=== axi_mmio_regs ===
## src/rtl/axi_mmio_pkg.sv

```systemverilog
// Shared constants, register offsets, FSM state types and small helpers
// for the AXI memory-mapped peripheral register block.
package axi_mmio_pkg;

   localparam logic [1:0] RESP_OKAY   = 2'b00;
   localparam logic [1:0] RESP_SLVERR = 2'b10;

   localparam logic [1:0] BURST_FIXED = 2'b00;
   localparam logic [1:0] BURST_INCR  = 2'b01;
   localparam logic [1:0] BURST_WRAP  = 2'b10;

   localparam int unsigned OFF_SCRATCH  = 'h00;
   localparam int unsigned OFF_GPIO_OUT = 'h04;
   localparam int unsigned OFF_GPIO_IN  = 'h08;
   localparam int unsigned OFF_TIME_LO  = 'h0C;
   localparam int unsigned OFF_TIME_HI  = 'h10;
   localparam int unsigned OFF_ID       = 'h14;

   typedef enum logic [1:0] {W_IDLE, W_DATA, W_RESP} wState_e;
   typedef enum logic {R_IDLE, R_DATA} rState_e;

   typedef enum logic [2:0] {
      SEL_SCRATCH, SEL_GPIO_OUT, SEL_GPIO_IN, SEL_TIME_LO, SEL_TIME_HI, SEL_ID, SEL_NONE
   } regSel_e;

   function automatic logic [31:0] mergeStrb(input logic [31:0] oldVal,
                                             input logic [31:0] newVal,
                                             input logic [3:0]  strb);
      logic [31:0] res;
      res = oldVal;
      for (int b = 0; b < 4; b++) begin
         if (strb[b]) res[8*b +: 8] = newVal[8*b +: 8];
      end
      return res;
   endfunction

   // WRAP and the reserved encoding are rejected beat by beat.
   function automatic logic burstSupported(input logic [1:0] burst);
      return (burst == BURST_FIXED) || (burst == BURST_INCR);
   endfunction

endpackage

```

## src/rtl/axi_mmio_burst_addr.sv

```systemverilog
// Next word address and beat counter for one AXI burst; instantiated once
// per channel. Addresses are word indices, so wrap is modulo 2^ADDR_WIDTH bytes.
module axi_mmio_burst_addr
   import axi_mmio_pkg::*;
#(
   parameter int ADDR_WIDTH = 12
) (
   input  logic [ADDR_WIDTH-3:0] word,
   input  logic [1:0]            burst,
   input  logic [7:0]            len,
   input  logic [7:0]            beatCnt,
   output logic [ADDR_WIDTH-3:0] nextWord,
   output logic [7:0]            nextCnt,
   output logic                  lastBeat,
   output logic                  burstOk
);

   assign burstOk  = burstSupported(burst);
   assign nextWord = (burst == BURST_INCR) ? word + 1'b1 : word;
   assign nextCnt  = beatCnt + 8'd1;
   assign lastBeat = (beatCnt == len);

endmodule

```

## src/rtl/axi_mmio_regs.sv

```systemverilog
// AXI4 responder exposing scratch, GPIO, a 64-bit cycle timer with a coherent
// high-word shadow, and a constant ID register. Read and write run independently.
module axi_mmio_regs
   import axi_mmio_pkg::*;
#(
   parameter int          ADDR_WIDTH = 12,
   parameter int          ID_WIDTH   = 1,
   parameter int          GPIO_WIDTH = 8,
   parameter logic [31:0] ID_VALUE   = 32'h5643_0001
) (
   input  logic                  clk,
   input  logic                  rst_n,
   input  logic [ID_WIDTH-1:0]   s_axi_awid,
   input  logic [ADDR_WIDTH-1:0] s_axi_awaddr,
   input  logic [7:0]            s_axi_awlen,
   input  logic [2:0]            s_axi_awsize,
   input  logic [1:0]            s_axi_awburst,
   input  logic                  s_axi_awvalid,
   output logic                  s_axi_awready,
   input  logic [31:0]           s_axi_wdata,
   input  logic [3:0]            s_axi_wstrb,
   input  logic                  s_axi_wlast,
   input  logic                  s_axi_wvalid,
   output logic                  s_axi_wready,
   output logic [ID_WIDTH-1:0]   s_axi_bid,
   output logic [1:0]            s_axi_bresp,
   output logic                  s_axi_bvalid,
   input  logic                  s_axi_bready,
   input  logic [ID_WIDTH-1:0]   s_axi_arid,
   input  logic [ADDR_WIDTH-1:0] s_axi_araddr,
   input  logic [7:0]            s_axi_arlen,
   input  logic [2:0]            s_axi_arsize,
   input  logic [1:0]            s_axi_arburst,
   input  logic                  s_axi_arvalid,
   output logic                  s_axi_arready,
   output logic [ID_WIDTH-1:0]   s_axi_rid,
   output logic [31:0]           s_axi_rdata,
   output logic [1:0]            s_axi_rresp,
   output logic                  s_axi_rlast,
   output logic                  s_axi_rvalid,
   input  logic                  s_axi_rready,
   output logic [GPIO_WIDTH-1:0] gpio_out,
   input  logic [GPIO_WIDTH-1:0] gpio_in
);

   typedef logic [ADDR_WIDTH-3:0] wordOff_t;

   function automatic regSel_e decode(input wordOff_t off);
      regSel_e sel;
      sel = SEL_NONE;
      if (off == wordOff_t'(OFF_SCRATCH / 4))  sel = SEL_SCRATCH;
      if (off == wordOff_t'(OFF_GPIO_OUT / 4)) sel = SEL_GPIO_OUT;
      if (off == wordOff_t'(OFF_GPIO_IN / 4))  sel = SEL_GPIO_IN;
      if (off == wordOff_t'(OFF_TIME_LO / 4))  sel = SEL_TIME_LO;
      if (off == wordOff_t'(OFF_TIME_HI / 4))  sel = SEL_TIME_HI;
      if (off == wordOff_t'(OFF_ID / 4))       sel = SEL_ID;
      return sel;
   endfunction

   // Size fields and sub-word address bits carry no information for 32-bit registers.
   logic unusedOk;
   assign unusedOk = ^{s_axi_awsize, s_axi_arsize, s_axi_awaddr[1:0], s_axi_araddr[1:0]};

   logic [31:0]           scratch;
   logic [63:0]           timer;
   logic [31:0]           timeHiShadow;
   logic [GPIO_WIDTH-1:0] gpioSync1, gpioSync2;
   logic [31:0]           gpioOutExt, gpioInExt;

   wState_e               wState;
   wordOff_t              wWord, wNextWord;
   logic [1:0]            wBurst;
   logic [7:0]            wLen, wCnt, wNextCnt;
   logic                  wLastBeat, wBurstOk, wErr;
   regSel_e               wSel;
   logic                  wFire, wWritable, beatErr;

   rState_e               rState;
   wordOff_t              rWord, rNextWord;
   logic [1:0]            rBurst;
   logic [7:0]            rLen, rCnt, rNextCnt;
   logic                  rLastBeat, rBurstOk;

   wordOff_t              beatWord;
   regSel_e               beatSel;
   logic                  beatBurstOk, beatLast, beatLoad, shadowLoad;
   logic [31:0]           beatData;
   logic [1:0]            beatResp;

   axi_mmio_burst_addr #(.ADDR_WIDTH(ADDR_WIDTH)) uWrAddr (
      .word(wWord), .burst(wBurst), .len(wLen), .beatCnt(wCnt),
      .nextWord(wNextWord), .nextCnt(wNextCnt), .lastBeat(wLastBeat), .burstOk(wBurstOk)
   );

   axi_mmio_burst_addr #(.ADDR_WIDTH(ADDR_WIDTH)) uRdAddr (
      .word(rWord), .burst(rBurst), .len(rLen), .beatCnt(rCnt),
      .nextWord(rNextWord), .nextCnt(rNextCnt), .lastBeat(rLastBeat), .burstOk(rBurstOk)
   );

   always_comb begin
      gpioOutExt = '0;
      gpioOutExt[GPIO_WIDTH-1:0] = gpio_out;
      gpioInExt = '0;
      gpioInExt[GPIO_WIDTH-1:0] = gpioSync2;
   end

   assign wFire     = (wState == W_DATA) && s_axi_wvalid;
   assign wSel      = decode(wWord);
   assign wWritable = wBurstOk && ((wSel == SEL_SCRATCH) || (wSel == SEL_GPIO_OUT));
   assign beatErr   = !wWritable || (s_axi_wlast != wLastBeat);

   // The first beat is decoded straight from the AR channel to get one-cycle latency.
   always_comb begin
      if (rState == R_IDLE) begin
         beatWord    = s_axi_araddr[ADDR_WIDTH-1:2];
         beatBurstOk = burstSupported(s_axi_arburst);
         beatLast    = (s_axi_arlen == 8'd0);
      end else begin
         beatWord    = rNextWord;
         beatBurstOk = rBurstOk;
         beatLast    = (rNextCnt == rLen);
      end
      beatSel  = decode(beatWord);
      beatData = '0;
      beatResp = RESP_OKAY;
      if (!beatBurstOk) begin
         beatResp = RESP_SLVERR;
      end else begin
         case (beatSel)
            SEL_SCRATCH:  beatData = scratch;
            SEL_GPIO_OUT: beatData = gpioOutExt;
            SEL_GPIO_IN:  beatData = gpioInExt;
            SEL_TIME_LO:  beatData = timer[31:0];
            SEL_TIME_HI:  beatData = timeHiShadow;
            SEL_ID:       beatData = ID_VALUE;
            default:      beatResp = RESP_SLVERR;
         endcase
      end
   end

   assign beatLoad   = ((rState == R_IDLE) && s_axi_arready && s_axi_arvalid) ||
                       ((rState == R_DATA) && s_axi_rready && !rLastBeat);
   assign shadowLoad = beatLoad && beatBurstOk && (beatSel == SEL_TIME_LO);

   always_ff @(posedge clk or negedge rst_n) begin
      if (!rst_n) begin
         timer     <= '0;
         gpioSync1 <= '0;
         gpioSync2 <= '0;
      end else begin
         timer     <= timer + 64'd1;
         gpioSync1 <= gpio_in;
         gpioSync2 <= gpioSync1;
      end
   end

   always_ff @(posedge clk or negedge rst_n) begin
      if (!rst_n) begin
         scratch  <= '0;
         gpio_out <= '0;
      end else if (wFire && wWritable) begin
         if (wSel == SEL_SCRATCH)
            scratch <= mergeStrb(scratch, s_axi_wdata, s_axi_wstrb);
         else
            gpio_out <= GPIO_WIDTH'(mergeStrb(gpioOutExt, s_axi_wdata, s_axi_wstrb));
      end
   end

   always_ff @(posedge clk or negedge rst_n) begin
      if (!rst_n) begin
         wState        <= W_IDLE;
         s_axi_awready <= 1'b0;
         s_axi_wready  <= 1'b0;
         s_axi_bvalid  <= 1'b0;
         s_axi_bresp   <= RESP_OKAY;
         s_axi_bid     <= '0;
         wWord         <= '0;
         wBurst        <= BURST_FIXED;
         wLen          <= 8'd0;
         wCnt          <= 8'd0;
         wErr          <= 1'b0;
      end else begin
         case (wState)
            W_IDLE: begin
               if (!s_axi_awready) begin
                  s_axi_awready <= 1'b1;
               end else if (s_axi_awvalid) begin
                  s_axi_awready <= 1'b0;
                  s_axi_wready  <= 1'b1;
                  s_axi_bid     <= s_axi_awid;
                  wWord         <= s_axi_awaddr[ADDR_WIDTH-1:2];
                  wBurst        <= s_axi_awburst;
                  wLen          <= s_axi_awlen;
                  wCnt          <= 8'd0;
                  wErr          <= 1'b0;
                  wState        <= W_DATA;
               end
            end
            W_DATA: begin
               if (s_axi_wvalid) begin
                  // Beat count, not wlast, ends the burst; a wlast mismatch only taints bresp.
                  if (wLastBeat) begin
                     s_axi_wready <= 1'b0;
                     s_axi_bvalid <= 1'b1;
                     s_axi_bresp  <= (wErr || beatErr) ? RESP_SLVERR : RESP_OKAY;
                     wState       <= W_RESP;
                  end else begin
                     wWord <= wNextWord;
                     wCnt  <= wNextCnt;
                     wErr  <= wErr || beatErr;
                  end
               end
            end
            W_RESP: begin
               if (s_axi_bready) begin
                  s_axi_bvalid  <= 1'b0;
                  s_axi_awready <= 1'b1;
                  wState        <= W_IDLE;
               end
            end
            default: wState <= W_IDLE;
         endcase
      end
   end

   always_ff @(posedge clk or negedge rst_n) begin
      if (!rst_n) begin
         rState        <= R_IDLE;
         s_axi_arready <= 1'b0;
         s_axi_rvalid  <= 1'b0;
         s_axi_rdata   <= '0;
         s_axi_rresp   <= RESP_OKAY;
         s_axi_rlast   <= 1'b0;
         s_axi_rid     <= '0;
         rWord         <= '0;
         rBurst        <= BURST_FIXED;
         rLen          <= 8'd0;
         rCnt          <= 8'd0;
         timeHiShadow  <= '0;
      end else begin
         if (shadowLoad) timeHiShadow <= timer[63:32];
         case (rState)
            R_IDLE: begin
               if (!s_axi_arready) begin
                  s_axi_arready <= 1'b1;
               end else if (s_axi_arvalid) begin
                  s_axi_arready <= 1'b0;
                  s_axi_rid     <= s_axi_arid;
                  rWord         <= s_axi_araddr[ADDR_WIDTH-1:2];
                  rBurst        <= s_axi_arburst;
                  rLen          <= s_axi_arlen;
                  rCnt          <= 8'd0;
                  s_axi_rvalid  <= 1'b1;
                  s_axi_rdata   <= beatData;
                  s_axi_rresp   <= beatResp;
                  s_axi_rlast   <= beatLast;
                  rState        <= R_DATA;
               end
            end
            R_DATA: begin
               if (s_axi_rready) begin
                  if (rLastBeat) begin
                     s_axi_rvalid  <= 1'b0;
                     s_axi_rlast   <= 1'b0;
                     s_axi_arready <= 1'b1;
                     rState        <= R_IDLE;
                  end else begin
                     rWord       <= rNextWord;
                     rCnt        <= rNextCnt;
                     s_axi_rdata <= beatData;
                     s_axi_rresp <= beatResp;
                     s_axi_rlast <= beatLast;
                  end
               end
            end
            default: rState <= R_IDLE;
         endcase
      end
   end

endmodule

```

## config.mk

```make
export PLATFORM = sky130hd
export DESIGN_NAME = axi_mmio_regs
export DESIGN_NICKNAME = d
export VERILOG_FILES = /design/src/rtl/axi_mmio_pkg.sv /design/src/rtl/axi_mmio_burst_addr.sv /design/src/rtl/axi_mmio_regs.sv
export SDC_FILE = /design/constraint.sdc
export NUM_CORES = 1
export LEC_CHECK = 0
export CAP_MARGIN = 40
export CORE_ASPECT_RATIO = 0.9
export CORE_MARGIN = 2
export CORE_UTILIZATION = 48
export CTS_CLUSTER_SIZE = 16
export DETAILED_ROUTE_END_ITERATION = 12
export HOLD_SLACK_MARGIN = 0.08
export PLACE_DENSITY = 0.77
export SYNTH_ARGS = -nofsm -noshare
export SYNTH_HDL_FRONTEND = slang
export SYNTH_SLANG_ARGS = --single-unit
```

## constraint.sdc

```tcl
create_clock -name clk -period 6.6 [get_ports clk]
set_input_delay 0.99 -clock clk [delete_from_list [all_inputs] [get_ports clk]]
set_output_delay 0.99 -clock clk [all_outputs]
set_load 0.02 [all_outputs]
```

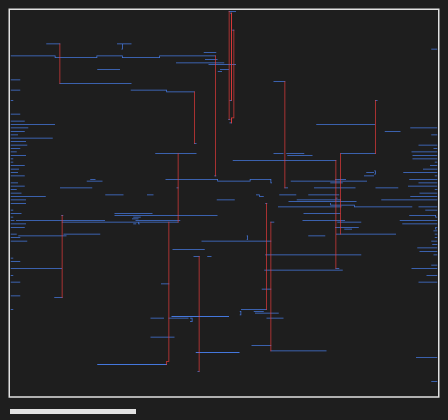
axi_mmio_regs: routed metal, one colour a layer
The bar under the picture is 50 um long. Two of the layers only.
legend:
  met4:
    colour: red
    wire_length: 593 um
  met3:
    colour: blue
    wire_length: 1620 um

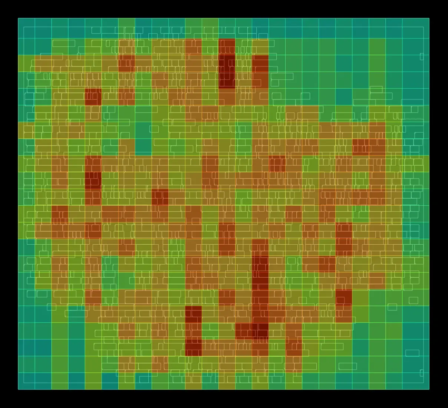
axi_mmio_regs: track usage over the die
grt met2 use: 0.338
final design utilization: 0.600
most used routing layer in global routing: met2
routed wire length per instance: 18.2 um
fraction of met3 tracks used by global routing: 0.0306

==> run notes <==
Implementation results are summarized by area below.

Final layout
The highest-count logic cell in the final layout is sky130_fd_sc_hd__dfrtp_1. After routing the design area is around 15000 um^2. The layout report lists the multi-input gate area as roughly 5200 um^2. The net count of the finished layout is ~1300. The filler cells instantiated in the layout total 1952.

Final timing
The last timing report of the flow puts the setup violation total at 0. At the pin with the least slew margin, the transition time is ~1000 ps. For this run, the top clock speed supported by timing is ~270 MHz. The time the worst path needs with I/O delays and setup is between 3000 and 4000 ps. The number of hold-slack violations in the final timing report is 0.

Drt
The antenna violation net count after detailed routing is 0. The routed layout has 8840 vias.

Logic synthesis
Yosys instantiated no cell more often than sky130_fd_sc_hd__dfrtp_1. The number of enable flip-flop cells is 0. The sequential cell area fraction in the yosys report is 0.535. The share of the synthesized area in the top cell type is 0.535.

Critical path
The highest net fanout along the worst path is 23. The startpoint type of the worst setup path is a flop. The capture point of the worst register-to-register path is recorded as timeHiShadow[4]$_DFFE_PN0P_. The critical register-to-register path startpoint is rWord[0]$_DFFE_PN0P_. The category of cells accounting for the largest share of critical-path delay is simple AND/OR/NAND/NOR gates.

Floorplan
At the floorplan stage, the core utilization is reported as 0.489. The die covers 26000 um^2.

Placed design
The sum of net half-perimeters after detailed placement is between 15 and 20 mm. The number of placed instances with taps included is between 1000 and 1500.

Clock network
According to the CTS report, the clock sink count is 254. The buffer type at the clock tree root is sky130_fd_sc_hd__clkbuf_16. The hold buffer count at CTS is 0.

Min path
The class of the tightest hold or removal check is flop to flop.

Status
The run finished with clean final reports.

Flow run
Max-cap violations in this run came to 0.
## power by group
group | total (W) | switching, W | internal [W]
Sequential | 0.00196 | 0.000211 | 0.00174
Clock | 0.00153 | 0.000626 | 0.000908
Combinational | 0.00167 | 0.000960 | 0.000714
## flip-flops by register name, indices dropped and copies added (netlist names), 10 cells and up
name	cells
timeHiShadow	32
scratch	32
wWord	10
s_axi_rdata	32
rWord	10
timer	64
## kinds of logic (layout without fill, tap and decap cells)
group	count (synthesis)	after routing	synth area share
other cells	1	2	0.000316
xor+xnor	97	97	0.0716
fa+ha+maj	8	8	0.00843
compound gates	191	191	0.108
flops	254	254	0.535
simple gates	338	338	0.145
buf+inv	68	227	0.0269
mux	110	110	0.104
## metal layers
metal / routed length (um) / part of all wire / up-vias
met5: 0 / 0 / -
met4: 592 / 0.021 / 0
met3: 1620 / 0.058 / 41
met2: 12800 / 0.46 / 265
met1: 13000 / 0.46 / 4418
li1: - / - / 4116
## area by class of cell
cell class	count	share of cell area
repair buffers	160	0.112
inverters	20	0.00515
clock buffers	31	0.0473
multi-input cells	746	0.358
well taps	308	0.0265
flip-flops and latches	254	0.436
clock inverters	16	0.0144

=== xulie_seq_ctrl ===
`src/rtl/xulie_seq_ctrl.sv`:
```
// Word-level sequencer for an external serial "1110" Moore detector: shifts each word in,
// counts hits, returns the count over a handshake. Define XULIE_LSB_FIRST_EN to shift LSB first.
module xulie_seq_ctrl #(
  parameter int unsigned WORD_W = 8,
  parameter int unsigned CNT_W  = 8
) (
  input  logic              Clk,
  input  logic              Reset,
  input  logic              In_valid,
  output logic              In_ready,
  input  logic [WORD_W-1:0] In_data,
  output logic              Det_din,
  output logic              Det_rst_n,
  input  logic              Det_dout,
  output logic              Out_valid,
  input  logic              Out_ready,
  output logic [CNT_W-1:0]  Out_count,
  output logic [CNT_W-1:0]  Total_count,
  output logic              Total_sat,
  input  logic              Total_clr
);

  localparam int unsigned BIT_W = (WORD_W > 1) ? $clog2(WORD_W) : 1;

  localparam logic [1:0] IDLE  = 2'd0;
  localparam logic [1:0] SHIFT = 2'd1;
  localparam logic [1:0] FLUSH = 2'd2;
  localparam logic [1:0] RESP  = 2'd3;

  logic [1:0]        state_q, state_d;
  logic [BIT_W-1:0]  bit_cnt_q, bit_cnt_d;
  logic [WORD_W-1:0] shift_q, shift_d;
  logic [CNT_W-1:0]  word_cnt_q, word_cnt_d;
  logic              in_ready_q, in_ready_d;
  logic              det_din_q, det_din_d;
  logic              det_rst_n_q, det_rst_n_d;
  logic              out_valid_q, out_valid_d;
  logic [CNT_W-1:0]  out_count_q, out_count_d;
  logic [CNT_W-1:0]  total_q, total_d;
  logic              sat_q, sat_d;

  logic              accept;
  logic              resp_entry;
  logic [CNT_W-1:0]  word_sum;
  logic [CNT_W:0]    total_sum;

  // in_ready_q is only ever set while in IDLE, so it doubles as the state qualifier.
  assign accept     = In_valid && in_ready_q;
  assign resp_entry = (state_q == FLUSH);
  assign word_sum   = word_cnt_q + CNT_W'(Det_dout);
  assign total_sum  = {1'b0, total_q} + {1'b0, word_sum};

  always_comb begin
    state_d     = state_q;
    bit_cnt_d   = bit_cnt_q;
    shift_d     = shift_q;
    word_cnt_d  = word_cnt_q;
    in_ready_d  = 1'b0;
    det_din_d   = det_din_q;
    det_rst_n_d = det_rst_n_q;
    out_valid_d = out_valid_q;
    out_count_d = out_count_q;
    total_d     = total_q;
    sat_d       = sat_q;

    unique case (state_q)
      IDLE: begin
        // Rises one cycle after entering IDLE, giving the post-response bubble.
        in_ready_d = !accept;
        if (accept) begin
`ifdef XULIE_LSB_FIRST_EN
          det_din_d = In_data[0];
          shift_d   = {1'b0, In_data[WORD_W-1:1]};
`else
          det_din_d = In_data[WORD_W-1];
          shift_d   = {In_data[WORD_W-2:0], 1'b0};
`endif
          det_rst_n_d = 1'b1;
          word_cnt_d  = '0;
          bit_cnt_d   = '0;
          state_d     = SHIFT;
        end
      end
      SHIFT: begin
        word_cnt_d = word_sum;
        if (bit_cnt_q == BIT_W'(WORD_W - 1)) begin
          det_din_d = 1'b0;
          bit_cnt_d = '0;
          state_d   = FLUSH;
        end else begin
          bit_cnt_d = bit_cnt_q + 1'b1;
`ifdef XULIE_LSB_FIRST_EN
          det_din_d = shift_q[0];
          shift_d   = {1'b0, shift_q[WORD_W-1:1]};
`else
          det_din_d = shift_q[WORD_W-1];
          shift_d   = {shift_q[WORD_W-2:0], 1'b0};
`endif
        end
      end
      FLUSH: begin
        // Dout now reflects the final bit; fold it in on the way out.
        word_cnt_d  = word_sum;
        out_count_d = word_sum;
        out_valid_d = 1'b1;
        det_rst_n_d = 1'b0;
        det_din_d   = 1'b0;
        state_d     = RESP;
      end
      RESP: begin
        if (Out_ready) begin
          out_valid_d = 1'b0;
          state_d     = IDLE;
        end
      end
      default: state_d = IDLE;
    endcase

    if (resp_entry) begin
      if (Total_clr) begin
        total_d = word_sum;
        sat_d   = 1'b0;
      end else if (total_sum[CNT_W]) begin
        total_d = '1;
        sat_d   = 1'b1;
      end else begin
        total_d = total_sum[CNT_W-1:0];
      end
    end else if (Total_clr) begin
      total_d = '0;
      sat_d   = 1'b0;
    end
  end

  always_ff @(posedge Clk or negedge Reset) begin
    if (!Reset) begin
      state_q     <= IDLE;
      bit_cnt_q   <= '0;
      shift_q     <= '0;
      word_cnt_q  <= '0;
      in_ready_q  <= 1'b0;
      det_din_q   <= 1'b0;
      det_rst_n_q <= 1'b0;
      out_valid_q <= 1'b0;
      out_count_q <= '0;
      total_q     <= '0;
      sat_q       <= 1'b0;
    end else begin
      state_q     <= state_d;
      bit_cnt_q   <= bit_cnt_d;
      shift_q     <= shift_d;
      word_cnt_q  <= word_cnt_d;
      in_ready_q  <= in_ready_d;
      det_din_q   <= det_din_d;
      det_rst_n_q <= det_rst_n_d;
      out_valid_q <= out_valid_d;
      out_count_q <= out_count_d;
      total_q     <= total_d;
      sat_q       <= sat_d;
    end
  end

  assign In_ready    = in_ready_q;
  assign Det_din     = det_din_q;
  assign Det_rst_n   = det_rst_n_q;
  assign Out_valid   = out_valid_q;
  assign Out_count   = out_count_q;
  assign Total_count = total_q;
  assign Total_sat   = sat_q;

endmodule
```
`config.mk`:
```
export PLATFORM = sky130hd
export DESIGN_NAME = xulie_seq_ctrl
export DESIGN_NICKNAME = d
export VERILOG_FILES = /design/src/rtl/xulie_seq_ctrl.sv
export SDC_FILE = /design/constraint.sdc
export NUM_CORES = 1
export LEC_CHECK = 0
export ABC_AREA = 0
export CORE_MARGIN = 4
export CORE_UTILIZATION = 26
export CTS_BUF_LIST = sky130_fd_sc_hd__clkbuf_16
export DETAILED_ROUTE_END_ITERATION = 12
export GPL_TIMING_DRIVEN = 0
export PLACE_DENSITY = 0.43
export SETUP_SLACK_MARGIN = 0.1
export SYNTH_ARGS = -nofsm -noshare
export SYNTH_HDL_FRONTEND = slang
export SYNTH_SLANG_ARGS = --single-unit
```
`constraint.sdc`:
```
create_clock -name Clk -period 4 [get_ports Clk]
set_clock_uncertainty 0.15 [all_clocks]
set_input_delay 0.6 -clock Clk [delete_from_list [all_inputs] [get_ports Clk]]
set_output_delay 0.6 -clock Clk [all_outputs]
set_load 0.03 [all_outputs]
```
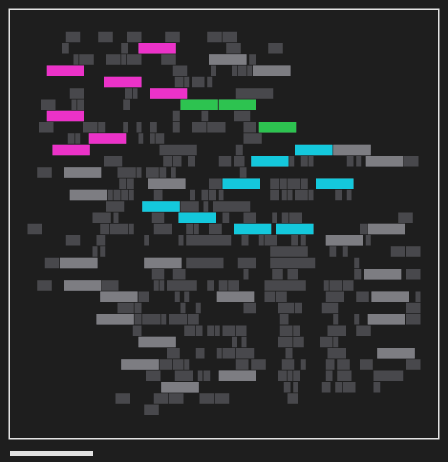
xulie_seq_ctrl: sequential cells coloured by netlist name
The bar under the picture is 20 um long.
legend:
  `bit_cnt_q`:
    colour: green
    sequential_cells: 3
  `shift_q`:
    colour: magenta
    sequential_cells: 7
    where: upper left
  `word_cnt_q`:
    colour: cyan
    sequential_cells: 8
not coloured: 23

==> run notes <==
Implementation results are summarized by area below.

Status
The flow ran to the end, and the final reports show no timing, DRC or antenna violations.

Critical path
The category of the worst setup path capture point is a flop. The cell sequence reported for the critical path is clkdlybuf4s50_1, ha_1, ha_1, nand3_1, xor2_1, inv_1, ha_1, a21oi_2, a21boi_1, a2111oi_4, buf_4, a221oi_1, a31o_2. Data arrives at the worst endpoint at around 3700 ps. Among all stages on the critical path, the maximum delay recorded is 490 ps. The type of the worst setup path is input pin to flop.

The data required time reported for the critical path is roughly 4000 ps.

Drt
The total via count in the routed design is about 1900. The routed design uses around 170 um of met3 wire. The routed length on met1 is about 3.0 mm. The per-cell routed wire length is 14.9 um.

Final layout
According to the cell report, flip-flops and latches in the layout number ~41. The final-layout non-clock buffer area share is 0.135. Ranking logic cells in the layout by count gives the top entries 41 x sky130_fd_sc_hd__dfrtp_1, 32 x sky130_fd_sc_hd__clkdlybuf4s50_1, 21 x sky130_fd_sc_hd__nor2_1, 20 x sky130_fd_sc_hd__inv_1. The non-filler instance count after layout is around 390.

From synthesis to final layout, the design area changed by 29.5%. Per the layout report, the design carries 5 clock buffers. The share of cell area taken by multi-input logic gates is 0.395. The top cell type in the final layout, fill and taps aside, is sky130_fd_sc_hd__dfrtp_1. Per the final layout report, the fraction of cells sized above drive strength 1 comes to 0.0804.

The clock network area share is 0.0625.

Logic synthesis
The post-synth count of flops with an enable pin is 0. The synthesis stat section lists a flop and latch total of 41. Of all flip-flops after synthesis, the portion carrying an async set or reset was 1.00.

The number of cells in Yosys stat is around 240. The cell-mix breakdown from Yosys lists the compound-gate area share as 0.209. The fraction of synthesized cell area in xor and xnor cells is 0.0373. Of the post-synthesis cell area, the dominant cell type holds 0.437. The net count after synthesis is ~270.

Power
The static leakage power is around 1.4 nW. Dividing total power by cell area gives a power density of ~800 nW/um^2. The total power is 0.00243 W.

Final timing
The final timing report lists a hold violation count of 0. The max-slew headroom at the worst pin is 0.562. Max-slew check failures listed in the final report amount to 0. Looking at the max-slew report, the worst-margin pin has a slew of 653 ps.

Global route
The total routing resource utilization after global routing is 0.119. The largest net degree at the start of global routing is 27.

Clock network
The insertion delay of the later-clocked pin in the worst-skew pair is about 280 ps.
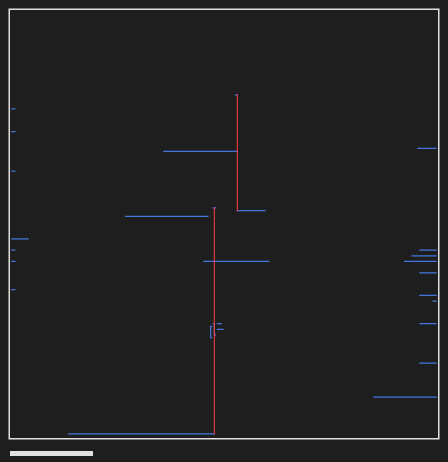
xulie_seq_ctrl: routed metal, one colour a layer
The bar under the picture is 20 um long. Two of the layers only.
legend:
  met4:
    colour: red
    wire_length: 82.3 um
  met3:
    colour: blue
    wire_length: 165 um

## state kept, by name, summed over array words and instances (netlist names)
name	cells
state_q	2
Det_rst_n	1
word_cnt_q	8
shift_q	7
Out_valid	1
Det_din	1
Total_count	8
Total_sat	1
bit_cnt_q	3
Out_count	8
In_ready	1
## stage by stage
| stage | area, um^2 | TNS (ps) | hold slack (ps) | setup WS (ps) | util |
|---|---|---|---|---|---|
| after floorplan | 2350 | 0 | 154 | 819 | - |
| after global placement | 2810 | -644 | 330 | -225 | 0.321 |
| after detailed placement | 2830 | -886 | 339 | -276 | 0.323 |
| after CTS | 3040 | 0 | 107 | 308 | 0.347 |
| after global routing | 3040 | 0 | 121 | 135 | 0.347 |
| final | 3040 | 0 | 97.6 | 342 | 0.347 |
## power breakdown
group	switching, W	total (W)	internal [W]	leakage, nW
Sequential	0.000106	0.000688	0.000582	0.516
Clock	0.000171	0.000528	0.000357	0.0938
Combinational	0.000730	0.00121	0.000485	0.741
Total	0.00101	0.00243	0.00142	1.35

=== cache_port_arbiter ===
cache_port_arbiter, placement by cell class:
The bar under the picture is 20 um long.
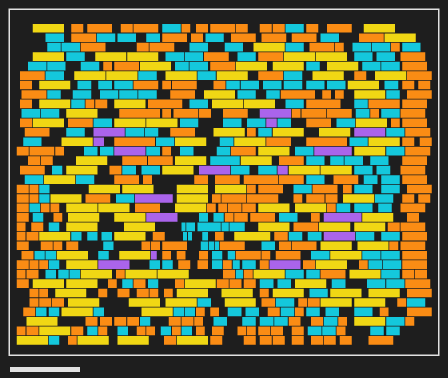
## config.mk

```make
export PLATFORM = sky130hd
export DESIGN_NAME = cache_port_arbiter
export DESIGN_NICKNAME = d
export VERILOG_FILES = /design/src/rtl/cache_port_arbiter.sv
export SDC_FILE = /design/constraint.sdc
export NUM_CORES = 1
export LEC_CHECK = 0
export CORE_ASPECT_RATIO = 0.8
export CORE_MARGIN = 1.5
export CORE_UTILIZATION = 45
export DETAILED_ROUTE_END_ITERATION = 8
export MAX_ROUTING_LAYER = met4
export PLACE_DENSITY_LB_ADDON = 0.15
export SLEW_MARGIN = 15
export SYNTH_ARGS = -nofsm -noshare
export SYNTH_HDL_FRONTEND = slang
export SYNTH_SLANG_ARGS = --single-unit
```

## constraint.sdc

```tcl
create_clock -name clk -period 2.1 [get_ports clk]
set_input_delay 0.42 -clock clk [delete_from_list [all_inputs] [get_ports clk]]
set_output_delay 0.42 -clock clk [all_outputs]
set_load 0.1 [all_outputs]
```

## src/rtl/cache_port_arbiter.sv

```systemverilog
// cache_port_arbiter
// Shares the single CPU-side cache port between the instruction-fetch side (I)
// and the data side (D). One transfer is in flight at a time. A grant cycle in
// IDLE loads the cpu_req_* registers. BUSY then holds them until the cache
// returns its one-cycle cpu_ready pulse, which also acks the owning side.
//
// Configuration macro ARB_RR_EN:
//   defined   - simultaneous requests are granted round-robin against last-grant
//   undefined - fixed priority, the data side always wins
module cache_port_arbiter #(
  parameter int ADDR_W = 8,
  parameter int DATA_W = 32
) (
  input  logic              clk,
  input  logic              rst,
  // instruction-fetch requester
  input  logic              i_re,
  input  logic [ADDR_W-1:0] i_addr,
  output logic [DATA_W-1:0] i_rdata,
  output logic              i_stop,
  // data requester
  input  logic              d_re,
  input  logic              d_we,
  input  logic [ADDR_W-1:0] d_addr,
  input  logic [DATA_W-1:0] d_wdata,
  output logic [DATA_W-1:0] d_rdata,
  output logic              d_stop,
  // cache CPU-side port
  output logic [ADDR_W-1:0] cpu_req_addr,
  output logic              cpu_req_rw,
  output logic              cpu_req_valid,
  output logic [DATA_W-1:0] cpu_data_write,
  input  logic [DATA_W-1:0] cpu_data_read,
  input  logic              cpu_ready
);

  typedef enum logic {
    ST_IDLE,
    ST_BUSY
  } state_e;

  typedef enum logic [1:0] {
    OWN_NONE,
    OWN_I,
    OWN_D
  } owner_e;

  state_e            state;
  owner_e            owner;
  logic              last_d;   // last completed grant went to D (0 = I)
  logic [DATA_W-1:0] i_hold;
  logic [DATA_W-1:0] d_hold;

  logic i_req;
  logic d_req;
  logic grant_d;
  logic ack_i;
  logic ack_d;

  assign i_req = i_re;
  assign d_req = d_re | d_we;

  // Winner selection for a grant taken in IDLE.
  // NOTE: every signal assigned in an always_comb gets a default first, so no
  // path can leave it unassigned and infer a latch.
  always_comb begin
    grant_d = 1'b0;
`ifdef ARB_RR_EN
    // On a tie, grant the side that did not complete the previous transfer.
    grant_d = d_req & (~i_req | ~last_d);
`else
    grant_d = d_req;
`endif
  end

`ifndef ARB_RR_EN
  // Last-grant is tracked in both builds; fixed priority simply ignores it.
  logic unused_last_grant;
  assign unused_last_grant = last_d;
`endif

  // Completion strobes: the cache's ready pulse acks whoever owns the port.
  assign ack_i = (state == ST_BUSY) && (owner == OWN_I) && cpu_ready;
  assign ack_d = (state == ST_BUSY) && (owner == OWN_D) && cpu_ready;

  // Stalls and read data returned to the requesters.
  // Read data bypasses the hold register on the ack cycle.
  always_comb begin
    i_stop  = i_req & ~ack_i;
    d_stop  = d_req & ~ack_d;
    i_rdata = ack_i ? cpu_data_read : i_hold;
    d_rdata = (ack_d && !cpu_req_rw) ? cpu_data_read : d_hold;
  end

  // Transfer sequencer: grant in IDLE, hold the request in BUSY until ready.
  // NOTE: sequential state uses non-blocking assignments only, so every
  // register in this block samples the pre-edge value of its neighbours.
  always_ff @(posedge clk or negedge rst) begin
    if (!rst) begin
      state          <= ST_IDLE;
      owner          <= OWN_NONE;
      last_d         <= 1'b0;
      cpu_req_valid  <= 1'b0;
      cpu_req_rw     <= 1'b0;
      cpu_req_addr   <= '0;
      cpu_data_write <= '0;
      i_hold         <= '0;
      d_hold         <= '0;
    end else begin
      unique case (state)
        ST_IDLE: begin
          // Valid is always low here, so the cache never sees back-to-back valid.
          if (i_req || d_req) begin
            state          <= ST_BUSY;
            owner          <= grant_d ? OWN_D : OWN_I;
            cpu_req_valid  <= 1'b1;
            cpu_req_addr   <= grant_d ? d_addr : i_addr;
            cpu_req_rw     <= grant_d & d_we;
            cpu_data_write <= grant_d ? d_wdata : '0;
          end
        end
        ST_BUSY: begin
          if (cpu_ready) begin
            state         <= ST_IDLE;
            owner         <= OWN_NONE;
            cpu_req_valid <= 1'b0;
            last_d        <= (owner == OWN_D);
            if (ack_i) begin
              i_hold <= cpu_data_read;
            end
            if (ack_d && !cpu_req_rw) begin
              d_hold <= cpu_data_read;
            end
          end
        end
        default: begin
          state <= ST_IDLE;
        end
      endcase
    end
  end

endmodule

```

==> run notes <==
Implementation results are summarized by area below.

Status
The flow ran to the end, but the final reports show violations. The final reports fail on negative setup slack.

Drt
The number of vias per cell after detailed routing is approximately 5.1. For this block, the initial DRC count from the detailed router was 74.

Clock network
Looking at the clock tree report, the maximum root-to-sink buffer count equals 2. CTS saw roughly 110 sinks. Per the post-CTS timing run, clock transition at the registers of the reported paths is 70 ps. The maximum level of the CTS H-tree is 3.

Final timing
The max-slew check reports its worst relative slack as 0.720. From the final report, the count of setup violators was given as 65. The worst setup margin is -339 ps.

The actual slew at the worst max-slew pin is 420 ps.

Critical path
The critical path in this run is classified as flop to primary output.

Final layout
The fraction of cell area in sequential cells is reported as 0.304. Leaving out the clock tree, the finished layout contains an inverter count of 0.

Global route
Routing resource usage on met2 recorded by global route was 0.386. The first global-routing pass estimated 21.4 mm of wire.

Floorplan
The row count is 34.

Placed design
In this run the tool buffered the top-level ports with 193 buffer cells.
About 'placement by cell class' of cache_port_arbiter:
legend:
  all other logic:
    colour: cyan
    cells: 196
  flip-flops:
    colour: yellow
    cells: 109
  other buffers and delay cells:
    colour: orange
    cells: 255
  clock drivers and dummy loads:
    colour: purple
    cells: 16

cell usage in the layout (no fill, tap or decap), types with 2 or more instances in the layout:
master / instances
sky130_fd_sc_hd__a22o_1: 33
sky130_fd_sc_hd__buf_12: 78
sky130_fd_sc_hd__buf_16: 4
sky130_fd_sc_hd__buf_4: 77
sky130_fd_sc_hd__buf_6: 6
sky130_fd_sc_hd__bufbuf_16: 3
sky130_fd_sc_hd__bufinv_16: 3
sky130_fd_sc_hd__clkbuf_16: 11
sky130_fd_sc_hd__clkdlybuf4s50_1: 83
sky130_fd_sc_hd__clkinv_4: 2
sky130_fd_sc_hd__dfrtp_1: 108
sky130_fd_sc_hd__mux2_1: 2
sky130_fd_sc_hd__mux2_2: 51
sky130_fd_sc_hd__mux2_4: 92
sky130_fd_sc_hd__nand2_1: 3
sky130_fd_sc_hd__nor2_2: 3
sky130_fd_sc_hd__o21ai_0: 2

=== stream_demux_1ton ===
stream_demux_1ton, track usage over the die:
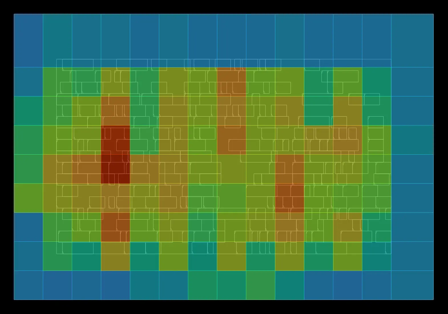
--- config.mk ---
export PLATFORM = sky130hd
export DESIGN_NAME = stream_demux_1ton
export DESIGN_NICKNAME = d
export VERILOG_FILES = /design/src/rtl/stream_demux_1ton_pkg.sv /design/src/rtl/stream_reg_slice.sv /design/src/rtl/stream_demux_1ton.sv
export SDC_FILE = /design/constraint.sdc
export NUM_CORES = 1
export LEC_CHECK = 0
export CAP_MARGIN = 0
export CORE_ASPECT_RATIO = 0.6
export CORE_MARGIN = 10
export CORE_UTILIZATION = 46
export DETAILED_ROUTE_END_ITERATION = 10
export PLACE_DENSITY = 0.92
export RECOVER_POWER = 50
export SLEW_MARGIN = 0
export SYNTH_ARGS = -nofsm -noshare
export SYNTH_HDL_FRONTEND = slang
export SYNTH_SLANG_ARGS = --single-unit
--- constraint.sdc ---
create_clock -name clk -period 4.9 [get_ports clk]
set_clock_uncertainty 0.05 [all_clocks]
set_input_delay 1.225 -clock clk [delete_from_list [all_inputs] [get_ports clk]]
set_output_delay 1.225 -clock clk [all_outputs]
set_load 0.05 [all_outputs]
--- src/rtl/stream_demux_1ton_pkg.sv ---
// Shared definitions for the 1-to-N stream demultiplexer: FSM encodings and
// default widths.
package stream_demux_1ton_pkg;
  localparam logic [1:0] ST_IDLE  = 2'd0;
  localparam logic [1:0] ST_ROUTE = 2'd1;
  localparam logic [1:0] ST_DROP  = 2'd2;

  localparam int DEF_DATA_W = 8;
  localparam int DEF_CNT_W  = 8;
endpackage

--- src/rtl/stream_reg_slice.sv ---
// One-beat registered output slice {valid, data, last}; a write replaces a
// draining beat in the same cycle so a streaming channel never bubbles.
module stream_reg_slice #(
  parameter int DATA_W = 8
) (
  input  logic              clk,
  input  logic              rst,
  input  logic              wr_en,
  input  logic [DATA_W-1:0] wr_data,
  input  logic              wr_last,
  output logic              out_valid,
  input  logic              out_ready,
  output logic [DATA_W-1:0] out_data,
  output logic              out_last,
  output logic              can_accept
);
  logic              vld_p1;
  logic [DATA_W-1:0] data_p1;
  logic              last_p1;

  assign can_accept = !vld_p1 || out_ready;

  // Stage p1: slice register
  always_ff @(posedge clk) begin
    if (rst) begin
      vld_p1  <= 1'b0;
      data_p1 <= '0;
      last_p1 <= 1'b0;
    end else if (wr_en && can_accept) begin
      vld_p1  <= 1'b1;
      data_p1 <= wr_data;
      last_p1 <= wr_last;
    end else if (vld_p1 && out_ready) begin
      vld_p1  <= 1'b0;
      last_p1 <= 1'b0;
    end
  end

  assign out_valid = vld_p1;
  assign out_data  = data_p1;
  assign out_last  = last_p1;
endmodule

--- src/rtl/stream_demux_1ton.sv ---
// 1-to-N packet demultiplexer: the channel is locked on the first beat of a
// packet; packets to a non-existent channel are swallowed and counted.
module stream_demux_1ton
  import stream_demux_1ton_pkg::*;
#(
  parameter  int NUM_CH = 4,
  parameter  int DATA_W = DEF_DATA_W,
  parameter  int CNT_W  = DEF_CNT_W,
  localparam int SEL_W  = $clog2(NUM_CH)
) (
  input  logic                     clk,
  input  logic                     rst,
  input  logic                     in_valid,
  output logic                     in_ready,
  input  logic [DATA_W-1:0]        in_data,
  input  logic [SEL_W-1:0]         in_sel,
  input  logic                     in_last,
  output logic [NUM_CH-1:0]        out_valid,
  input  logic [NUM_CH-1:0]        out_ready,
  output logic [NUM_CH*DATA_W-1:0] out_data,
  output logic [NUM_CH-1:0]        out_last,
  output logic [CNT_W-1:0]         drop_cnt
);
  logic [1:0]       state_q, state_d;
  logic [SEL_W-1:0] cur_ch;
  logic [CNT_W-1:0] drop_cnt_q;
  logic [SEL_W-1:0] tgt;
  logic             sel_ok, route_beat, accept, tgt_can;
  logic [NUM_CH-1:0] can_acc, wr_en;

  function automatic logic [CNT_W-1:0] sat_inc(input logic [CNT_W-1:0] c);
    return (c == '1) ? c : c + CNT_W'(1);
  endfunction

  assign sel_ok     = ({1'b0, in_sel} < (SEL_W+1)'(NUM_CH));
  assign tgt        = (state_q == ST_IDLE) ? in_sel : cur_ch;
  assign route_beat = (state_q == ST_ROUTE) || (state_q == ST_IDLE && sel_ok);
  assign accept     = in_valid && in_ready;

  always_comb begin
    tgt_can = 1'b0;
    for (int k = 0; k < NUM_CH; k++)
      if (SEL_W'(k) == tgt) tgt_can = can_acc[k];
  end

  // Discarding states always sink; routing follows the target slice.
  always_comb begin
    in_ready = tgt_can;
    if (state_q == ST_DROP || (state_q == ST_IDLE && !sel_ok)) in_ready = 1'b1;
  end

  always_comb begin
    state_d = state_q;
    case (state_q)
      ST_IDLE:  if (accept && !in_last) state_d = sel_ok ? ST_ROUTE : ST_DROP;
      ST_ROUTE,
      ST_DROP:  if (accept && in_last) state_d = ST_IDLE;
      default:  state_d = ST_IDLE;
    endcase
  end

  // Stage p0: packet control
  always_ff @(posedge clk) begin
    if (rst) begin
      state_q    <= ST_IDLE;
      cur_ch     <= '0;
      drop_cnt_q <= '0;
    end else begin
      state_q <= state_d;
      if (accept && state_q == ST_IDLE) begin
        if (sel_ok) cur_ch     <= in_sel;
        else        drop_cnt_q <= sat_inc(drop_cnt_q);
      end
    end
  end

  assign drop_cnt = drop_cnt_q;

  for (genvar k = 0; k < NUM_CH; k++) begin : g_ch
    assign wr_en[k] = accept && route_beat && (tgt == SEL_W'(k));

    stream_reg_slice #(.DATA_W(DATA_W)) u_slice (
      .clk       (clk),
      .rst       (rst),
      .wr_en     (wr_en[k]),
      .wr_data   (in_data),
      .wr_last   (in_last),
      .out_valid (out_valid[k]),
      .out_ready (out_ready[k]),
      .out_data  (out_data[k*DATA_W +: DATA_W]),
      .out_last  (out_last[k]),
      .can_accept(can_acc[k])
    );
  end
endmodule

==> run notes <==
Implementation results are summarized by area below.

Critical path
The library cell contributing the largest single delay on the critical path is sky130_fd_sc_hd__clkdlybuf4s50_1. The arrival time of the worst setup path is around 3200 ps.

Logic synthesis
The fraction of synthesized cell area in xor and xnor cells is 0. The number of distinct library cells after synthesis is 25. The post-synthesis mux area share is 0.214. The synthesized netlist occupies a cell area of approximately 1800 um^2.

Power
The power group with the largest share is registers. The switching part of the total power is 0.316. The portion of total power attributed to sequential cells is 0.479.

The power report attributes to the combinational group a share of 0.231.

Placed design
The count of buffers added on input and output ports is ~58. The sum of net half-perimeters after detailed placement is between 3 and 4 mm. Per the detailed placement report, the placed cell area equals 2270 um^2.

Global route
The global route stage reports its total congestion overflow as 0. The number of antenna violations at the first check in global routing is 0.

Drt
The violation count after the first detailed-route iteration is about 58. The met2 routed wirelength is about 1.9 mm.

Final layout
The non-filler instance count after layout is between 200 and 300. The finished layout cell area is 2340 um^2. The number of sequential cells reported for the layout is about 43.

In the layout the commonest cells are 43 x sky130_fd_sc_hd__dfxtp_1, 37 x sky130_fd_sc_hd__dlygate4sd3_1, 36 x sky130_fd_sc_hd__mux2i_1, 35 x sky130_fd_sc_hd__nor2_1, 21 x sky130_fd_sc_hd__clkdlybuf4s50_1.

Status
The flow ran to the end, and the final reports show no timing, DRC or antenna violations.

Floorplan
After floorplanning, the core was divided into 17 placement rows.

Min path
The min-delay analysis places its worst path in the category flop to flop.

Clock network
TritonCTS built the clock tree.
About 'track usage over the die' of stream_demux_1ton:
grt met2 use: 0.190
most used routing layer in global routing: met2
routed wire length per instance: 16.0 um
total track usage: 0.129

[cells in the mapped netlist (all sizes together), types with 2 or more instances]
cell type | instances | share of area
a21oi | 9 | 0.026
dfxtp | 43 | 0.49
buf | 21 | 0.083
clkbuf | 4 | 0.0086
inv | 2 | 0.0043
nor2 | 35 | 0.075
mux2i | 36 | 0.21
nand3 | 3 | 0.0086
o21ai | 2 | 0.0057
nand2b | 5 | 0.022
or3b | 3 | 0.015
or2 | 3 | 0.011
nand2 | 5 | 0.011
[worst max-delay path: cells and delay by family]
kind | cells | cell delay (ps)
multiplexers | 3 | 750
buffers and inverters | 2 | 1240
[final timing paths]
kind	start	endpoint	slack [ps]	cells after the start
hold / removal	cur_ch[1]$_SDFFE_PP0P_	cur_ch[1]$_SDFFE_PP0P_	430	2
setup reg to reg	state_q[0]$_SDFFE_PP0P_	g_ch[1].u_slice.out_last$_SDFFE_PP0P_	2720	4
hold reg to reg	cur_ch[1]$_SDFFE_PP0P_	cur_ch[1]$_SDFFE_PP0P_	430	2
setup / recovery	in_sel[1]	in_ready	410	5

=== uart_rx_buffer_flat ===
File: config.mk
export PLATFORM = sky130hd
export DESIGN_NAME = uart_rx_buffer_flat
export DESIGN_NICKNAME = d
export VERILOG_FILES = /design/src/rtl/uart_pkg.sv /design/src/rtl/uart_rx_buffer_if.sv /design/src/rtl/sync_fifo_fwft.sv /design/src/rtl/uart_rx_buffer.sv /design/src/flat_wrapper.sv
export SDC_FILE = /design/constraint.sdc
export NUM_CORES = 1
export LEC_CHECK = 0
export ABC_AREA = 1
export CORE_ASPECT_RATIO = 0.6
export CORE_UTILIZATION = 47
export CTS_CLUSTER_DIAMETER = 60
export DETAILED_ROUTE_END_ITERATION = 8
export GPL_TIMING_DRIVEN = 0
export HOLD_SLACK_MARGIN = 0.06
export PLACE_DENSITY = 0.68
export SLEW_MARGIN = 25
export SYNTH_ARGS = -nofsm -noshare
export SYNTH_HDL_FRONTEND = slang
export SYNTH_SLANG_ARGS = --single-unit
export TNS_END_PERCENT = 10
File: constraint.sdc
create_clock -name clk -period 1.7 [get_ports clk]
set_input_delay 0.34 -clock clk [delete_from_list [all_inputs] [get_ports clk]]
set_output_delay 0.34 -clock clk [all_outputs]
set_load 0.005 [all_outputs]
File: src/rtl/uart_pkg.sv
// Shared UART definitions: default word width, default buffer depth and the
// receive-capture FSM state encoding.
package uart_pkg;

    localparam int UART_DATA_W     = 4;
    localparam int UART_FIFO_DEPTH = 8;

    typedef enum logic [0:0] {
        IDLE = 1'b0,
        CLR  = 1'b1
    } rx_cap_state_t;

    function automatic bit is_pow2(input int v);
        return (v >= 2) && ((v & (v - 1)) == 0);
    endfunction

endpackage

File: src/rtl/uart_rx_buffer_if.sv
// Receiver-side and consumer-side signals of uart_rx_buffer.
// almost_full exists only when UART_RX_BUF_WATERMARK_EN is defined.
interface uart_rx_buffer_if
    import uart_pkg::*;
#(
    parameter int DATA_WIDTH = UART_DATA_W,
    parameter int DEPTH      = UART_FIFO_DEPTH
);

    localparam int CNT_W = $clog2(DEPTH) + 1;

    logic                  rx_ready;
    logic [DATA_WIDTH-1:0] rx_data;
    logic                  rx_ready_clr;
    logic [DATA_WIDTH-1:0] dout;
    logic                  dout_valid;
    logic                  pop;
    logic [CNT_W-1:0]      count;
    logic                  full;
    logic                  overflow;
    logic                  overflow_clr;
`ifdef UART_RX_BUF_WATERMARK_EN
    logic                  almost_full;
`endif

    // master: receiver + consumer side; slave: the buffer itself
    modport master (
        output rx_ready, rx_data, pop, overflow_clr,
        input  rx_ready_clr, dout, dout_valid, count, full, overflow
`ifdef UART_RX_BUF_WATERMARK_EN
        , input almost_full
`endif
    );

    modport slave (
        input  rx_ready, rx_data, pop, overflow_clr,
        output rx_ready_clr, dout, dout_valid, count, full, overflow
`ifdef UART_RX_BUF_WATERMARK_EN
        , output almost_full
`endif
    );

endinterface

File: src/rtl/sync_fifo_fwft.sv
// First-word-fall-through synchronous FIFO; dout is the storage head, read
// combinationally. Pushes while full are accepted only alongside a real pop.
module sync_fifo_fwft
    import uart_pkg::*;
#(
    parameter int DATA_WIDTH = UART_DATA_W,
    parameter int DEPTH      = UART_FIFO_DEPTH
) (
    input  logic                       clk,
    input  logic                       rst,
    input  logic                       push,
    input  logic                       pop,
    input  logic [DATA_WIDTH-1:0]      din,
    output logic [DATA_WIDTH-1:0]      dout,
    output logic [$clog2(DEPTH):0]     count,
    output logic                       full,
    output logic                       empty
);

    localparam int ADDR_W = $clog2(DEPTH);
    localparam int CNT_W  = ADDR_W + 1;

    if (!is_pow2(DEPTH)) begin : g_bad_depth
        $error("sync_fifo_fwft: DEPTH must be a power of two >= 2");
    end

    logic [DATA_WIDTH-1:0] mem_q [DEPTH];
    logic [ADDR_W-1:0]     wr_ptr_q, wr_ptr_d;
    logic [ADDR_W-1:0]     rd_ptr_q, rd_ptr_d;
    logic [CNT_W-1:0]      count_q,  count_d;
    logic                  wr_en, rd_en;

    assign full  = (count_q == CNT_W'(DEPTH));
    assign empty = (count_q == '0);
    assign count = count_q;
    assign dout  = mem_q[rd_ptr_q];

    // A pop on an empty FIFO is ignored even if a push lands that cycle.
    assign rd_en = pop && !empty;
    assign wr_en = push && (!full || rd_en);

    always_comb begin
        wr_ptr_d = wr_ptr_q;
        rd_ptr_d = rd_ptr_q;
        count_d  = count_q;
        if (wr_en) wr_ptr_d = wr_ptr_q + ADDR_W'(1);
        if (rd_en) rd_ptr_d = rd_ptr_q + ADDR_W'(1);
        case ({wr_en, rd_en})
            2'b10:   count_d = count_q + CNT_W'(1);
            2'b01:   count_d = count_q - CNT_W'(1);
            default: count_d = count_q;
        endcase
    end

    always_ff @(posedge clk) begin
        if (rst) begin
            wr_ptr_q <= '0;
            rd_ptr_q <= '0;
            count_q  <= '0;
        end else begin
            wr_ptr_q <= wr_ptr_d;
            rd_ptr_q <= rd_ptr_d;
            count_q  <= count_d;
        end
    end

    // Storage is not reset; the pointers alone define what is valid.
    always_ff @(posedge clk) begin
        if (wr_en) mem_q[wr_ptr_q] <= din;
    end

endmodule

File: src/rtl/uart_rx_buffer.sv
// Buffers UART receiver words in a FWFT FIFO and re-arms the receiver via
// rx_ready_clr. Optional almost_full output: define UART_RX_BUF_WATERMARK_EN.
module uart_rx_buffer
    import uart_pkg::*;
#(
    parameter int DATA_WIDTH = UART_DATA_W,
    parameter int DEPTH      = UART_FIFO_DEPTH,
    parameter int WATERMARK  = 6
) (
    input  logic             clk,
    input  logic             rst,
    uart_rx_buffer_if.slave  bus
);

    localparam int CNT_W = $clog2(DEPTH) + 1;

    if (WATERMARK < 1 || WATERMARK > DEPTH) begin : g_bad_watermark
        $error("uart_rx_buffer: WATERMARK must lie in 1..DEPTH");
    end

    rx_cap_state_t         state_q, state_d;
    logic                  push;
    logic                  rx_ready_clr;
    logic                  drop;
    logic                  overflow_q, overflow_d;
    logic [DATA_WIDTH-1:0] fifo_dout;
    logic [CNT_W-1:0]      fifo_count;
    logic                  fifo_full;
    logic                  fifo_empty;

    // One push per receiver word: capture on entry to CLR, then wait for
    // the receiver to drop ready before accepting another word.
    always_comb begin
        state_d      = state_q;
        push         = 1'b0;
        rx_ready_clr = 1'b0;
        case (state_q)
            IDLE: begin
                if (bus.rx_ready) begin
                    push    = 1'b1;
                    state_d = CLR;
                end
            end
            CLR: begin
                rx_ready_clr = 1'b1;
                if (!bus.rx_ready) state_d = IDLE;
            end
            default: state_d = IDLE;
        endcase
    end

    always_ff @(posedge clk) begin
        if (rst) state_q <= IDLE;
        else     state_q <= state_d;
    end

    sync_fifo_fwft #(
        .DATA_WIDTH (DATA_WIDTH),
        .DEPTH      (DEPTH)
    ) u_fifo (
        .clk   (clk),
        .rst   (rst),
        .push  (push),
        .pop   (bus.pop),
        .din   (bus.rx_data),
        .dout  (fifo_dout),
        .count (fifo_count),
        .full  (fifo_full),
        .empty (fifo_empty)
    );

    // A new drop outranks a clear arriving in the same cycle.
    assign drop = push && fifo_full && !bus.pop;

    always_comb begin
        overflow_d = overflow_q;
        if (bus.overflow_clr) overflow_d = 1'b0;
        if (drop)             overflow_d = 1'b1;
    end

    always_ff @(posedge clk) begin
        if (rst) overflow_q <= 1'b0;
        else     overflow_q <= overflow_d;
    end

`ifdef UART_RX_BUF_WATERMARK_EN
    logic almost_full_q, almost_full_d;

    always_comb begin
        almost_full_d = (int'(fifo_count) >= WATERMARK);
    end

    always_ff @(posedge clk) begin
        if (rst) almost_full_q <= 1'b0;
        else     almost_full_q <= almost_full_d;
    end

    assign bus.almost_full = almost_full_q;
`endif

    assign bus.rx_ready_clr = rx_ready_clr;
    assign bus.dout         = fifo_dout;
    assign bus.dout_valid   = !fifo_empty;
    assign bus.count        = fifo_count;
    assign bus.full         = fifo_full;
    assign bus.overflow     = overflow_q;

endmodule

File: src/flat_wrapper.sv
// flat-port wrapper written by rule: the top's interface ports become plain ports
module uart_rx_buffer_flat import uart_pkg::*;
#(
    parameter int DATA_WIDTH = UART_DATA_W,
    parameter int DEPTH      = UART_FIFO_DEPTH,
    parameter int WATERMARK  = 6
)
  (clk, rst, bus_rx_ready, bus_rx_data, bus_pop, bus_overflow_clr, bus_rx_ready_clr, bus_dout, bus_dout_valid, bus_count, bus_full, bus_overflow);
  uart_rx_buffer_if #(.DATA_WIDTH(DATA_WIDTH), .DEPTH(DEPTH)) bus_i ();
  input  logic clk;
  input  logic rst;
  input wire logic [$bits(bus_i.rx_ready)-1:0] bus_rx_ready;
  input wire logic [$bits(bus_i.rx_data)-1:0] bus_rx_data;
  input wire logic [$bits(bus_i.pop)-1:0] bus_pop;
  input wire logic [$bits(bus_i.overflow_clr)-1:0] bus_overflow_clr;
  output wire logic [$bits(bus_i.rx_ready_clr)-1:0] bus_rx_ready_clr;
  output wire logic [$bits(bus_i.dout)-1:0] bus_dout;
  output wire logic [$bits(bus_i.dout_valid)-1:0] bus_dout_valid;
  output wire logic [$bits(bus_i.count)-1:0] bus_count;
  output wire logic [$bits(bus_i.full)-1:0] bus_full;
  output wire logic [$bits(bus_i.overflow)-1:0] bus_overflow;
  assign bus_i.rx_ready = bus_rx_ready;
  assign bus_i.rx_data = bus_rx_data;
  assign bus_i.pop = bus_pop;
  assign bus_i.overflow_clr = bus_overflow_clr;
  assign bus_rx_ready_clr = bus_i.rx_ready_clr;
  assign bus_dout = bus_i.dout;
  assign bus_dout_valid = bus_i.dout_valid;
  assign bus_count = bus_i.count;
  assign bus_full = bus_i.full;
  assign bus_overflow = bus_i.overflow;
  uart_rx_buffer #(.DATA_WIDTH(DATA_WIDTH), .DEPTH(DEPTH), .WATERMARK(WATERMARK)) u_core (.clk(clk), .rst(rst), .bus(bus_i));
endmodule
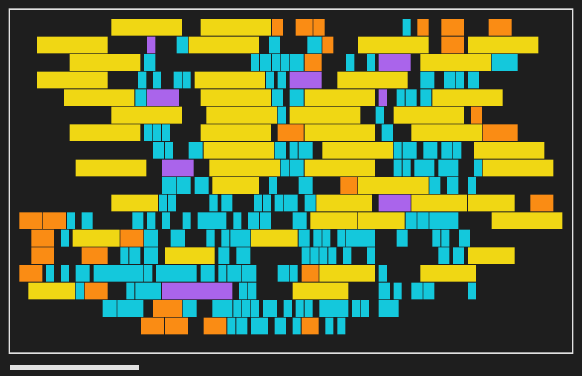
uart_rx_buffer_flat: placement by cell class
The bar under the picture is 20 um long.
legend:
  clock drivers and dummy loads:
    colour: purple
    cells: 8
  flip-flops:
    colour: yellow
    cells: 47
  other buffers and delay cells:
    colour: orange
    cells: 28
  all other logic:
    colour: cyan
    cells: 157

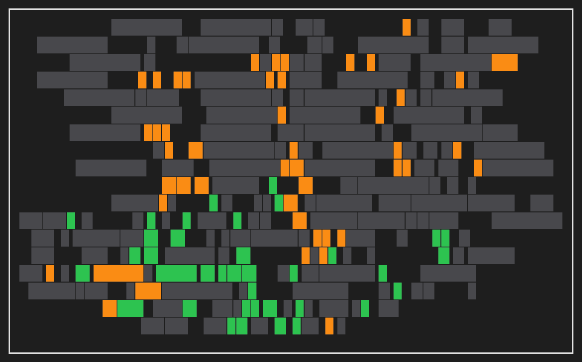
uart_rx_buffer_flat: selected gate families
legend:
  NOR gates:
    colour: orange
    cells: 47
  NAND gates:
    colour: green
    cells: 37

==> run notes <==
Implementation results are summarized by area below.

Status
The run finished, with violations left. The checks that failed: negative setup slack.

Final timing
The highest clock frequency the design can meet is 539 MHz. After layout, the worst setup slack is -157 ps. The total of endpoints with negative setup slack in the final report is 4.

Floorplan
The number of top-level design ports is 21.

Logic synthesis
Per the post-synthesis report, the number of cells in the design is between 200 and 250. Per the synthesis report, the AND-OR/OR-AND share of the synthesized area is 0.111. The biggest area consumer among synthesized cells is sky130_fd_sc_hd__edfxtp_1. The most frequently used flop master after synthesis is sky130_fd_sc_hd__edfxtp_1. The number of cells in Yosys stat is between 200 and 250. The number of enable flip-flop cells is 32.

Min path
The worst hold path belongs to the class flop to flop.

Drt
Summed over all nets, wire length on met3 after detailed routing comes to about 320 um. The violation count after the first detailed-route iteration is 91. The per-cell routed wire length is roughly 14 um. Per the post-route antenna check, the number of violating nets is 0. The number of vias per cell after detailed routing is a little under 5. The routed wire length is about 4.3 mm.

Global route
For met2 alone, demand over resource in global routing was 0.276. The global routing report lists met1 layer usage as 0.320. The busiest layer in global routing is met1.

Placed design
The number of buffer cells added on primary ports is 20.

Clock network
The buffer type at the clock tree root is sky130_fd_sc_hd__clkbuf_8. Buffers inserted to repair hold after CTS numbered 0. TritonCTS built the clock tree.

Critical path
The arrival time of the worst setup path is about 1500 ps. In this design, the stage delay of the slowest critical-path cell is 420 ps. The type of the worst setup path is flop to primary output. The capture point of the critical path was reported as bus_dout[2].

Power
The power report puts the leakage power at 0.959 nW.
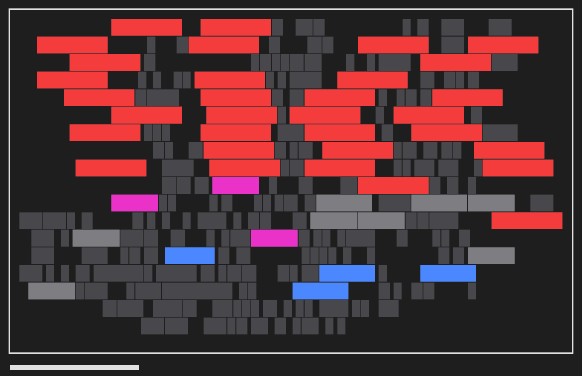
uart_rx_buffer_flat: sequential cells coloured by netlist name
The bar under the picture is 20 um long.
legend:
  `u_core.u_fifo.count`:
    colour: blue
    sequential_cells: 4
  `u_core.u_fifo.mem_q`:
    colour: red
    sequential_cells: 32
  `u_core.u_fifo.wr_ptr_q`:
    colour: magenta
    sequential_cells: 3
not coloured: 8

per-stage QoR:
step	instances	area, um^2	TNS (ps)
after floorplan	208	2040	0
after global placement	288	2310	-12780
after detailed placement	288	2310	-13510
after CTS	297	2480	-594
after global routing	300	2530	-1040
final	300	2530	-445
report_power, final:
group / switching [W] / total, W / internal [W] / leakage (nW)
clock network: 0.000351 / 0.000791 / 0.000440 / 0.0524
registers: 0.000140 / 0.00147 / 0.00133 / 0.417
logic: 0.000594 / 0.00107 / 0.000472 / 0.490
total: 0.00108 / 0.00333 / 0.00224 / 0.959
registers in the layout, summed over array words and instances (netlist names), named ones only:
register	cells
u_core.u_fifo.mem_q	32
u_core.u_fifo.count	4
u_core.u_fifo.rd_ptr_q	3
u_core.u_fifo.wr_ptr_q	3
u_core.state_q	1
u_core.bus.overflow	1
final cells by class:
cell class	instances	area, um^2	share of cell area
flip-flops and latches	47	1280	0.506
well taps	60	75.1	0.0296
clock buffers	7	76.3	0.0301
inverters	26	109	0.0430
repair buffers	26	226	0.0894
plain buffers	2	26.3	0.0104
multi-input cells	131	709	0.280
clock inverters	1	30.0	0.0119

=== micromotion_histogram ===
micromotion_histogram, sequential cells coloured by netlist name:
The bar under the picture is 50 um long.
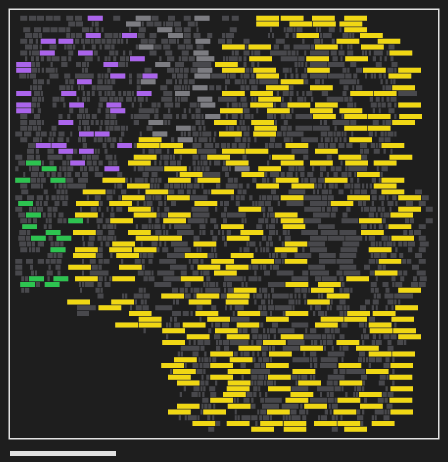
micromotion_histogram, placement by cell class:
The bar under the picture is 50 um long.
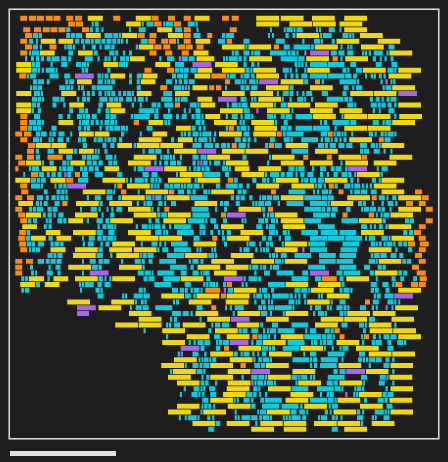
===== src/rtl/micromotion_histogram.sv =====
// Photon-phase histogram: clear, acquire for a programmed window, stream bins out; bin updates land 1 clk after the detect.
// Readout is valid/ready with registered valid; words hold under backpressure, 1 word/clk when ready stays high.
module micromotion_histogram #(
    parameter int DATASIZE   = 8,
    parameter int NBINS_LOG2 = 4,
    parameter int BIN_SHIFT  = 2,
    parameter int COUNTSIZE  = 16,
    parameter int WINSIZE    = 32
) (
    input  logic                  c_clk,
    input  logic                  c_rst,
    input  logic                  c_detect,
    input  logic [DATASIZE-1:0]   c_diff,
    input  logic [DATASIZE-1:0]   c_ch2_period,
    input  logic                  c_start,
    input  logic [WINSIZE-1:0]    c_win_len,
    output logic                  c_busy,
    output logic                  c_rd_valid,
    input  logic                  c_rd_ready,
    output logic [NBINS_LOG2-1:0] c_rd_bin,
    output logic [COUNTSIZE-1:0]  c_rd_count,
    output logic                  c_rd_last,
    output logic [COUNTSIZE-1:0]  c_ovf_count,
    output logic [DATASIZE-1:0]   c_period_snap,
    output logic                  c_done
);

    localparam int NBINS = 1 << NBINS_LOG2;
    localparam logic [NBINS_LOG2-1:0] LAST_BIN = NBINS_LOG2'(NBINS - 1);
    localparam logic [COUNTSIZE-1:0]  CNT_MAX  = '1;

    typedef enum logic [1:0] {
        S_IDLE,
        S_CLEAR,
        S_ACQUIRE,
        S_READOUT
    } state_t;

    state_t                state_q, state_d;
    logic [NBINS_LOG2-1:0] clr_q, clr_d;
    logic [NBINS_LOG2-1:0] ptr_q, ptr_d;
    logic [WINSIZE-1:0]    win_q, win_d;
    logic [COUNTSIZE-1:0]  ovf_q, ovf_d;
    logic [DATASIZE-1:0]   snap_q, snap_d;
    logic                  done_q, done_d;
    logic [COUNTSIZE-1:0]  bins_q [NBINS];

    logic [DATASIZE-1:0]   shifted;
    logic                  in_range;
    logic [NBINS_LOG2-1:0] det_bin;
    logic                  acq_hit;
    logic                  win_last;

    // A bin index is in range when nothing survives above the low NBINS_LOG2 bits.
    assign shifted  = c_diff >> BIN_SHIFT;
    assign in_range = (shifted >> NBINS_LOG2) == '0;
    assign det_bin  = shifted[NBINS_LOG2-1:0];
    assign acq_hit  = (state_q == S_ACQUIRE) && c_detect;
    assign win_last = (win_q == WINSIZE'(1));

    always_comb begin
        state_d = state_q;
        clr_d   = clr_q;
        ptr_d   = ptr_q;
        win_d   = win_q;
        ovf_d   = ovf_q;
        snap_d  = snap_q;
        done_d  = 1'b0;
        case (state_q)
            S_IDLE: begin
                if (c_start) begin
                    state_d = S_CLEAR;
                    clr_d   = '0;
                    ptr_d   = '0;
                    ovf_d   = '0;
                    win_d   = (c_win_len == '0) ? WINSIZE'(1) : c_win_len;
                end
            end
            S_CLEAR: begin
                clr_d = clr_q + NBINS_LOG2'(1);
                if (clr_q == LAST_BIN) begin
                    state_d = S_ACQUIRE;
                end
            end
            S_ACQUIRE: begin
                win_d = win_q - WINSIZE'(1);
                if (acq_hit && !in_range && (ovf_q != CNT_MAX)) begin
                    ovf_d = ovf_q + COUNTSIZE'(1);
                end
                if (win_last) begin
                    state_d = S_READOUT;
                    snap_d  = c_ch2_period;
                    ptr_d   = '0;
                end
            end
            S_READOUT: begin
                if (c_rd_ready) begin
                    ptr_d = ptr_q + NBINS_LOG2'(1);
                    if (ptr_q == LAST_BIN) begin
                        state_d = S_IDLE;
                        done_d  = 1'b1;
                    end
                end
            end
            default: state_d = S_IDLE;
        endcase
    end

    always_ff @(posedge c_clk) begin
        if (c_rst) begin
            state_q <= S_IDLE;
            clr_q   <= '0;
            ptr_q   <= '0;
            win_q   <= '0;
            ovf_q   <= '0;
            snap_q  <= '0;
            done_q  <= 1'b0;
        end else begin
            state_q <= state_d;
            clr_q   <= clr_d;
            ptr_q   <= ptr_d;
            win_q   <= win_d;
            ovf_q   <= ovf_d;
            snap_q  <= snap_d;
            done_q  <= done_d;
        end
    end

    // Bin storage is not reset; CLEAR walks one bin per cycle. Each bin does its own
    // read-modify-write every cycle, so back-to-back hits to one bin never lose an update.
    always_ff @(posedge c_clk) begin
        for (int i = 0; i < NBINS; i++) begin
            if ((state_q == S_CLEAR) && (clr_q == NBINS_LOG2'(i))) begin
                bins_q[i] <= '0;
            end else if (acq_hit && in_range && (det_bin == NBINS_LOG2'(i))
                         && (bins_q[i] != CNT_MAX)) begin
                bins_q[i] <= bins_q[i] + COUNTSIZE'(1);
            end
        end
    end

    assign c_busy        = (state_q != S_IDLE);
    assign c_rd_valid    = (state_q == S_READOUT);
    assign c_rd_bin      = ptr_q;
    assign c_rd_count    = c_rd_valid ? bins_q[ptr_q] : '0;
    assign c_rd_last     = c_rd_valid && (ptr_q == LAST_BIN);
    assign c_ovf_count   = ovf_q;
    assign c_period_snap = snap_q;
    assign c_done        = done_q;

endmodule


===== config.mk =====
export PLATFORM = sky130hd
export DESIGN_NAME = micromotion_histogram
export DESIGN_NICKNAME = d
export VERILOG_FILES = /design/src/rtl/micromotion_histogram.sv
export SDC_FILE = /design/constraint.sdc
export NUM_CORES = 1
export LEC_CHECK = 0
export CAP_MARGIN = 25
export CORE_MARGIN = 2
export CORE_UTILIZATION = 50
export CTS_CLUSTER_DIAMETER = 200
export CTS_CLUSTER_SIZE = 20
export DETAILED_ROUTE_END_ITERATION = 8
export HOLD_SLACK_MARGIN = 0.05
export PLACE_DENSITY = 0.69
export SYNTH_ARGS = -nofsm -noshare
export SYNTH_HDL_FRONTEND = slang
export SYNTH_SLANG_ARGS = --single-unit

===== constraint.sdc =====
create_clock -name c_clk -period 4.62 [get_ports c_clk]
set_clock_uncertainty 0.15 [all_clocks]
set_input_delay 1.155 -clock c_clk [delete_from_list [all_inputs] [get_ports c_clk]]
set_output_delay 1.155 -clock c_clk [all_outputs]
set_load 0.05 [all_outputs]

==> run notes <==
Implementation results are summarized by area below.

Status
The run finished with clean final reports.

Final timing
The number of max-slew violations in the final report is 0. For the final routed database, the setup TNS stands at 0 ps.

Final layout
The fraction of final layout cells sized beyond drive strength 1 is 0.0876.

Drt
Summed over all nets, wire length on met3 after detailed routing comes to approximately 3.6 mm. The routed wire length is between 40 and 50 mm. In the final routing, the length of wire on met1 measures roughly 21 mm.

Logic synthesis
The chip area line in the Yosys stat output reads between 15000 and 20000 um^2. Among the non-sequential cells, simple AND/OR/NAND/NOR gates take the most area. The post-synthesis mux area share is 0.102. The synthesized area is a little under 20000 um^2.

The number of distinct library cells after synthesis is about 66. Of the total synthesized cell area, the portion taken by XOR and XNOR cells is 0.102. The biggest area consumer among synthesized cells is sky130_fd_sc_hd__edfxtp_1.

The most frequently used flop master after synthesis is sky130_fd_sc_hd__edfxtp_1.

Power
The power per unit of standard cell area is 321 nW/um^2.

Clock network
For this design, the sink count on the clock tree is roughly 330.

Global route
The overflow left after global routing is 0.

Floorplan
The floorplan die height is 201 um.

Critical path
Per the timing report, the most critical flop-to-flop path finishes at bins_q[3][2]$_SDFFCE_PN0P_.

Min path
The most critical min-delay path falls under flop to flop.

Placed design
The final weighted congestion of routability-driven global placement is between 0.9 and 1.
About 'sequential cells coloured by netlist name' of micromotion_histogram:
legend:
  `c_ovf_count`:
    colour: green
    sequential_cells: 16
    where: middle left
  `bins_q`:
    colour: yellow
    sequential_cells: 256
  `win_q`:
    colour: purple
    sequential_cells: 32
    where: upper left

About 'placement by cell class' of micromotion_histogram:
legend:
  clock drivers and dummy loads:
    colour: purple
    cells: 36
  flip-flops:
    colour: yellow
    cells: 327
  other buffers and delay cells:
    colour: orange
    cells: 147
  all other logic:
    colour: cyan
    cells: 1464

==> how the worst max path moves through the flow <==
| stage | start | to | slack, ps | cells past startpoint |
|---|---|---|---|---|
| after floorplan | flop | c_rd_count[10] | 920 | 6 |
| after global placement | flop | c_rd_count[11] | 470 | 5 |
| after detailed placement | flop | c_rd_count[0] | 470 | 5 |
| after CTS | flop | c_rd_count[0] | 30 | 5 |
| after global routing | flop | c_rd_count[0] | 0.9 | 5 |
| final | flop | c_rd_count[3] | 60 | 5 |
==> worst max-delay path, delay by kind of cell, from the launching register on <==
kind | cells | cell delay (ps)
buffers and inverters | 2 | 930
flip-flops | 1 | 500
multiplexers | 2 | 1100
AND/OR/NAND/NOR | 1 | 180
==> cell type report <==
class | count | area, um^2 | area share
clock buffers | 35 | 578 | 0.0265
clock inverters | 1 | 16.3 | 0.000747
inverters | 43 | 161 | 0.00741
multi-input cells | 1421 | 9870 | 0.453
flip-flops and latches | 327 | 9110 | 0.418
well taps | 518 | 648 | 0.0297
repair buffers | 147 | 1400 | 0.0642
==> report_power, final <==
group          internal [W]  total [W]  switching [W]
clock network      0.000864    0.00188        0.00101
registers           0.00330    0.00351       0.000206
logic              0.000621    0.00162       0.000995
total               0.00479    0.00700        0.00222

=== uart_rx_controller ===
`config.mk`:
```
export PLATFORM = sky130hd
export DESIGN_NAME = uart_rx_controller
export DESIGN_NICKNAME = d
export VERILOG_FILES = /design/src/rtl/uart_rx_controller.sv
export SDC_FILE = /design/constraint.sdc
export NUM_CORES = 1
export LEC_CHECK = 0
export CORE_MARGIN = 2
export CORE_UTILIZATION = 52
export CTS_CLUSTER_SIZE = 28
export DETAILED_ROUTE_END_ITERATION = 10
export PLACE_DENSITY = 0.73
export RECOVER_POWER = 100
export SLEW_MARGIN = 20
export SYNTH_ARGS = -nofsm -noshare
export SYNTH_HDL_FRONTEND = slang
export SYNTH_SLANG_ARGS = --single-unit
export TNS_END_PERCENT = 100
```
`constraint.sdc`:
```
create_clock -name clk -period 2.75 [get_ports clk]
set_input_delay 0.55 -clock clk [delete_from_list [all_inputs] [get_ports clk]]
set_output_delay 0.55 -clock clk [all_outputs]
set_load 0.05 [all_outputs]
```
`src/rtl/uart_rx_controller.sv`:
```
// UART receive controller: captures receiver bytes into a show-ahead
// FIFO for the host, with RTS flow control and a line timeout.
module uart_rx_controller #(
  parameter int FIFO_DEPTH     = 8,
  parameter int RTS_THRESHOLD  = 6,
  parameter int TIMEOUT_CYCLES = 4096
) (
  input  logic                          clk,
  input  logic                          reset,
  input  logic                          rx_data_ready,
  input  logic [7:0]                    rx_data,
  input  logic                          rx_parity_ok,
  input  logic                          rx_receiving,
  input  logic                          handshake_en,
  input  logic                          host_read,
  input  logic                          overrun_clr,
  output logic                          rx_data_ack,
  output logic                          rx_timeout,
  output logic                          rts_n,
  output logic                          host_valid,
  output logic [7:0]                    host_data,
  output logic                          host_parity_err,
  output logic [$clog2(FIFO_DEPTH):0]   fifo_count,
  output logic                          overrun
);

  localparam int AW = $clog2(FIFO_DEPTH);
  localparam int CW = AW + 1;
  localparam int TW = $clog2(TIMEOUT_CYCLES);

  typedef enum logic [1:0] {
    IDLE,
    CAPTURE,
    ACK
  } state_t;

  state_t          state;
  state_t          state_nxt;
  logic [8:0]      mem [FIFO_DEPTH];
  logic [AW-1:0]   wr_ptr;
  logic [AW-1:0]   rd_ptr;
  logic [AW-1:0]   rd_nxt;
  logic [CW-1:0]   count_nxt;
  logic [TW-1:0]   tmo_cnt;
  logic [8:0]      wdata;
  logic [8:0]      head_nxt;
  logic            full;
  logic            pop;
  logic            capture;
  logic            wr_en;
  logic            drop;

  assign wdata       = {~rx_parity_ok, rx_data};
  assign full        = (fifo_count == CW'(FIFO_DEPTH));
  assign pop         = host_read & host_valid;
  assign capture     = (state == CAPTURE);
  assign wr_en       = capture & (~full | pop);
  assign drop        = capture & full & ~pop;
  assign rx_data_ack = (state == ACK);
  assign host_valid  = (fifo_count != '0);

  // capture FSM state register
  always_ff @(posedge clk) begin
    if (reset) state <= IDLE;
    else       state <= state_nxt;
  end

  // capture FSM next state
  always_comb begin
    state_nxt = state;
    unique case (state)
      IDLE:    if (rx_data_ready) state_nxt = CAPTURE;
      CAPTURE: state_nxt = ACK;
      ACK:     if (!rx_data_ready) state_nxt = IDLE;
      default: state_nxt = IDLE;
    endcase
  end

  // next head pointer, count and head entry (bypass a same-cycle write)
  always_comb begin
    rd_nxt    = rd_ptr;
    count_nxt = fifo_count;
    if (pop) rd_nxt = rd_ptr + AW'(1);
    if (wr_en && !pop) count_nxt = fifo_count + CW'(1);
    if (!wr_en && pop) count_nxt = fifo_count - CW'(1);
    if (wr_en && (rd_nxt == wr_ptr)) head_nxt = wdata;
    else                             head_nxt = mem[rd_nxt];
  end

  // FIFO storage
  always_ff @(posedge clk) begin
    if (wr_en) mem[wr_ptr] <= wdata;
  end

  // FIFO pointers, count, show-ahead head register and overrun flag
  always_ff @(posedge clk) begin
    if (reset) begin
      wr_ptr          <= '0;
      rd_ptr          <= '0;
      fifo_count      <= '0;
      host_data       <= '0;
      host_parity_err <= 1'b0;
      overrun         <= 1'b0;
    end else begin
      if (wr_en) wr_ptr <= wr_ptr + AW'(1);
      rd_ptr     <= rd_nxt;
      fifo_count <= count_nxt;
      if (count_nxt != '0) begin
        host_data       <= head_nxt[7:0];
        host_parity_err <= head_nxt[8];
      end
      if (drop)             overrun <= 1'b1;
      else if (overrun_clr) overrun <= 1'b0;
    end
  end

  // RTS follows the registered fill level
  always_ff @(posedge clk) begin
    if (reset) rts_n <= 1'b0;
    else       rts_n <= handshake_en & (fifo_count >= CW'(RTS_THRESHOLD));
  end

  // receive timeout counter, re-arms after each pulse
  always_ff @(posedge clk) begin
    if (reset) begin
      tmo_cnt    <= '0;
      rx_timeout <= 1'b0;
    end else if (!rx_receiving) begin
      tmo_cnt    <= '0;
      rx_timeout <= 1'b0;
    end else if (tmo_cnt == TW'(TIMEOUT_CYCLES - 1)) begin
      tmo_cnt    <= '0;
      rx_timeout <= 1'b1;
    end else begin
      tmo_cnt    <= tmo_cnt + TW'(1);
      rx_timeout <= 1'b0;
    end
  end

endmodule

```
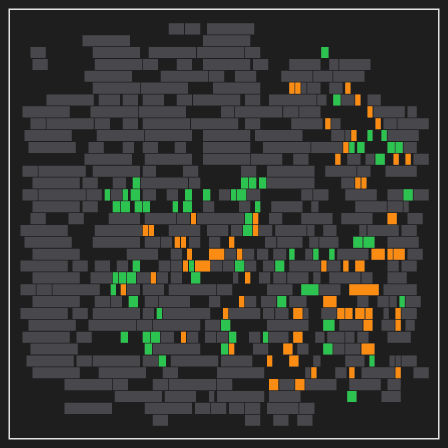
uart_rx_controller: selected gate families
legend:
  NAND gates:
    colour: green
    cells: 62
  NOR gates:
    colour: orange
    cells: 61

==> run notes <==
Implementation results are summarized by area below.

Min path
The number of cells traversed by the worst hold path is 1.

Logic synthesis
The share of the synthesized area in the top cell type is 0.469. Of the total synthesized cell area, the portion taken by AND-OR and OR-AND cells is 0.0708. The number of enable flip-flop cells is about 70.

Of the post-synthesis cell area, the part taken by muxes is 0.0825. The area share of fa/ha/maj cells after synthesis is 0.0190. The most used standard cell by instance count after synthesis is sky130_fd_sc_hd__edfxtp_1. Per the post-synthesis report, the number of cells in the design is between 300 and 400.

Status
The run finished with clean final reports.

Floorplan
Row generation in the floorplan step produced 34 rows. The die area is slightly below 10000 um^2. The placeable core region is 8680 um^2.

Clock network
In this run the post-CTS setup repair buffer count came out at 0. The maximum clock path buffer count is 2. The clock tree from TritonCTS is built.

Power
The power per unit of standard cell area is 1060 nW/um^2. The worst-case IR drop observed on VDD is ~0.63 mV. The static leakage power is 1.97 nW.

Final layout
Leaving out fill and tap cells, the most frequent cells in the layout are 72 x sky130_fd_sc_hd__edfxtp_1, 41 x sky130_fd_sc_hd__nor2_1, 38 x sky130_fd_sc_hd__mux2i_1, 34 x sky130_fd_sc_hd__dfxtp_1, 29 x sky130_fd_sc_hd__buf_4. The largest registers in the layout are mem x72, tmo_cnt x12, host_data x8. The final net count is approximately 450. For this run, the number of standard cells in the final layout without fillers is approximately 540.

Final timing
The smallest clock period supported by the final layout is computed as between 2000 and 3000 ps. The maximum clock skew at final layout is 9.76 ps. The number of max-slew violations in the final report is 0.

Drt
The total via count in the routed design is 3034. The routed wire length is around 9.4 mm.

Critical path
For reference, the critical path cell chain is inv_2, ha_2, nor3b_4, inv_2, a221o_2, buf_12, mux2i_1, a22oi_1, nand4_1, a311oi_1. The timing report shows that the slowest cell on the worst path is sky130_fd_sc_hd__a221o_2. The startpoint type of the worst setup path is a flop.

Global route
The largest net degree at the start of global routing is 30.
[path summary, 6_finish.rpt]
path | slack (ps) | end | startpoint
max | 180 | host_data[4]$_SDFFE_PP0P_ | fifo_count[0]$_SDFF_PP0_
max reg2reg | 180 | host_data[4]$_SDFFE_PP0P_ | fifo_count[0]$_SDFF_PP0_
min reg2reg | 480 | tmo_cnt[0]$_SDFF_PP0_ | tmo_cnt[0]$_SDFF_PP0_
min | 480 | tmo_cnt[0]$_SDFF_PP0_ | tmo_cnt[0]$_SDFF_PP0_
[final cells by class]
cell class	count	area [um^2]
flip-flops and latches	108	2890
clock inverters	7	111
clock buffers	9	124
multi-input cells	233	1640
inverters	7	26.3
repair buffers	65	569
well taps	108	135
fillers	698	3190
[layer usage]
layer | routed length (um) | global-route usage | part of all wire | vias up
met4 | 280 | 0.0896 | 0.030 | 0
met1 | 4160 | 0.270 | 0.44 | 1446
li1 | - | - | - | 1477
met3 | 455 | 0.0508 | 0.048 | 21
met5 | 0 | 0 | 0 | -
met2 | 4500 | 0.322 | 0.48 | 90
[power breakdown]
part / switching (W) / internal (W)
Sequential: 0.000124 / 0.00185
Clock: 0.000560 / 0.000533
Combinational: 0.00156 / 0.00117

=== float_mul_seq_flat ===
$ cat src/rtl/float_mul_seq_if.sv
// float_mul_seq_if: req/ack handshake bundle for the sequential float multiplier
interface float_mul_seq_if #(
  parameter int FLOAT_WIDTH = 32
);
  logic                   req;
  logic [FLOAT_WIDTH-1:0] a;
  logic [FLOAT_WIDTH-1:0] b;
  logic [FLOAT_WIDTH-1:0] out;
  logic                   ack;
  logic                   busy;
  modport master(output req, a, b, input out, ack, busy);
  modport slave(input req, a, b, output out, ack, busy);
endinterface

$ cat src/rtl/float_mul_seq.sv
// float_mul_seq: multi-cycle shift-add floating-point multiplier with RNE rounding
module float_mul_seq #(
  parameter int EXP_WIDTH      = 8,
  parameter int MANT_WIDTH     = 23,
  parameter int BIAS           = 2**(EXP_WIDTH-1)-1,
  parameter int BITS_PER_CYCLE = 1,
  parameter int FLOAT_WIDTH    = 1+EXP_WIDTH+MANT_WIDTH
)(
  input logic           clk,
  input logic           rst,
  float_mul_seq_if.slave bus
);
  localparam int W   = MANT_WIDTH + 1;
  localparam int P   = 2 * W;
  localparam int K   = W / BITS_PER_CYCLE;
  localparam int CW  = $clog2(K + 1);
  localparam int EW2 = EXP_WIDTH + 2;
  localparam logic signed [EW2-1:0] EMAX = EW2'(2**EXP_WIDTH - 1);
  typedef enum logic [1:0] {IDLE, MUL, NORM} state_t;
  state_t state, nxt;
  logic                  sgn, bypass;
  logic [EXP_WIDTH-1:0]  ea, eb, in_ea, in_eb;
  logic [MANT_WIDTH-1:0] fa, fb, in_fa, in_fb;
  logic [P-1:0]          mcand, acc, pp, n;
  logic [W-1:0]          mplier;
  logic [CW-1:0]         cnt;
  logic                  special_in;
  logic                  hi, guard, sticky, rnd, carry;
  logic                  nan_a, nan_b, inf_a, inf_b, zero_a, zero_b;
  logic [MANT_WIDTH-1:0] mant, mr;
  logic signed [EW2-1:0] e;
  logic [FLOAT_WIDTH-1:0] qnan, inf_r, zero_r, spec, res;
  assign in_ea = bus.a[FLOAT_WIDTH-2 -: EXP_WIDTH];
  assign in_eb = bus.b[FLOAT_WIDTH-2 -: EXP_WIDTH];
  assign in_fa = bus.a[MANT_WIDTH-1:0];
  assign in_fb = bus.b[MANT_WIDTH-1:0];
  // zero/subnormal (exp 0) and inf/NaN (exp all ones) skip the multiply
  assign special_in = (in_ea == '0) || (&in_ea) || (in_eb == '0) || (&in_eb);
  // state register
  always_ff @(posedge clk or negedge rst) begin
    if (!rst) state <= IDLE;
    else state <= nxt;
  end
  // next-state: IDLE accepts, MUL runs K steps, NORM emits one result
  always_comb begin
    nxt = state;
    nxt = state == IDLE ? (bus.req ? (special_in ? NORM : MUL) : IDLE) :
          state == MUL  ? (cnt == CW'(K-1) ? NORM : MUL) : IDLE;
  end
  // partial product, normalisation, rounding, range and special-case result
  always_comb begin
    pp     = mcand * P'(mplier[BITS_PER_CYCLE-1:0]);
    hi     = acc[P-1];
    n      = hi ? acc : acc << 1;
    mant   = n[P-2 -: MANT_WIDTH];
    guard  = n[P-2-MANT_WIDTH];
    sticky = |n[P-3-MANT_WIDTH:0];
    rnd    = guard & (sticky | mant[0]);
    {carry, mr} = {1'b0, mant} + (MANT_WIDTH+1)'(rnd);
    e      = EW2'(ea) + EW2'(eb) - EW2'(BIAS) + EW2'(hi) + EW2'(carry);
    nan_a  = (&ea) & (|fa);
    nan_b  = (&eb) & (|fb);
    inf_a  = (&ea) & ~(|fa);
    inf_b  = (&eb) & ~(|fb);
    zero_a = ea == '0;
    zero_b = eb == '0;
    qnan   = {1'b0, {EXP_WIDTH{1'b1}}, 1'b1, {(MANT_WIDTH-1){1'b0}}};
    inf_r  = {sgn, {EXP_WIDTH{1'b1}}, {MANT_WIDTH{1'b0}}};
    zero_r = {sgn, {(FLOAT_WIDTH-1){1'b0}}};
    spec   = (nan_a | nan_b | (inf_a & zero_b) | (inf_b & zero_a)) ? qnan :
             (inf_a | inf_b) ? inf_r : zero_r;
    res    = bypass ? spec :
             e >= EMAX ? inf_r :
             (e[EW2-1] || e == '0) ? zero_r : {sgn, e[EXP_WIDTH-1:0], mr};
  end
  // operand capture, shift-add accumulation and result/handshake registers
  always_ff @(posedge clk or negedge rst) begin
    if (!rst) begin
      sgn      <= 1'b0;
      bypass   <= 1'b0;
      ea       <= '0;
      eb       <= '0;
      fa       <= '0;
      fb       <= '0;
      mcand    <= '0;
      mplier   <= '0;
      acc      <= '0;
      cnt      <= '0;
      bus.out  <= '0;
      bus.ack  <= 1'b0;
      bus.busy <= 1'b0;
    end else begin
      bus.ack <= 1'b0;
      if (state == IDLE && bus.req) begin
        sgn      <= bus.a[FLOAT_WIDTH-1] ^ bus.b[FLOAT_WIDTH-1];
        ea       <= in_ea;
        eb       <= in_eb;
        fa       <= in_fa;
        fb       <= in_fb;
        bypass   <= special_in;
        mcand    <= P'({1'b1, in_fa});
        mplier   <= {1'b1, in_fb};
        acc      <= '0;
        cnt      <= '0;
        bus.busy <= 1'b1;
      end
      if (state == MUL) begin
        acc    <= acc + pp;
        mcand  <= mcand << BITS_PER_CYCLE;
        mplier <= mplier >> BITS_PER_CYCLE;
        cnt    <= cnt + 1'b1;
      end
      if (state == NORM) begin
        bus.out  <= res;
        bus.ack  <= 1'b1;
        bus.busy <= 1'b0;
      end
    end
  end
endmodule
$ cat src/flat_wrapper.sv
// flat-port wrapper written by rule: the top's interface ports become plain ports
module float_mul_seq_flat 
#(
  parameter int EXP_WIDTH      = 8,
  parameter int MANT_WIDTH     = 23,
  parameter int BIAS           = 2**(EXP_WIDTH-1)-1,
  parameter int BITS_PER_CYCLE = 1,
  parameter int FLOAT_WIDTH    = 1+EXP_WIDTH+MANT_WIDTH
)
  (clk, rst, bus_req, bus_a, bus_b, bus_out, bus_ack, bus_busy);
  float_mul_seq_if #(.FLOAT_WIDTH(FLOAT_WIDTH)) bus_i ();
  input logic clk;
  input logic rst;
  input wire logic [$bits(bus_i.req)-1:0] bus_req;
  input wire logic [$bits(bus_i.a)-1:0] bus_a;
  input wire logic [$bits(bus_i.b)-1:0] bus_b;
  output wire logic [$bits(bus_i.out)-1:0] bus_out;
  output wire logic [$bits(bus_i.ack)-1:0] bus_ack;
  output wire logic [$bits(bus_i.busy)-1:0] bus_busy;
  assign bus_i.req = bus_req;
  assign bus_i.a = bus_a;
  assign bus_i.b = bus_b;
  assign bus_out = bus_i.out;
  assign bus_ack = bus_i.ack;
  assign bus_busy = bus_i.busy;
  float_mul_seq #(.EXP_WIDTH(EXP_WIDTH), .MANT_WIDTH(MANT_WIDTH), .BIAS(BIAS), .BITS_PER_CYCLE(BITS_PER_CYCLE), .FLOAT_WIDTH(FLOAT_WIDTH)) u_core (.clk(clk), .rst(rst), .bus(bus_i));
endmodule
$ cat config.mk
export PLATFORM = sky130hd
export DESIGN_NAME = float_mul_seq_flat
export DESIGN_NICKNAME = d
export VERILOG_FILES = /design/src/rtl/float_mul_seq_if.sv /design/src/rtl/float_mul_seq.sv /design/src/flat_wrapper.sv
export SDC_FILE = /design/constraint.sdc
export NUM_CORES = 1
export LEC_CHECK = 0
export CAP_MARGIN = 20
export CORE_ASPECT_RATIO = 1.1
export CORE_MARGIN = 2
export CORE_UTILIZATION = 45
export CTS_CLUSTER_DIAMETER = 150
export DETAILED_ROUTE_END_ITERATION = 6
export GPL_TIMING_DRIVEN = 0
export SYNTH_ARGS = -nofsm -noshare
export SYNTH_HDL_FRONTEND = slang
export SYNTH_SLANG_ARGS = --single-unit
$ cat constraint.sdc
create_clock -name clk -period 5.7 [get_ports clk]
set_clock_uncertainty 0.1 [all_clocks]
set_input_delay 0.855 -clock clk [delete_from_list [all_inputs] [get_ports clk]]
set_output_delay 0.855 -clock clk [all_outputs]
set_load 0.01 [all_outputs]
==> run notes <==
Implementation results are summarized by area below.

Logic synthesis
The share of the synthesized area in the top cell type is 0.399.

Drt
TritonRoute output was used to compute an average wire per cell of 18.1 um.

Clock network
TritonCTS built the clock tree. The hold buffer count at CTS is 0. The number of clock buffers added by TritonCTS is 26. Clock tree synthesis selected as its root buffer the cell sky130_fd_sc_hd__clkbuf_16.

Global route
The global-route wire length before repair is 65.9 mm.

Final timing
The transition time recorded at the tightest slew-check pin is 781 ps. Per the slew report, the remaining headroom to the max-slew limit stands at 0.476.

Power
The fraction of power consumed by combinational cells is 0.478. The switching power summed over all nets is ~0.0038 W.

Floorplan
The die is ~190 um tall.

Final layout
The largest registers in the layout are u_core.acc x48, u_core.mcand x48, u_core.bus.out x32. Fill cells in the final layout number between 2000 and 3000. The fraction of final layout cells sized beyond drive strength 1 is 0.0460.

Critical path
For this design, the slowest cell found on the critical path is sky130_fd_sc_hd__nor4b_4.

Status
The run finished with clean final reports.
==> cell families (layout without fill, tap and decap cells) <==
group / count (synthesis) / in the layout / share of synthesized area
buf+inv: 133 / 283 / 0.0381
flops: 225 / 225 / 0.399
fa+ha+maj: 65 / 65 / 0.0593
mux: 16 / 16 / 0.0121
compound gates: 484 / 484 / 0.225
simple gates: 635 / 635 / 0.220
xor+xnor: 73 / 73 / 0.0463
==> routing by layer <==
metal  vias to the layer above  GRT usage  wire length, um
met5                         -          0                0
met4                         0     0.0681              937
met3                        56     0.0318             1880
met2                       308      0.421            19000
met1                      6044      0.328            18000
li1                       6150          -                -
==> cell type report <==
| class | instances | area, um^2 | share of cell area |
|---|---|---|---|
| multi-input cells | 1273 | 7930 | 0.478 |
| well taps | 414 | 518 | 0.0312 |
| clock inverters | 10 | 125 | 0.00754 |
| clock buffers | 38 | 797 | 0.0480 |
| plain buffers | 101 | 417 | 0.0251 |
| repair buffers | 102 | 1060 | 0.0639 |
| inverters | 32 | 120 | 0.00723 |
| flip-flops and latches | 225 | 5630 | 0.339 |
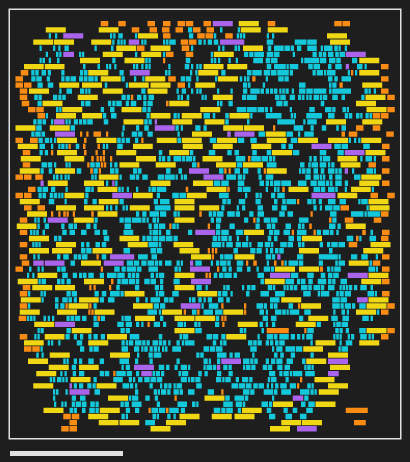
float_mul_seq_flat: placement by cell class
The bar under the picture is 50 um long.
legend:
  flip-flops:
    colour: yellow
    cells: 225
  other buffers and delay cells:
    colour: orange
    cells: 203
  all other logic:
    colour: cyan
    cells: 1305
  clock drivers and dummy loads:
    colour: purple
    cells: 48


=== fetch_unit ===
## src/rtl/fetch_unit.sv

```systemverilog
// Instruction-fetch stage: owns the PC, issues word fetches, buffers {pc, insn}
// responses for decode and applies control-flow redirects from execute.
module fetch_unit #(
   parameter int                DWIDTH     = 32,
   parameter int                AWIDTH     = 32,
   parameter logic [AWIDTH-1:0] BASEADDR   = 32'h0100_0000,
   parameter int                FIFO_DEPTH = 2
) (
   input  logic              clk,
   input  logic              rst,
   output logic              imem_req_valid_o,
   input  logic              imem_req_ready_i,
   output logic [AWIDTH-1:0] imem_addr_o,
   input  logic              imem_rsp_valid_i,
   input  logic [DWIDTH-1:0] imem_rsp_data_i,
   input  logic              redirect_i,
   input  logic [AWIDTH-1:0] redirect_pc_i,
   output logic              valid_o,
   input  logic              ready_i,
   output logic [AWIDTH-1:0] pc_o,
   output logic [DWIDTH-1:0] insn_o
);
   localparam int            CW      = $clog2(FIFO_DEPTH + 1);
   localparam int            PW      = (FIFO_DEPTH > 1) ? $clog2(FIFO_DEPTH) : 1;
   localparam logic [PW-1:0] LAST    = PW'(FIFO_DEPTH - 1);
   localparam logic [CW:0]   DEPTH_W = (CW + 1)'(FIFO_DEPTH);

   logic [AWIDTH-1:0] r_pc;
   logic [AWIDTH-1:0] r_rsp_pc;
   logic [CW-1:0]     r_out;
   logic [CW-1:0]     r_drop;
   logic [CW-1:0]     r_count;
   logic [PW-1:0]     r_wptr;
   logic [PW-1:0]     r_rptr;
   logic [AWIDTH-1:0] r_fifo_pc   [FIFO_DEPTH];
   logic [DWIDTH-1:0] r_fifo_insn [FIFO_DEPTH];

   logic              w_credit;
   logic              w_req_fire;
   logic              w_rsp;
   logic              w_push;
   logic              w_pop;
   logic [AWIDTH-1:0] w_target;

   function automatic logic [PW-1:0] f_inc(input logic [PW-1:0] p);
      return (p == LAST) ? '0 : p + 1'b1;
   endfunction

   // Credit counts only registered state so a request never depends on same-cycle pops.
   assign w_credit         = ({1'b0, r_out} + {1'b0, r_count}) < DEPTH_W;
   assign imem_req_valid_o = rst && !redirect_i && w_credit;
   assign imem_addr_o      = rst ? r_pc : '0;
   assign valid_o          = rst && (r_count != '0);
   assign pc_o             = rst ? r_fifo_pc[r_rptr] : '0;
   assign insn_o           = rst ? r_fifo_insn[r_rptr] : '0;

   assign w_req_fire = imem_req_valid_o && imem_req_ready_i;
   assign w_rsp      = rst && imem_rsp_valid_i;
   assign w_push     = w_rsp && (r_drop == '0) && !redirect_i;
   assign w_pop      = valid_o && ready_i && !redirect_i;
   assign w_target   = {redirect_pc_i[AWIDTH-1:2], 2'b00};

   always_ff @(posedge clk) begin
      if (!rst) begin
         r_pc     <= BASEADDR;
         r_rsp_pc <= BASEADDR;
         r_out    <= '0;
         r_drop   <= '0;
         r_count  <= '0;
         r_wptr   <= '0;
         r_rptr   <= '0;
      end else begin
         r_out <= r_out + CW'(w_req_fire) - CW'(w_rsp);
         if (redirect_i) begin
            // Everything still in flight is stale; the same-cycle response is dropped here.
            r_pc     <= w_target;
            r_rsp_pc <= w_target;
            r_drop   <= r_out - CW'(w_rsp);
            r_count  <= '0;
            r_wptr   <= '0;
            r_rptr   <= '0;
         end else begin
            if (w_req_fire)
               r_pc <= r_pc + AWIDTH'(4);
            if (w_rsp && (r_drop != '0))
               r_drop <= r_drop - CW'(1);
            if (w_push) begin
               r_rsp_pc <= r_rsp_pc + AWIDTH'(4);
               r_wptr   <= f_inc(r_wptr);
            end
            if (w_pop)
               r_rptr <= f_inc(r_rptr);
            r_count <= r_count + CW'(w_push) - CW'(w_pop);
         end
      end
   end

   always_ff @(posedge clk) begin
      if (w_push) begin
         r_fifo_pc[r_wptr]   <= r_rsp_pc;
         r_fifo_insn[r_wptr] <= imem_rsp_data_i;
      end
   end

   always_ff @(posedge clk) begin
      if (rst) begin
         assert (r_out <= CW'(FIFO_DEPTH));
         assert (r_drop <= r_out);
         assert (!imem_rsp_valid_i || (r_out != '0));
         assert (!(w_push && (r_count == CW'(FIFO_DEPTH))))
            else $fatal(1, "fetch_unit: instruction buffer overflow");
      end
   end
endmodule
```

## config.mk

```make
export PLATFORM = sky130hd
export DESIGN_NAME = fetch_unit
export DESIGN_NICKNAME = d
export VERILOG_FILES = /design/src/rtl/fetch_unit.sv
export SDC_FILE = /design/constraint.sdc
export NUM_CORES = 1
export LEC_CHECK = 0
export ABC_AREA = 1
export CAP_MARGIN = 25
export CORE_ASPECT_RATIO = 0.8
export CORE_UTILIZATION = 48
export DETAILED_ROUTE_END_ITERATION = 12
export GPL_TIMING_DRIVEN = 0
export PLACE_DENSITY = 0.85
export REMOVE_ABC_BUFFERS = 1
export SLEW_MARGIN = 25
export SYNTH_ARGS = -nofsm -noshare
export SYNTH_HDL_FRONTEND = slang
export SYNTH_SLANG_ARGS = --single-unit
```

## constraint.sdc

```tcl
create_clock -name clk -period 3.8 [get_ports clk]
set_clock_uncertainty 0.05 [all_clocks]
set_input_delay 0.38 -clock clk [delete_from_list [all_inputs] [get_ports clk]]
set_output_delay 0.38 -clock clk [all_outputs]
set_load 0.01 [all_outputs]
```

==> run notes <==
Implementation results are summarized by area below.

Status
The run finished with clean final reports.

Drt
The number of vias per cell after detailed routing is 5.27. Per the detail_route report, routed wire per instance is 15.5 um. The routed length on met3 is about 2.6 mm.

For this block, the via count after detailed routing is roughly 8300.

Logic synthesis
The number of distinct library cells after synthesis is 37. The sequential cell area fraction in the yosys report is 0.543. Measured against the total synthesized area, the mux share comes to 0. The mapped netlist covers 9400 um^2. The most used standard cell by instance count after synthesis is sky130_fd_sc_hd__nand2_1.

Each instance of the synthesized netlist takes up on average ~8.1 um^2. After synthesis, the largest family of logic cells by area is simple AND/OR/NAND/NOR gates. Once synthesis finished, the tally of register bits stood at ~190. For reference, the top cells by count after synthesis are 270 x sky130_fd_sc_hd__nand2_1, 236 x sky130_fd_sc_hd__nor2_1, 124 x sky130_fd_sc_hd__edfxtp_1. The number of warning messages in the yosys log is 0.

Final timing
The max-slew headroom at the worst pin is 0.266. After routing, the total negative slack on setup checks comes to 0 ps. Setup violations remaining at the end of the flow were counted as 0.

Min path
The destination of the worst hold path is r_drop[1]$_SDFFE_PN0P_. The number of cells traversed by the worst hold path is 2.

Critical path
The worst endpoint required time is 3890 ps. The startpoint type of the worst setup path is an input pin. According to the timing report, the arrival time at the worst endpoint equals roughly 3500 ps. STA classifies the critical path endpoint as a flop. The critical register-to-register path startpoint is r_drop[1]$_SDFFE_PN0P_. The largest single stage delay on the critical path is about 620 ps. The most numerous cell type found on the critical path is sky130_fd_sc_hd__nor2_4. The worst register-to-register path depth is 10.

The slack of the worst reg-to-reg path is between 600 and 700 ps.

Global route
Entering global routing, the biggest net connects 66 pins. Per the GRT congestion report, total overflow comes to 0.

Placed design
In this run, placement finished with an instance count of 1539.

Floorplan
The placeable core region is 19100 um^2. In this run the vertical extent of the chip is 127 um.

Final layout
By instance count after routing, the leading logic cell type is sky130_fd_sc_hd__nand2_1. The footprint of the multi-input gates is 3650 um^2. The final net count is 1379. The fill cell total of the finished layout is between 1500 and 2000.

Clock network
The number of clock buffers added by TritonCTS is 17. The timing report gives the clock slew at the launch and capture registers of the worst setup and hold paths as 70 ps.

Power
The total power is approximately 0.0046 W. The static leakage power is 4.64 nW.
-- per-stage QoR --
step | area [um^2] | hold WS, ps
after CTS | 11900 | 442
after detailed placement | 11300 | 431
after floorplan | 9190 | 389
after global placement | 11100 | 408
final | 11900 | 455
after global routing | 11900 | 452
-- where the power goes --
part           switching [W]  total [W]  leakage [nW]  internal, W
clock               0.000849    0.00178         0.287     0.000935
sequential         0.0000768    0.00237          1.71      0.00230
combinational       0.000254   0.000470          2.64     0.000216
total                0.00118    0.00463          4.64      0.00345
-- state kept, by name, indices dropped and copies added (netlist names), 2 cells and up, named ones only --
name,cells
r_count,2
r_drop,2
r_fifo_insn,64
r_fifo_pc,60
r_out,2
r_pc,30
r_rsp_pc,30
-- layout make-up --
type / count / share of cell area
repair buffers: 167 / 0.148
inverters: 120 / 0.0384
multi-input cells: 801 / 0.308
clock buffers: 17 / 0.0358
clock inverters: 15 / 0.0131
flip-flops and latches: 193 / 0.430
well taps: 258 / 0.0272
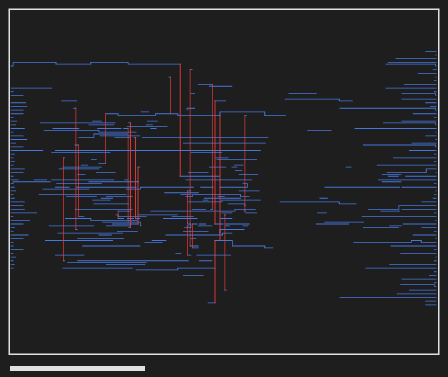
fetch_unit: routed metal, one colour a layer
The bar under the picture is 50 um long. Two of the layers only.
legend:
  met4:
    colour: red
    wire_length: 631 um
  met3:
    colour: blue
    wire_length: 2630 um


=== led_matrix_scan_ctrl ===
==> config.mk <==
export PLATFORM = sky130hd
export DESIGN_NAME = led_matrix_scan_ctrl
export DESIGN_NICKNAME = d
export VERILOG_FILES = /design/src/rtl/led_matrix_scan_ctrl.sv
export SDC_FILE = /design/constraint.sdc
export NUM_CORES = 1
export LEC_CHECK = 0
export ABC_AREA = 1
export CAP_MARGIN = 15
export CORE_UTILIZATION = 45
export DETAILED_ROUTE_END_ITERATION = 6
export GPL_ROUTABILITY_DRIVEN = 1
export PLACE_DENSITY_LB_ADDON = 0.12
export SLEW_MARGIN = 20
export SYNTH_ARGS = -nofsm -noshare
export SYNTH_HDL_FRONTEND = slang
export SYNTH_SLANG_ARGS = --single-unit
==> constraint.sdc <==
create_clock -name clk -period 3.2 [get_ports clk]
set_input_delay 0.48 -clock clk [delete_from_list [all_inputs] [get_ports clk]]
set_output_delay 0.48 -clock clk [all_outputs]
set_load 0.05 [all_outputs]
==> src/rtl/led_matrix_scan_ctrl.sv <==
// Row-scanning PWM controller for a multiplexed LED matrix with a double-buffered
// frame store; buffer swaps are deferred to the edge that ends the last row.
module led_matrix_scan_ctrl #(
  parameter int ROWS       = 8,
  parameter int COLS       = 8,
  parameter int PWM_BITS   = 3,
  parameter int SLOT_CLKS  = 16,
  parameter int BLANK_CLKS = 4
) (
  input  logic                      clk,
  input  logic                      rst_n,
  input  logic                      wr_en,
  input  logic [$clog2(ROWS)-1:0]   wr_row,
  input  logic [$clog2(COLS)-1:0]   wr_col,
  input  logic [PWM_BITS-1:0]       wr_data,
  input  logic                      swap_req,
  output logic                      swap_ack,
  output logic                      frame_start,
  output logic [ROWS-1:0]           row_sel,
  output logic [COLS-1:0]           col_drive
);

  localparam int RW      = $clog2(ROWS);
  localparam int CNT_MAX = (SLOT_CLKS > BLANK_CLKS) ? SLOT_CLKS : BLANK_CLKS;
  localparam int CNT_W   = $clog2(CNT_MAX + 1);

  localparam logic [CNT_W-1:0]    BLANK_LAST = CNT_W'(BLANK_CLKS - 1);
  localparam logic [CNT_W-1:0]    SLOT_LAST  = CNT_W'(SLOT_CLKS - 1);
  localparam logic [PWM_BITS-1:0] SLOT_MAX   = '1;
  localparam logic [RW-1:0]       ROW_LAST   = RW'(ROWS - 1);

  typedef enum logic [1:0] {
    ST_INIT,
    ST_BLANK,
    ST_DRIVE
  } state_t;

  state_t                r_state;
  state_t                w_state_nxt;
  logic                  r_run;
  logic [CNT_W-1:0]      r_cnt;
  logic [CNT_W-1:0]      w_cnt_nxt;
  logic [PWM_BITS-1:0]   r_slot;
  logic [PWM_BITS-1:0]   w_slot_nxt;
  logic [RW-1:0]         r_row;
  logic [RW-1:0]         w_row_nxt;
  logic                  r_front;
  logic                  w_front_nxt;
  logic                  w_frame_nxt;
  logic                  w_ack_nxt;
  logic [ROWS-1:0]       w_row_sel_nxt;
  logic [COLS-1:0]       w_col_nxt;
  logic                  w_wr_ok;

  logic                  r_swap_ack;
  logic                  r_frame_start;
  logic [ROWS-1:0]       r_row_sel;
  logic [COLS-1:0]       r_col_drive;

  logic [PWM_BITS-1:0]   r_mem [2][ROWS][COLS];

  assign w_wr_ok = wr_en && (int'(wr_row) < ROWS) && (int'(wr_col) < COLS);

  // Outputs are computed from the next state so the registered pins line up
  // with the state they describe, with no extra pipeline stage.
  always_comb begin
    w_state_nxt   = r_state;
    w_cnt_nxt     = r_cnt;
    w_slot_nxt    = r_slot;
    w_row_nxt     = r_row;
    w_front_nxt   = r_front;
    w_frame_nxt   = 1'b0;
    w_ack_nxt     = 1'b0;
    w_row_sel_nxt = '0;
    w_col_nxt     = '0;

    unique case (r_state)
      ST_INIT: begin
        if (r_run) begin
          w_state_nxt = ST_BLANK;
          w_cnt_nxt   = '0;
          w_frame_nxt = 1'b1;
        end
      end
      ST_BLANK: begin
        if (r_cnt == BLANK_LAST) begin
          w_state_nxt = ST_DRIVE;
          w_cnt_nxt   = '0;
          w_slot_nxt  = '0;
        end else begin
          w_cnt_nxt = r_cnt + CNT_W'(1);
        end
      end
      ST_DRIVE: begin
        if (r_cnt == SLOT_LAST) begin
          w_cnt_nxt = '0;
          if (r_slot == SLOT_MAX) begin
            w_state_nxt = ST_BLANK;
            if (r_row == ROW_LAST) begin
              // Frame boundary: the only point where the buffers may swap.
              w_row_nxt   = '0;
              w_frame_nxt = 1'b1;
              if (swap_req) begin
                w_front_nxt = ~r_front;
                w_ack_nxt   = 1'b1;
              end
            end else begin
              w_row_nxt = r_row + RW'(1);
            end
          end else begin
            w_slot_nxt = r_slot + PWM_BITS'(1);
          end
        end else begin
          w_cnt_nxt = r_cnt + CNT_W'(1);
        end
      end
      default: begin
        w_state_nxt = ST_INIT;
      end
    endcase

    if (w_state_nxt == ST_DRIVE) begin
      w_row_sel_nxt = ROWS'(1) << w_row_nxt;
      for (int c = 0; c < COLS; c++) begin
        w_col_nxt[c] = r_mem[w_front_nxt][w_row_nxt][c] > w_slot_nxt;
      end
    end
  end

  always_ff @(posedge clk or negedge rst_n) begin
    if (!rst_n) begin
      r_state       <= ST_INIT;
      r_run         <= 1'b0;
      r_cnt         <= '0;
      r_slot        <= '0;
      r_row         <= '0;
      r_front       <= 1'b0;
      r_swap_ack    <= 1'b0;
      r_frame_start <= 1'b0;
      r_row_sel     <= '0;
      r_col_drive   <= '0;
    end else begin
      r_run         <= 1'b1;
      r_state       <= w_state_nxt;
      r_cnt         <= w_cnt_nxt;
      r_slot        <= w_slot_nxt;
      r_row         <= w_row_nxt;
      r_front       <= w_front_nxt;
      r_swap_ack    <= w_ack_nxt;
      r_frame_start <= w_frame_nxt;
      r_row_sel     <= w_row_sel_nxt;
      r_col_drive   <= w_col_nxt;
    end
  end

  // Writes target the pre-swap back buffer, so a write on the boundary edge
  // lands in the buffer that becomes the new front.
  always_ff @(posedge clk or negedge rst_n) begin
    if (!rst_n) begin
      for (int b = 0; b < 2; b++) begin
        for (int r = 0; r < ROWS; r++) begin
          for (int c = 0; c < COLS; c++) begin
            r_mem[b][r][c] <= '0;
          end
        end
      end
    end else if (w_wr_ok) begin
      r_mem[~r_front][wr_row][wr_col] <= wr_data;
    end
  end

  assign swap_ack    = r_swap_ack;
  assign frame_start = r_frame_start;
  assign row_sel     = r_row_sel;
  assign col_drive   = r_col_drive;

endmodule

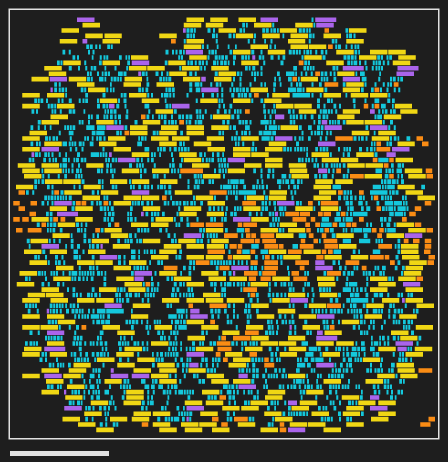
led_matrix_scan_ctrl: placement by cell class
The bar under the picture is 50 um long.
legend:
  all other logic:
    colour: cyan
    cells: 2128
  other buffers and delay cells:
    colour: orange
    cells: 171
  clock drivers and dummy loads:
    colour: purple
    cells: 86
  flip-flops:
    colour: yellow
    cells: 417

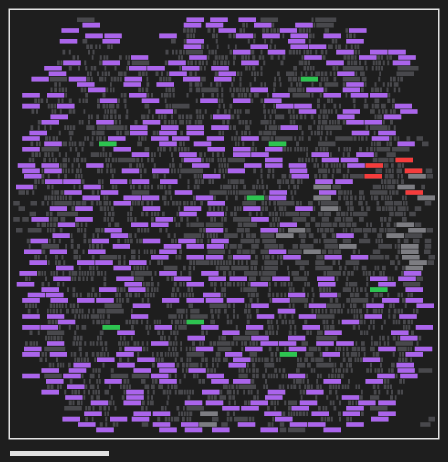
led_matrix_scan_ctrl: sequential cells coloured by netlist name
The bar under the picture is 50 um long.
legend:
  `col_drive`:
    colour: green
    sequential_cells: 8
  `r_cnt`:
    colour: red
    sequential_cells: 5
  `r_mem`:
    colour: purple
    sequential_cells: 384
    where: widely spread
not coloured: 20

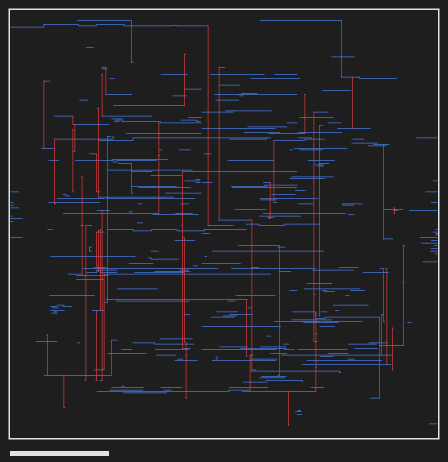
led_matrix_scan_ctrl: routed metal, one colour a layer
The bar under the picture is 50 um long. Two of the layers only.
legend:
  met3:
    colour: blue
    wire_length: 4180 um
  met4:
    colour: red
    wire_length: 2020 um

==> per-layer routing <==
layer  wire length [um]  share of wire
met5                  0              0
met4               2020          0.031
met3               4180          0.064
met2              29100           0.44
met1              30300           0.46
==> state kept, by name, summed over array words and instances, names as in the netlist <==
signal and flops:
r_row 3, frame_start 1, r_cnt 5, r_run 1, r_state 2, swap_ack 1, row_sel 8, col_drive 8
r_slot 3, r_mem 384, r_front 1
==> stage by stage <==
| stage | setup WS (ps) | TNS, ps | power (W) | hold WS (ps) | instance area, um^2 |
|---|---|---|---|---|---|
| 6_report | 29.5 | 0 | 0.0124 | 476 | 24600 |
| 5_1_grt | -129 | -694 | 0.0129 | 502 | 24600 |
| 4_1_cts | 5.42 | 0 | 0.0125 | 480 | 24000 |
| 3_5_place_dp | -79.4 | -245 | 0.00683 | 466 | 22300 |
| 3_3_place_gp | -34.2 | -34.2 | 0.00680 | 458 | 22300 |
| 2_1_floorplan | 357 | 0 | 0.00637 | 184 | 20600 |
==> cells by family after synthesis <==
kind of cell / after synthesis
AND-OR/OR-AND: 474
XOR/XNOR: 1
adder cells (fa/ha/maj): 36
buffers and inverters: 321
flip-flops: 417
other: 1
AND/OR/NAND/NOR: 1430
==> run notes <==
Implementation results are summarized by area below.

Logic synthesis
The portion of synthesized area spent on multiplexers is 0. The post-synth count of flops with an enable pin is 0. The synthesis report lists the Yosys warning total as 0. The cell-mix breakdown from Yosys lists the adder-cell area share as 0.0219.

After synthesis, the most frequently instantiated cells are 952 x sky130_fd_sc_hd__nand2_1, 417 x sky130_fd_sc_hd__dfrtp_1, 416 x sky130_fd_sc_hd__o21ai_0. The biggest area consumer among synthesized cells is sky130_fd_sc_hd__dfrtp_1.

Final timing
The number of max-slew violations in the final report is 0. Headroom to the max-slew limit came out at 0.470. In the final report, the number of hold violations comes to 0. The clock period could shrink to ~3200 ps. The actual slew at the worst max-slew pin is between 700 and 800 ps. Of the available clock period, the critical path in the final layout requires 0.991.

Final layout
The count of clock-net buffers in the final layout is around 65. The repair_antennas step left the layout with diodes totalling 1. Leaving out the clock tree, the finished layout contains a buffer count of 171.

The sequential cell area is between 10000 and 15000 um^2. According to the cell report, flip-flops and latches in the layout number 417. The clock network area share is 0.0662.

Clock network
Per the post-CTS timing run, clock transition at the registers of the reported paths is about 60 ps. The maximum level of the CTS H-tree is 2. The clock net in this run drives a total of around 420 sinks. At the later pin of the worst-skew pair, clock insertion delay measures roughly 580 ps. The post-CTS setup buffer count is 0. Clock tree synthesis inserted a total of about 47 buffers.

Global route
For met2 alone, demand over resource in global routing was 0.434. The total routing resource utilization after global routing is 0.277. The busiest layer in global routing is met2.

Critical path
Walking the worst path, the cells encountered are ha_2, nand2_2, nor2_4, ha_4, nand4_1, nand2_2, nand2_4, nor2_4, buf_6, buf_12, clkbuf_16, clkbuf_16, nand2_1, nand2_1, nand2_1, nand3_1, nor2_1, nor2_1, ha_1, inv_1, nor2_1, nor3_1. STA classifies the critical path startpoint as a flop. The critical path is of the flop to flop type. Setup slack on the worst reg-to-reg path comes out at roughly 30 ps. The destination of the worst register-to-register timing path is col_drive[2]$_DFF_PN0_. The maximum cell stage delay along the critical path is between 300 and 400 ps.

Power
The switching power summed over all nets is between 0.003 and 0.004 W. The share of total power dissipated in sequential elements is 0.467. In the power breakdown, the internal column shows 0.00937 W.

Status
The run finished with clean final reports.

Floorplan
In this run the horizontal extent of the chip is ~220 um. According to the tapcell log, the count of inserted taps is slightly below 600. The region available for standard cell placement spans around 45000 um^2.

Flow run
The tool warning count for the run is 33.

Placed design
The sum of net half-perimeters after detailed placement is just under 40 mm.

=== audio_dac_serializer ===
--- config.mk ---
export PLATFORM = sky130hd
export DESIGN_NAME = audio_dac_serializer
export DESIGN_NICKNAME = d
export VERILOG_FILES = /design/src/rtl/audio_dac_serializer.sv
export SDC_FILE = /design/constraint.sdc
export NUM_CORES = 1
export LEC_CHECK = 0
export ABC_AREA = 1
export CAP_MARGIN = 20
export CORE_MARGIN = 2
export CORE_UTILIZATION = 59
export DETAILED_ROUTE_END_ITERATION = 10
export MAX_ROUTING_LAYER = met4
export PLACE_DENSITY = 0.81
export SYNTH_ARGS = -nofsm -noshare
export SYNTH_HDL_FRONTEND = slang
export SYNTH_SLANG_ARGS = --single-unit
export TNS_END_PERCENT = 20
--- constraint.sdc ---
create_clock -name clk -period 2.9 [get_ports clk]
set_input_delay 0.58 -clock clk [delete_from_list [all_inputs] [get_ports clk]]
set_output_delay 0.58 -clock clk [all_outputs]
set_load 0.005 [all_outputs]
--- src/rtl/audio_dac_serializer.sv ---
// Stereo PCM frame FIFO feeding an I2S / left-justified serial DAC link (bclk, lrclk, dac_data).
// Defining AUDIO_UNDERRUN_COUNT_EN adds a saturating 16-bit underrun_count output.
module audio_dac_serializer #(
    parameter int SAMPLE_WIDTH = 16,
    parameter int SLOT_WIDTH   = 32,
    parameter int BCLK_DIV     = 4,
    parameter int FIFO_DEPTH   = 4,
    parameter int I2S_MODE     = 1
) (
    input  logic                        clk,
    input  logic                        reset,
    input  logic                        enable,
    input  logic                        mute,
    input  logic [SAMPLE_WIDTH-1:0]     in_left,
    input  logic [SAMPLE_WIDTH-1:0]     in_right,
    input  logic                        in_valid,
    output logic                        in_ready,
    output logic                        bclk,
    output logic                        lrclk,
    output logic                        dac_data,
    output logic                        underrun,
`ifdef AUDIO_UNDERRUN_COUNT_EN
    output logic [15:0]                 underrun_count,
`endif
    output logic [$clog2(FIFO_DEPTH):0] fifo_level
);

    localparam int CW         = $clog2(BCLK_DIV);
    localparam int FRAME_BITS = 2 * SLOT_WIDTH;
    localparam int BW         = $clog2(FRAME_BITS);
    localparam int PW         = $clog2(FIFO_DEPTH);
    localparam int LW         = PW + 1;
    localparam int FW         = 2 * SAMPLE_WIDTH;
    localparam int IW         = $clog2(SAMPLE_WIDTH);

    logic [CW-1:0]           cnt, cnt_next;
    logic [BW-1:0]           b, b_next;
    logic                    run;
    logic                    tick, first, frame_end, pop, load;
    logic                    push, pop_ok, fifo_empty;
    logic [LW-1:0]           level_next;
    logic [PW-1:0]           wr_ptr, rd_ptr;
    logic [FW-1:0]           mem [FIFO_DEPTH];
    logic [FW-1:0]           head;
    logic [SAMPLE_WIDTH-1:0] cur_left, cur_right, new_left, new_right, sel;
    logic [IW-1:0]           idx;
    logic                    p_right, in_range, bit_val;
    int                      p, s, shamt;

    // Bit-clock divider and frame position; a pop happens on entry to b=0,
    // including the very first enabled cycle after an idle period.
    always_comb begin
        // NOTE: every always_comb output gets a default before any branch, so no latch can be inferred.
        tick      = enable && (cnt == CW'(BCLK_DIV - 1));
        first     = enable && !run;
        frame_end = (b == BW'(FRAME_BITS - 1));
        pop       = first || (tick && frame_end);
        load      = first || tick;
        cnt_next  = tick ? '0 : cnt + 1'b1;
        b_next    = b;
        if (tick) begin
            b_next = frame_end ? '0 : b + 1'b1;
        end
    end

    always_comb begin
        fifo_empty = (fifo_level == '0);
        push       = in_valid && in_ready;
        pop_ok     = pop && !fifo_empty;
        level_next = fifo_level;
        if (push && !pop_ok) begin
            level_next = fifo_level + 1'b1;
        end else if (!push && pop_ok) begin
            level_next = fifo_level - 1'b1;
        end
        head      = mem[rd_ptr];
        new_left  = pop_ok ? head[FW-1:SAMPLE_WIDTH] : '0;
        new_right = pop_ok ? head[SAMPLE_WIDTH-1:0] : '0;
    end

    // Serial bit for the slot position entering now. In I2S mode b=0 carries the
    // last right-slot bit, read from cur_right before the popped frame replaces it.
    always_comb begin
        p = int'(b_next);
        if (I2S_MODE != 0) begin
            p = (p == 0) ? FRAME_BITS - 1 : p - 1;
        end
        p_right  = (p >= SLOT_WIDTH);
        s        = p_right ? p - SLOT_WIDTH : p;
        in_range = (s < SAMPLE_WIDTH);
        shamt    = in_range ? SAMPLE_WIDTH - 1 - s : 0;
        idx      = IW'(shamt);
        sel      = p_right ? cur_right : (pop ? new_left : cur_left);
        bit_val  = in_range && sel[idx] && !mute;
    end

    // NOTE: all state here is updated with non-blocking assignments so every flop samples pre-edge values.
    always_ff @(posedge clk) begin
        if (reset) begin
            cnt        <= '0;
            b          <= '0;
            run        <= 1'b0;
            bclk       <= 1'b0;
            lrclk      <= 1'b0;
            dac_data   <= 1'b0;
            underrun   <= 1'b0;
            cur_left   <= '0;
            cur_right  <= '0;
            wr_ptr     <= '0;
            rd_ptr     <= '0;
            fifo_level <= '0;
            in_ready   <= 1'b0;
`ifdef AUDIO_UNDERRUN_COUNT_EN
            underrun_count <= '0;
`endif
        end else begin
            run      <= enable;
            underrun <= pop && fifo_empty;
            if (enable) begin
                cnt  <= cnt_next;
                b    <= b_next;
                bclk <= (cnt_next >= CW'(BCLK_DIV / 2));
                if (load) begin
                    lrclk    <= (b_next >= BW'(SLOT_WIDTH));
                    dac_data <= bit_val;
                end
            end else begin
                cnt      <= '0;
                b        <= '0;
                bclk     <= 1'b0;
                lrclk    <= 1'b0;
                dac_data <= 1'b0;
            end
            if (pop) begin
                cur_left  <= new_left;
                cur_right <= new_right;
            end
            if (push) begin
                wr_ptr <= wr_ptr + 1'b1;
            end
            if (pop_ok) begin
                rd_ptr <= rd_ptr + 1'b1;
            end
            fifo_level <= level_next;
            in_ready   <= (level_next != LW'(FIFO_DEPTH));
`ifdef AUDIO_UNDERRUN_COUNT_EN
            if (pop && fifo_empty && (underrun_count != 16'hFFFF)) begin
                underrun_count <= underrun_count + 16'd1;
            end
`endif
        end
    end

    // NOTE: FIFO storage has no reset; the pointers and level define which entries are valid.
    always_ff @(posedge clk) begin
        if (push) begin
            mem[wr_ptr] <= {in_left, in_right};
        end
    end

endmodule
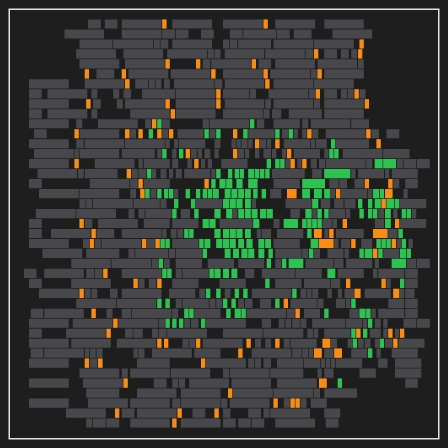
audio_dac_serializer: selected gate families
legend:
  NOR gates:
    colour: orange
    cells: 105
    where: widely spread
  NAND gates:
    colour: green
    cells: 175

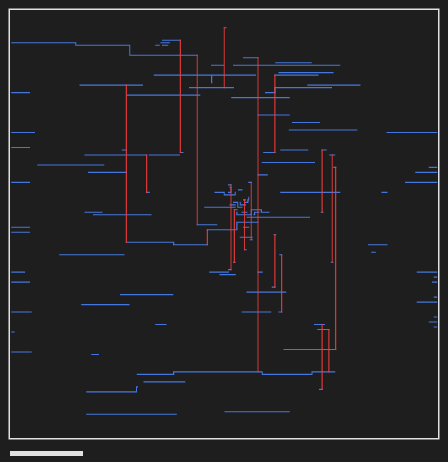
audio_dac_serializer: routed metal, one colour a layer
The bar under the picture is 20 um long. Two of the layers only.
legend:
  met3:
    colour: blue
    wire_length: 860 um
  met4:
    colour: red
    wire_length: 479 um

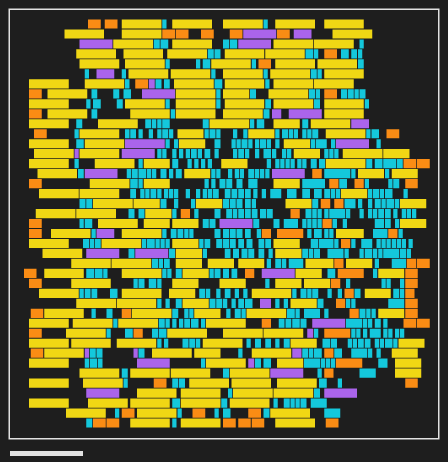
audio_dac_serializer: placement by cell class
The bar under the picture is 20 um long.
legend:
  flip-flops:
    colour: yellow
    cells: 182
  other buffers and delay cells:
    colour: orange
    cells: 72
  all other logic:
    colour: cyan
    cells: 511
  clock drivers and dummy loads:
    colour: purple
    cells: 32

## repair_timing
| action | 4_1_cts | 5_1_grt |
|---|---|---|
| buffers inserted | 0 | 0 |
| hold buffers | 0 | 0 |
| gates resized | 0 | 2 |
| setup endpoints to repair | 0 | 1 |
## cells by family after synthesis
group,after synthesis,share of synthesized area
buf+inv,100,0.0519
xor+xnor,2,0.00234
simple gates,280,0.163
flops,182,0.657
fa+ha+maj,11,0.0184
compound gates,149,0.107
## stage by stage
step / instance area [um^2] / power [W] / hold slack (ps) / cells
finish: 8880 / 0.00650 / 432 / 969
CTS: 8880 / 0.00652 / 436 / 969
detailed placement: 8290 / 0.00429 / 426 / 937
global placement: 8290 / 0.00423 / 414 / 937
global route: 8880 / 0.00678 / 457 / 969
floorplan: 7490 / 0.00385 / 406 / 724
## flip-flops by register name, indices dropped and copies added (netlist names), 2 cells and up, named ones only
name,cells
fifo_level,3
wr_ptr,2
cur_right,16
b,6
cur_left,16
rd_ptr,2
mem,128
## cell type report
cell class	instances	area (um^2)
clock inverter	7	68.8
multi-input combinational	442	2190
sequential	182	4930
timing repair buffer	72	701
fill	897	3640
tap	172	215
clock buffer	25	517
inverter	69	259
==> run notes <==
Implementation results are summarized by area below.

Flow run
In this run the tools logged warnings totalling 32.

Logic synthesis
The number of enable flip-flop cells is ~130. The post-synthesis average cell area is roughly 10 um^2. Of all flip-flops after synthesis, the portion carrying an async set or reset was 0.

The net count after synthesis is around 770.

Drt
The first detailed-routing pass took 6 iterations. The DRC violation total left in the routed layout is recorded as 0. The highest layer used for signal routing is met4. The routed design has 16.0 mm of wire.

Per the post-route antenna check, the number of violating nets is 0.

Final timing
The worst setup margin is 243 ps.

Power
Dividing total power by cell area gives a power density of about 730 nW/um^2. The portion of total power attributed to sequential cells is 0.473. The script extracted a total leakage power of between 3 and 4 nW.

Status
The run finished with clean final reports.

Critical path
The highest net fanout along the worst path is 9. The critical register-to-register path startpoint is b[1]$_SDFF_PP0_. Along the critical path, the tally of buffer and inverter instances is 3. The critical path endpoint is dac_data$_SDFFE_PP0P_.

Clock network
Counting every sink on the clock net gives approximately 180.

Final layout
The most common logic cell in the final layout is sky130_fd_sc_hd__edfxtp_1.


## Gallery

Sequential cells coloured by netlist name.
image #1
The bar under the picture is 50 um long.
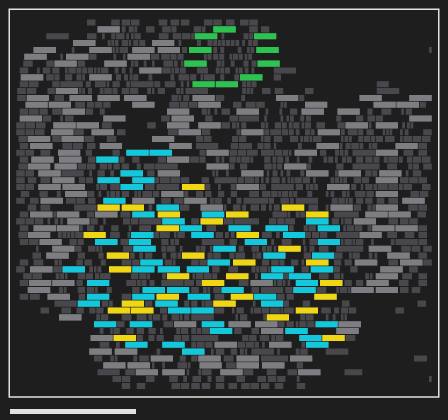
image #2
The bar under the picture is 50 um long.
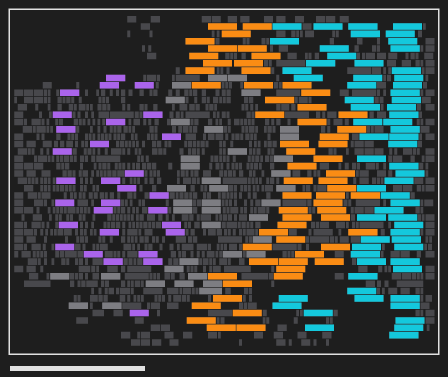
image #3
The bar under the picture is 20 um long.
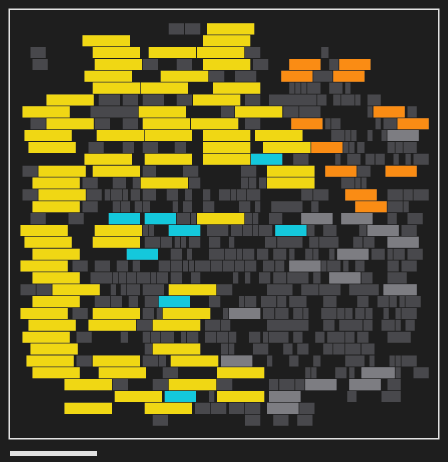
image #4
The bar under the picture is 20 um long.
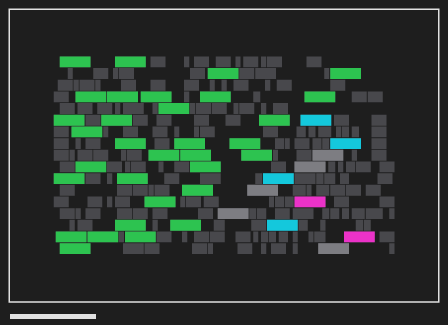
image #5
The bar under the picture is 20 um long.
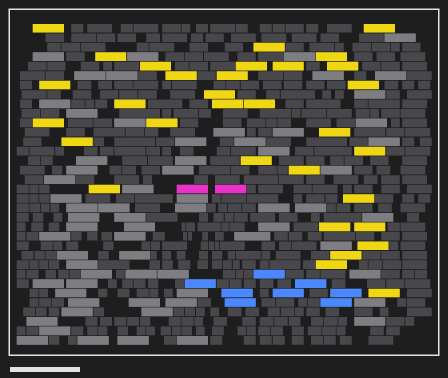
image #6
The bar under the picture is 20 um long.
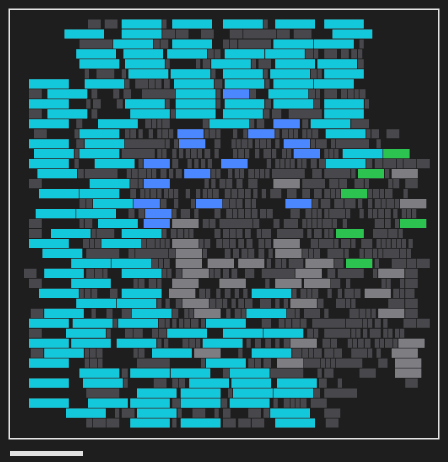
- largest die: image #1
- smallest die: image #4
For stream_demux_1ton, see image #4.
For cache_port_arbiter, see image #5.
For uart_rx_controller, see image #3.
For fetch_unit, see image #2.
For audio_dac_serializer, see image #6.
For axi_mmio_regs, see image #1.

Key to image #1:
legend:
  `timer`:
    colour: cyan
    sequential_cells: 64
  `wWord`:
    colour: green
    sequential_cells: 10
    where: top centre
  `timeHiShadow`:
    colour: yellow
    sequential_cells: 32
not coloured: 148


==> layout pictures side by side <==
Selected gate families.
picture 1
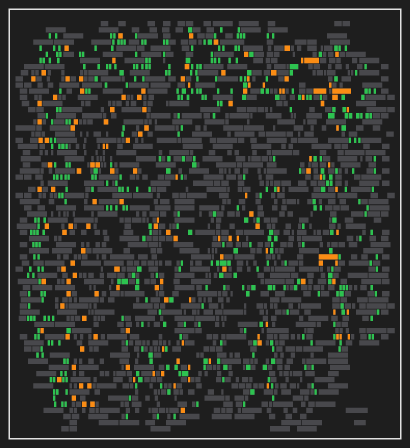
picture 2
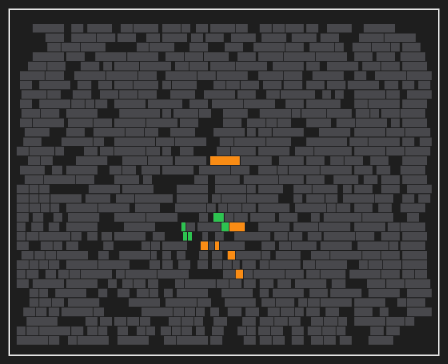
picture 3
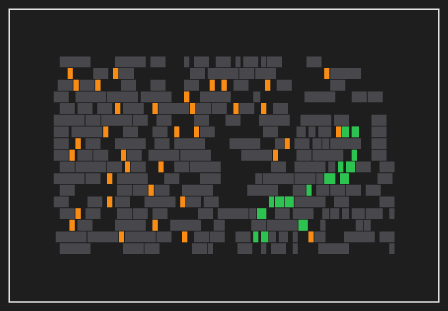
picture 4
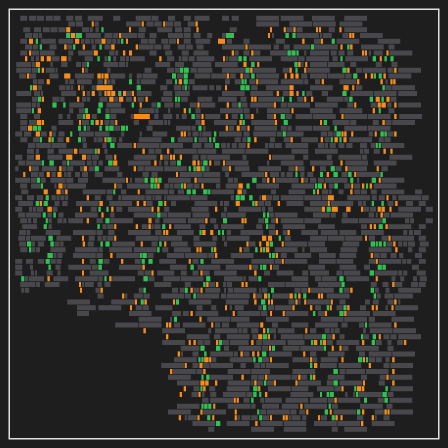
picture 5
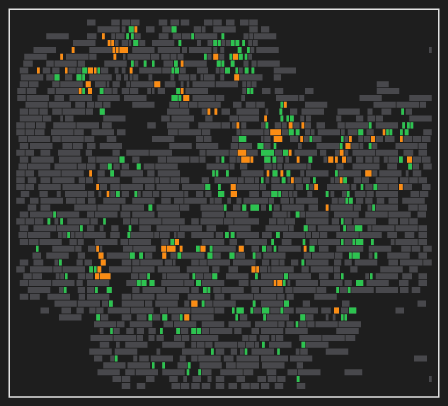
picture 6
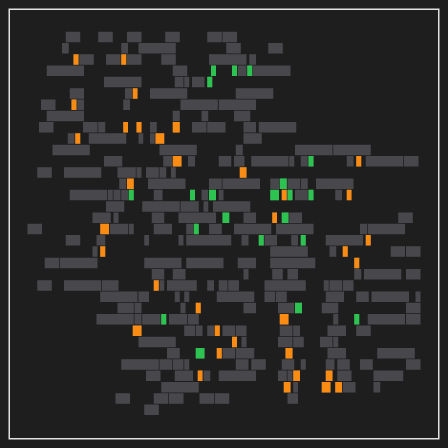
- fewest cells: picture 3
axi_mmio_regs is picture 5.
micromotion_histogram is picture 4.
float_mul_seq_flat is picture 1.
cache_port_arbiter is picture 2.
stream_demux_1ton is picture 3.
xulie_seq_ctrl is picture 6.

No activity file was given, so power comes from the tool's default toggle rates.
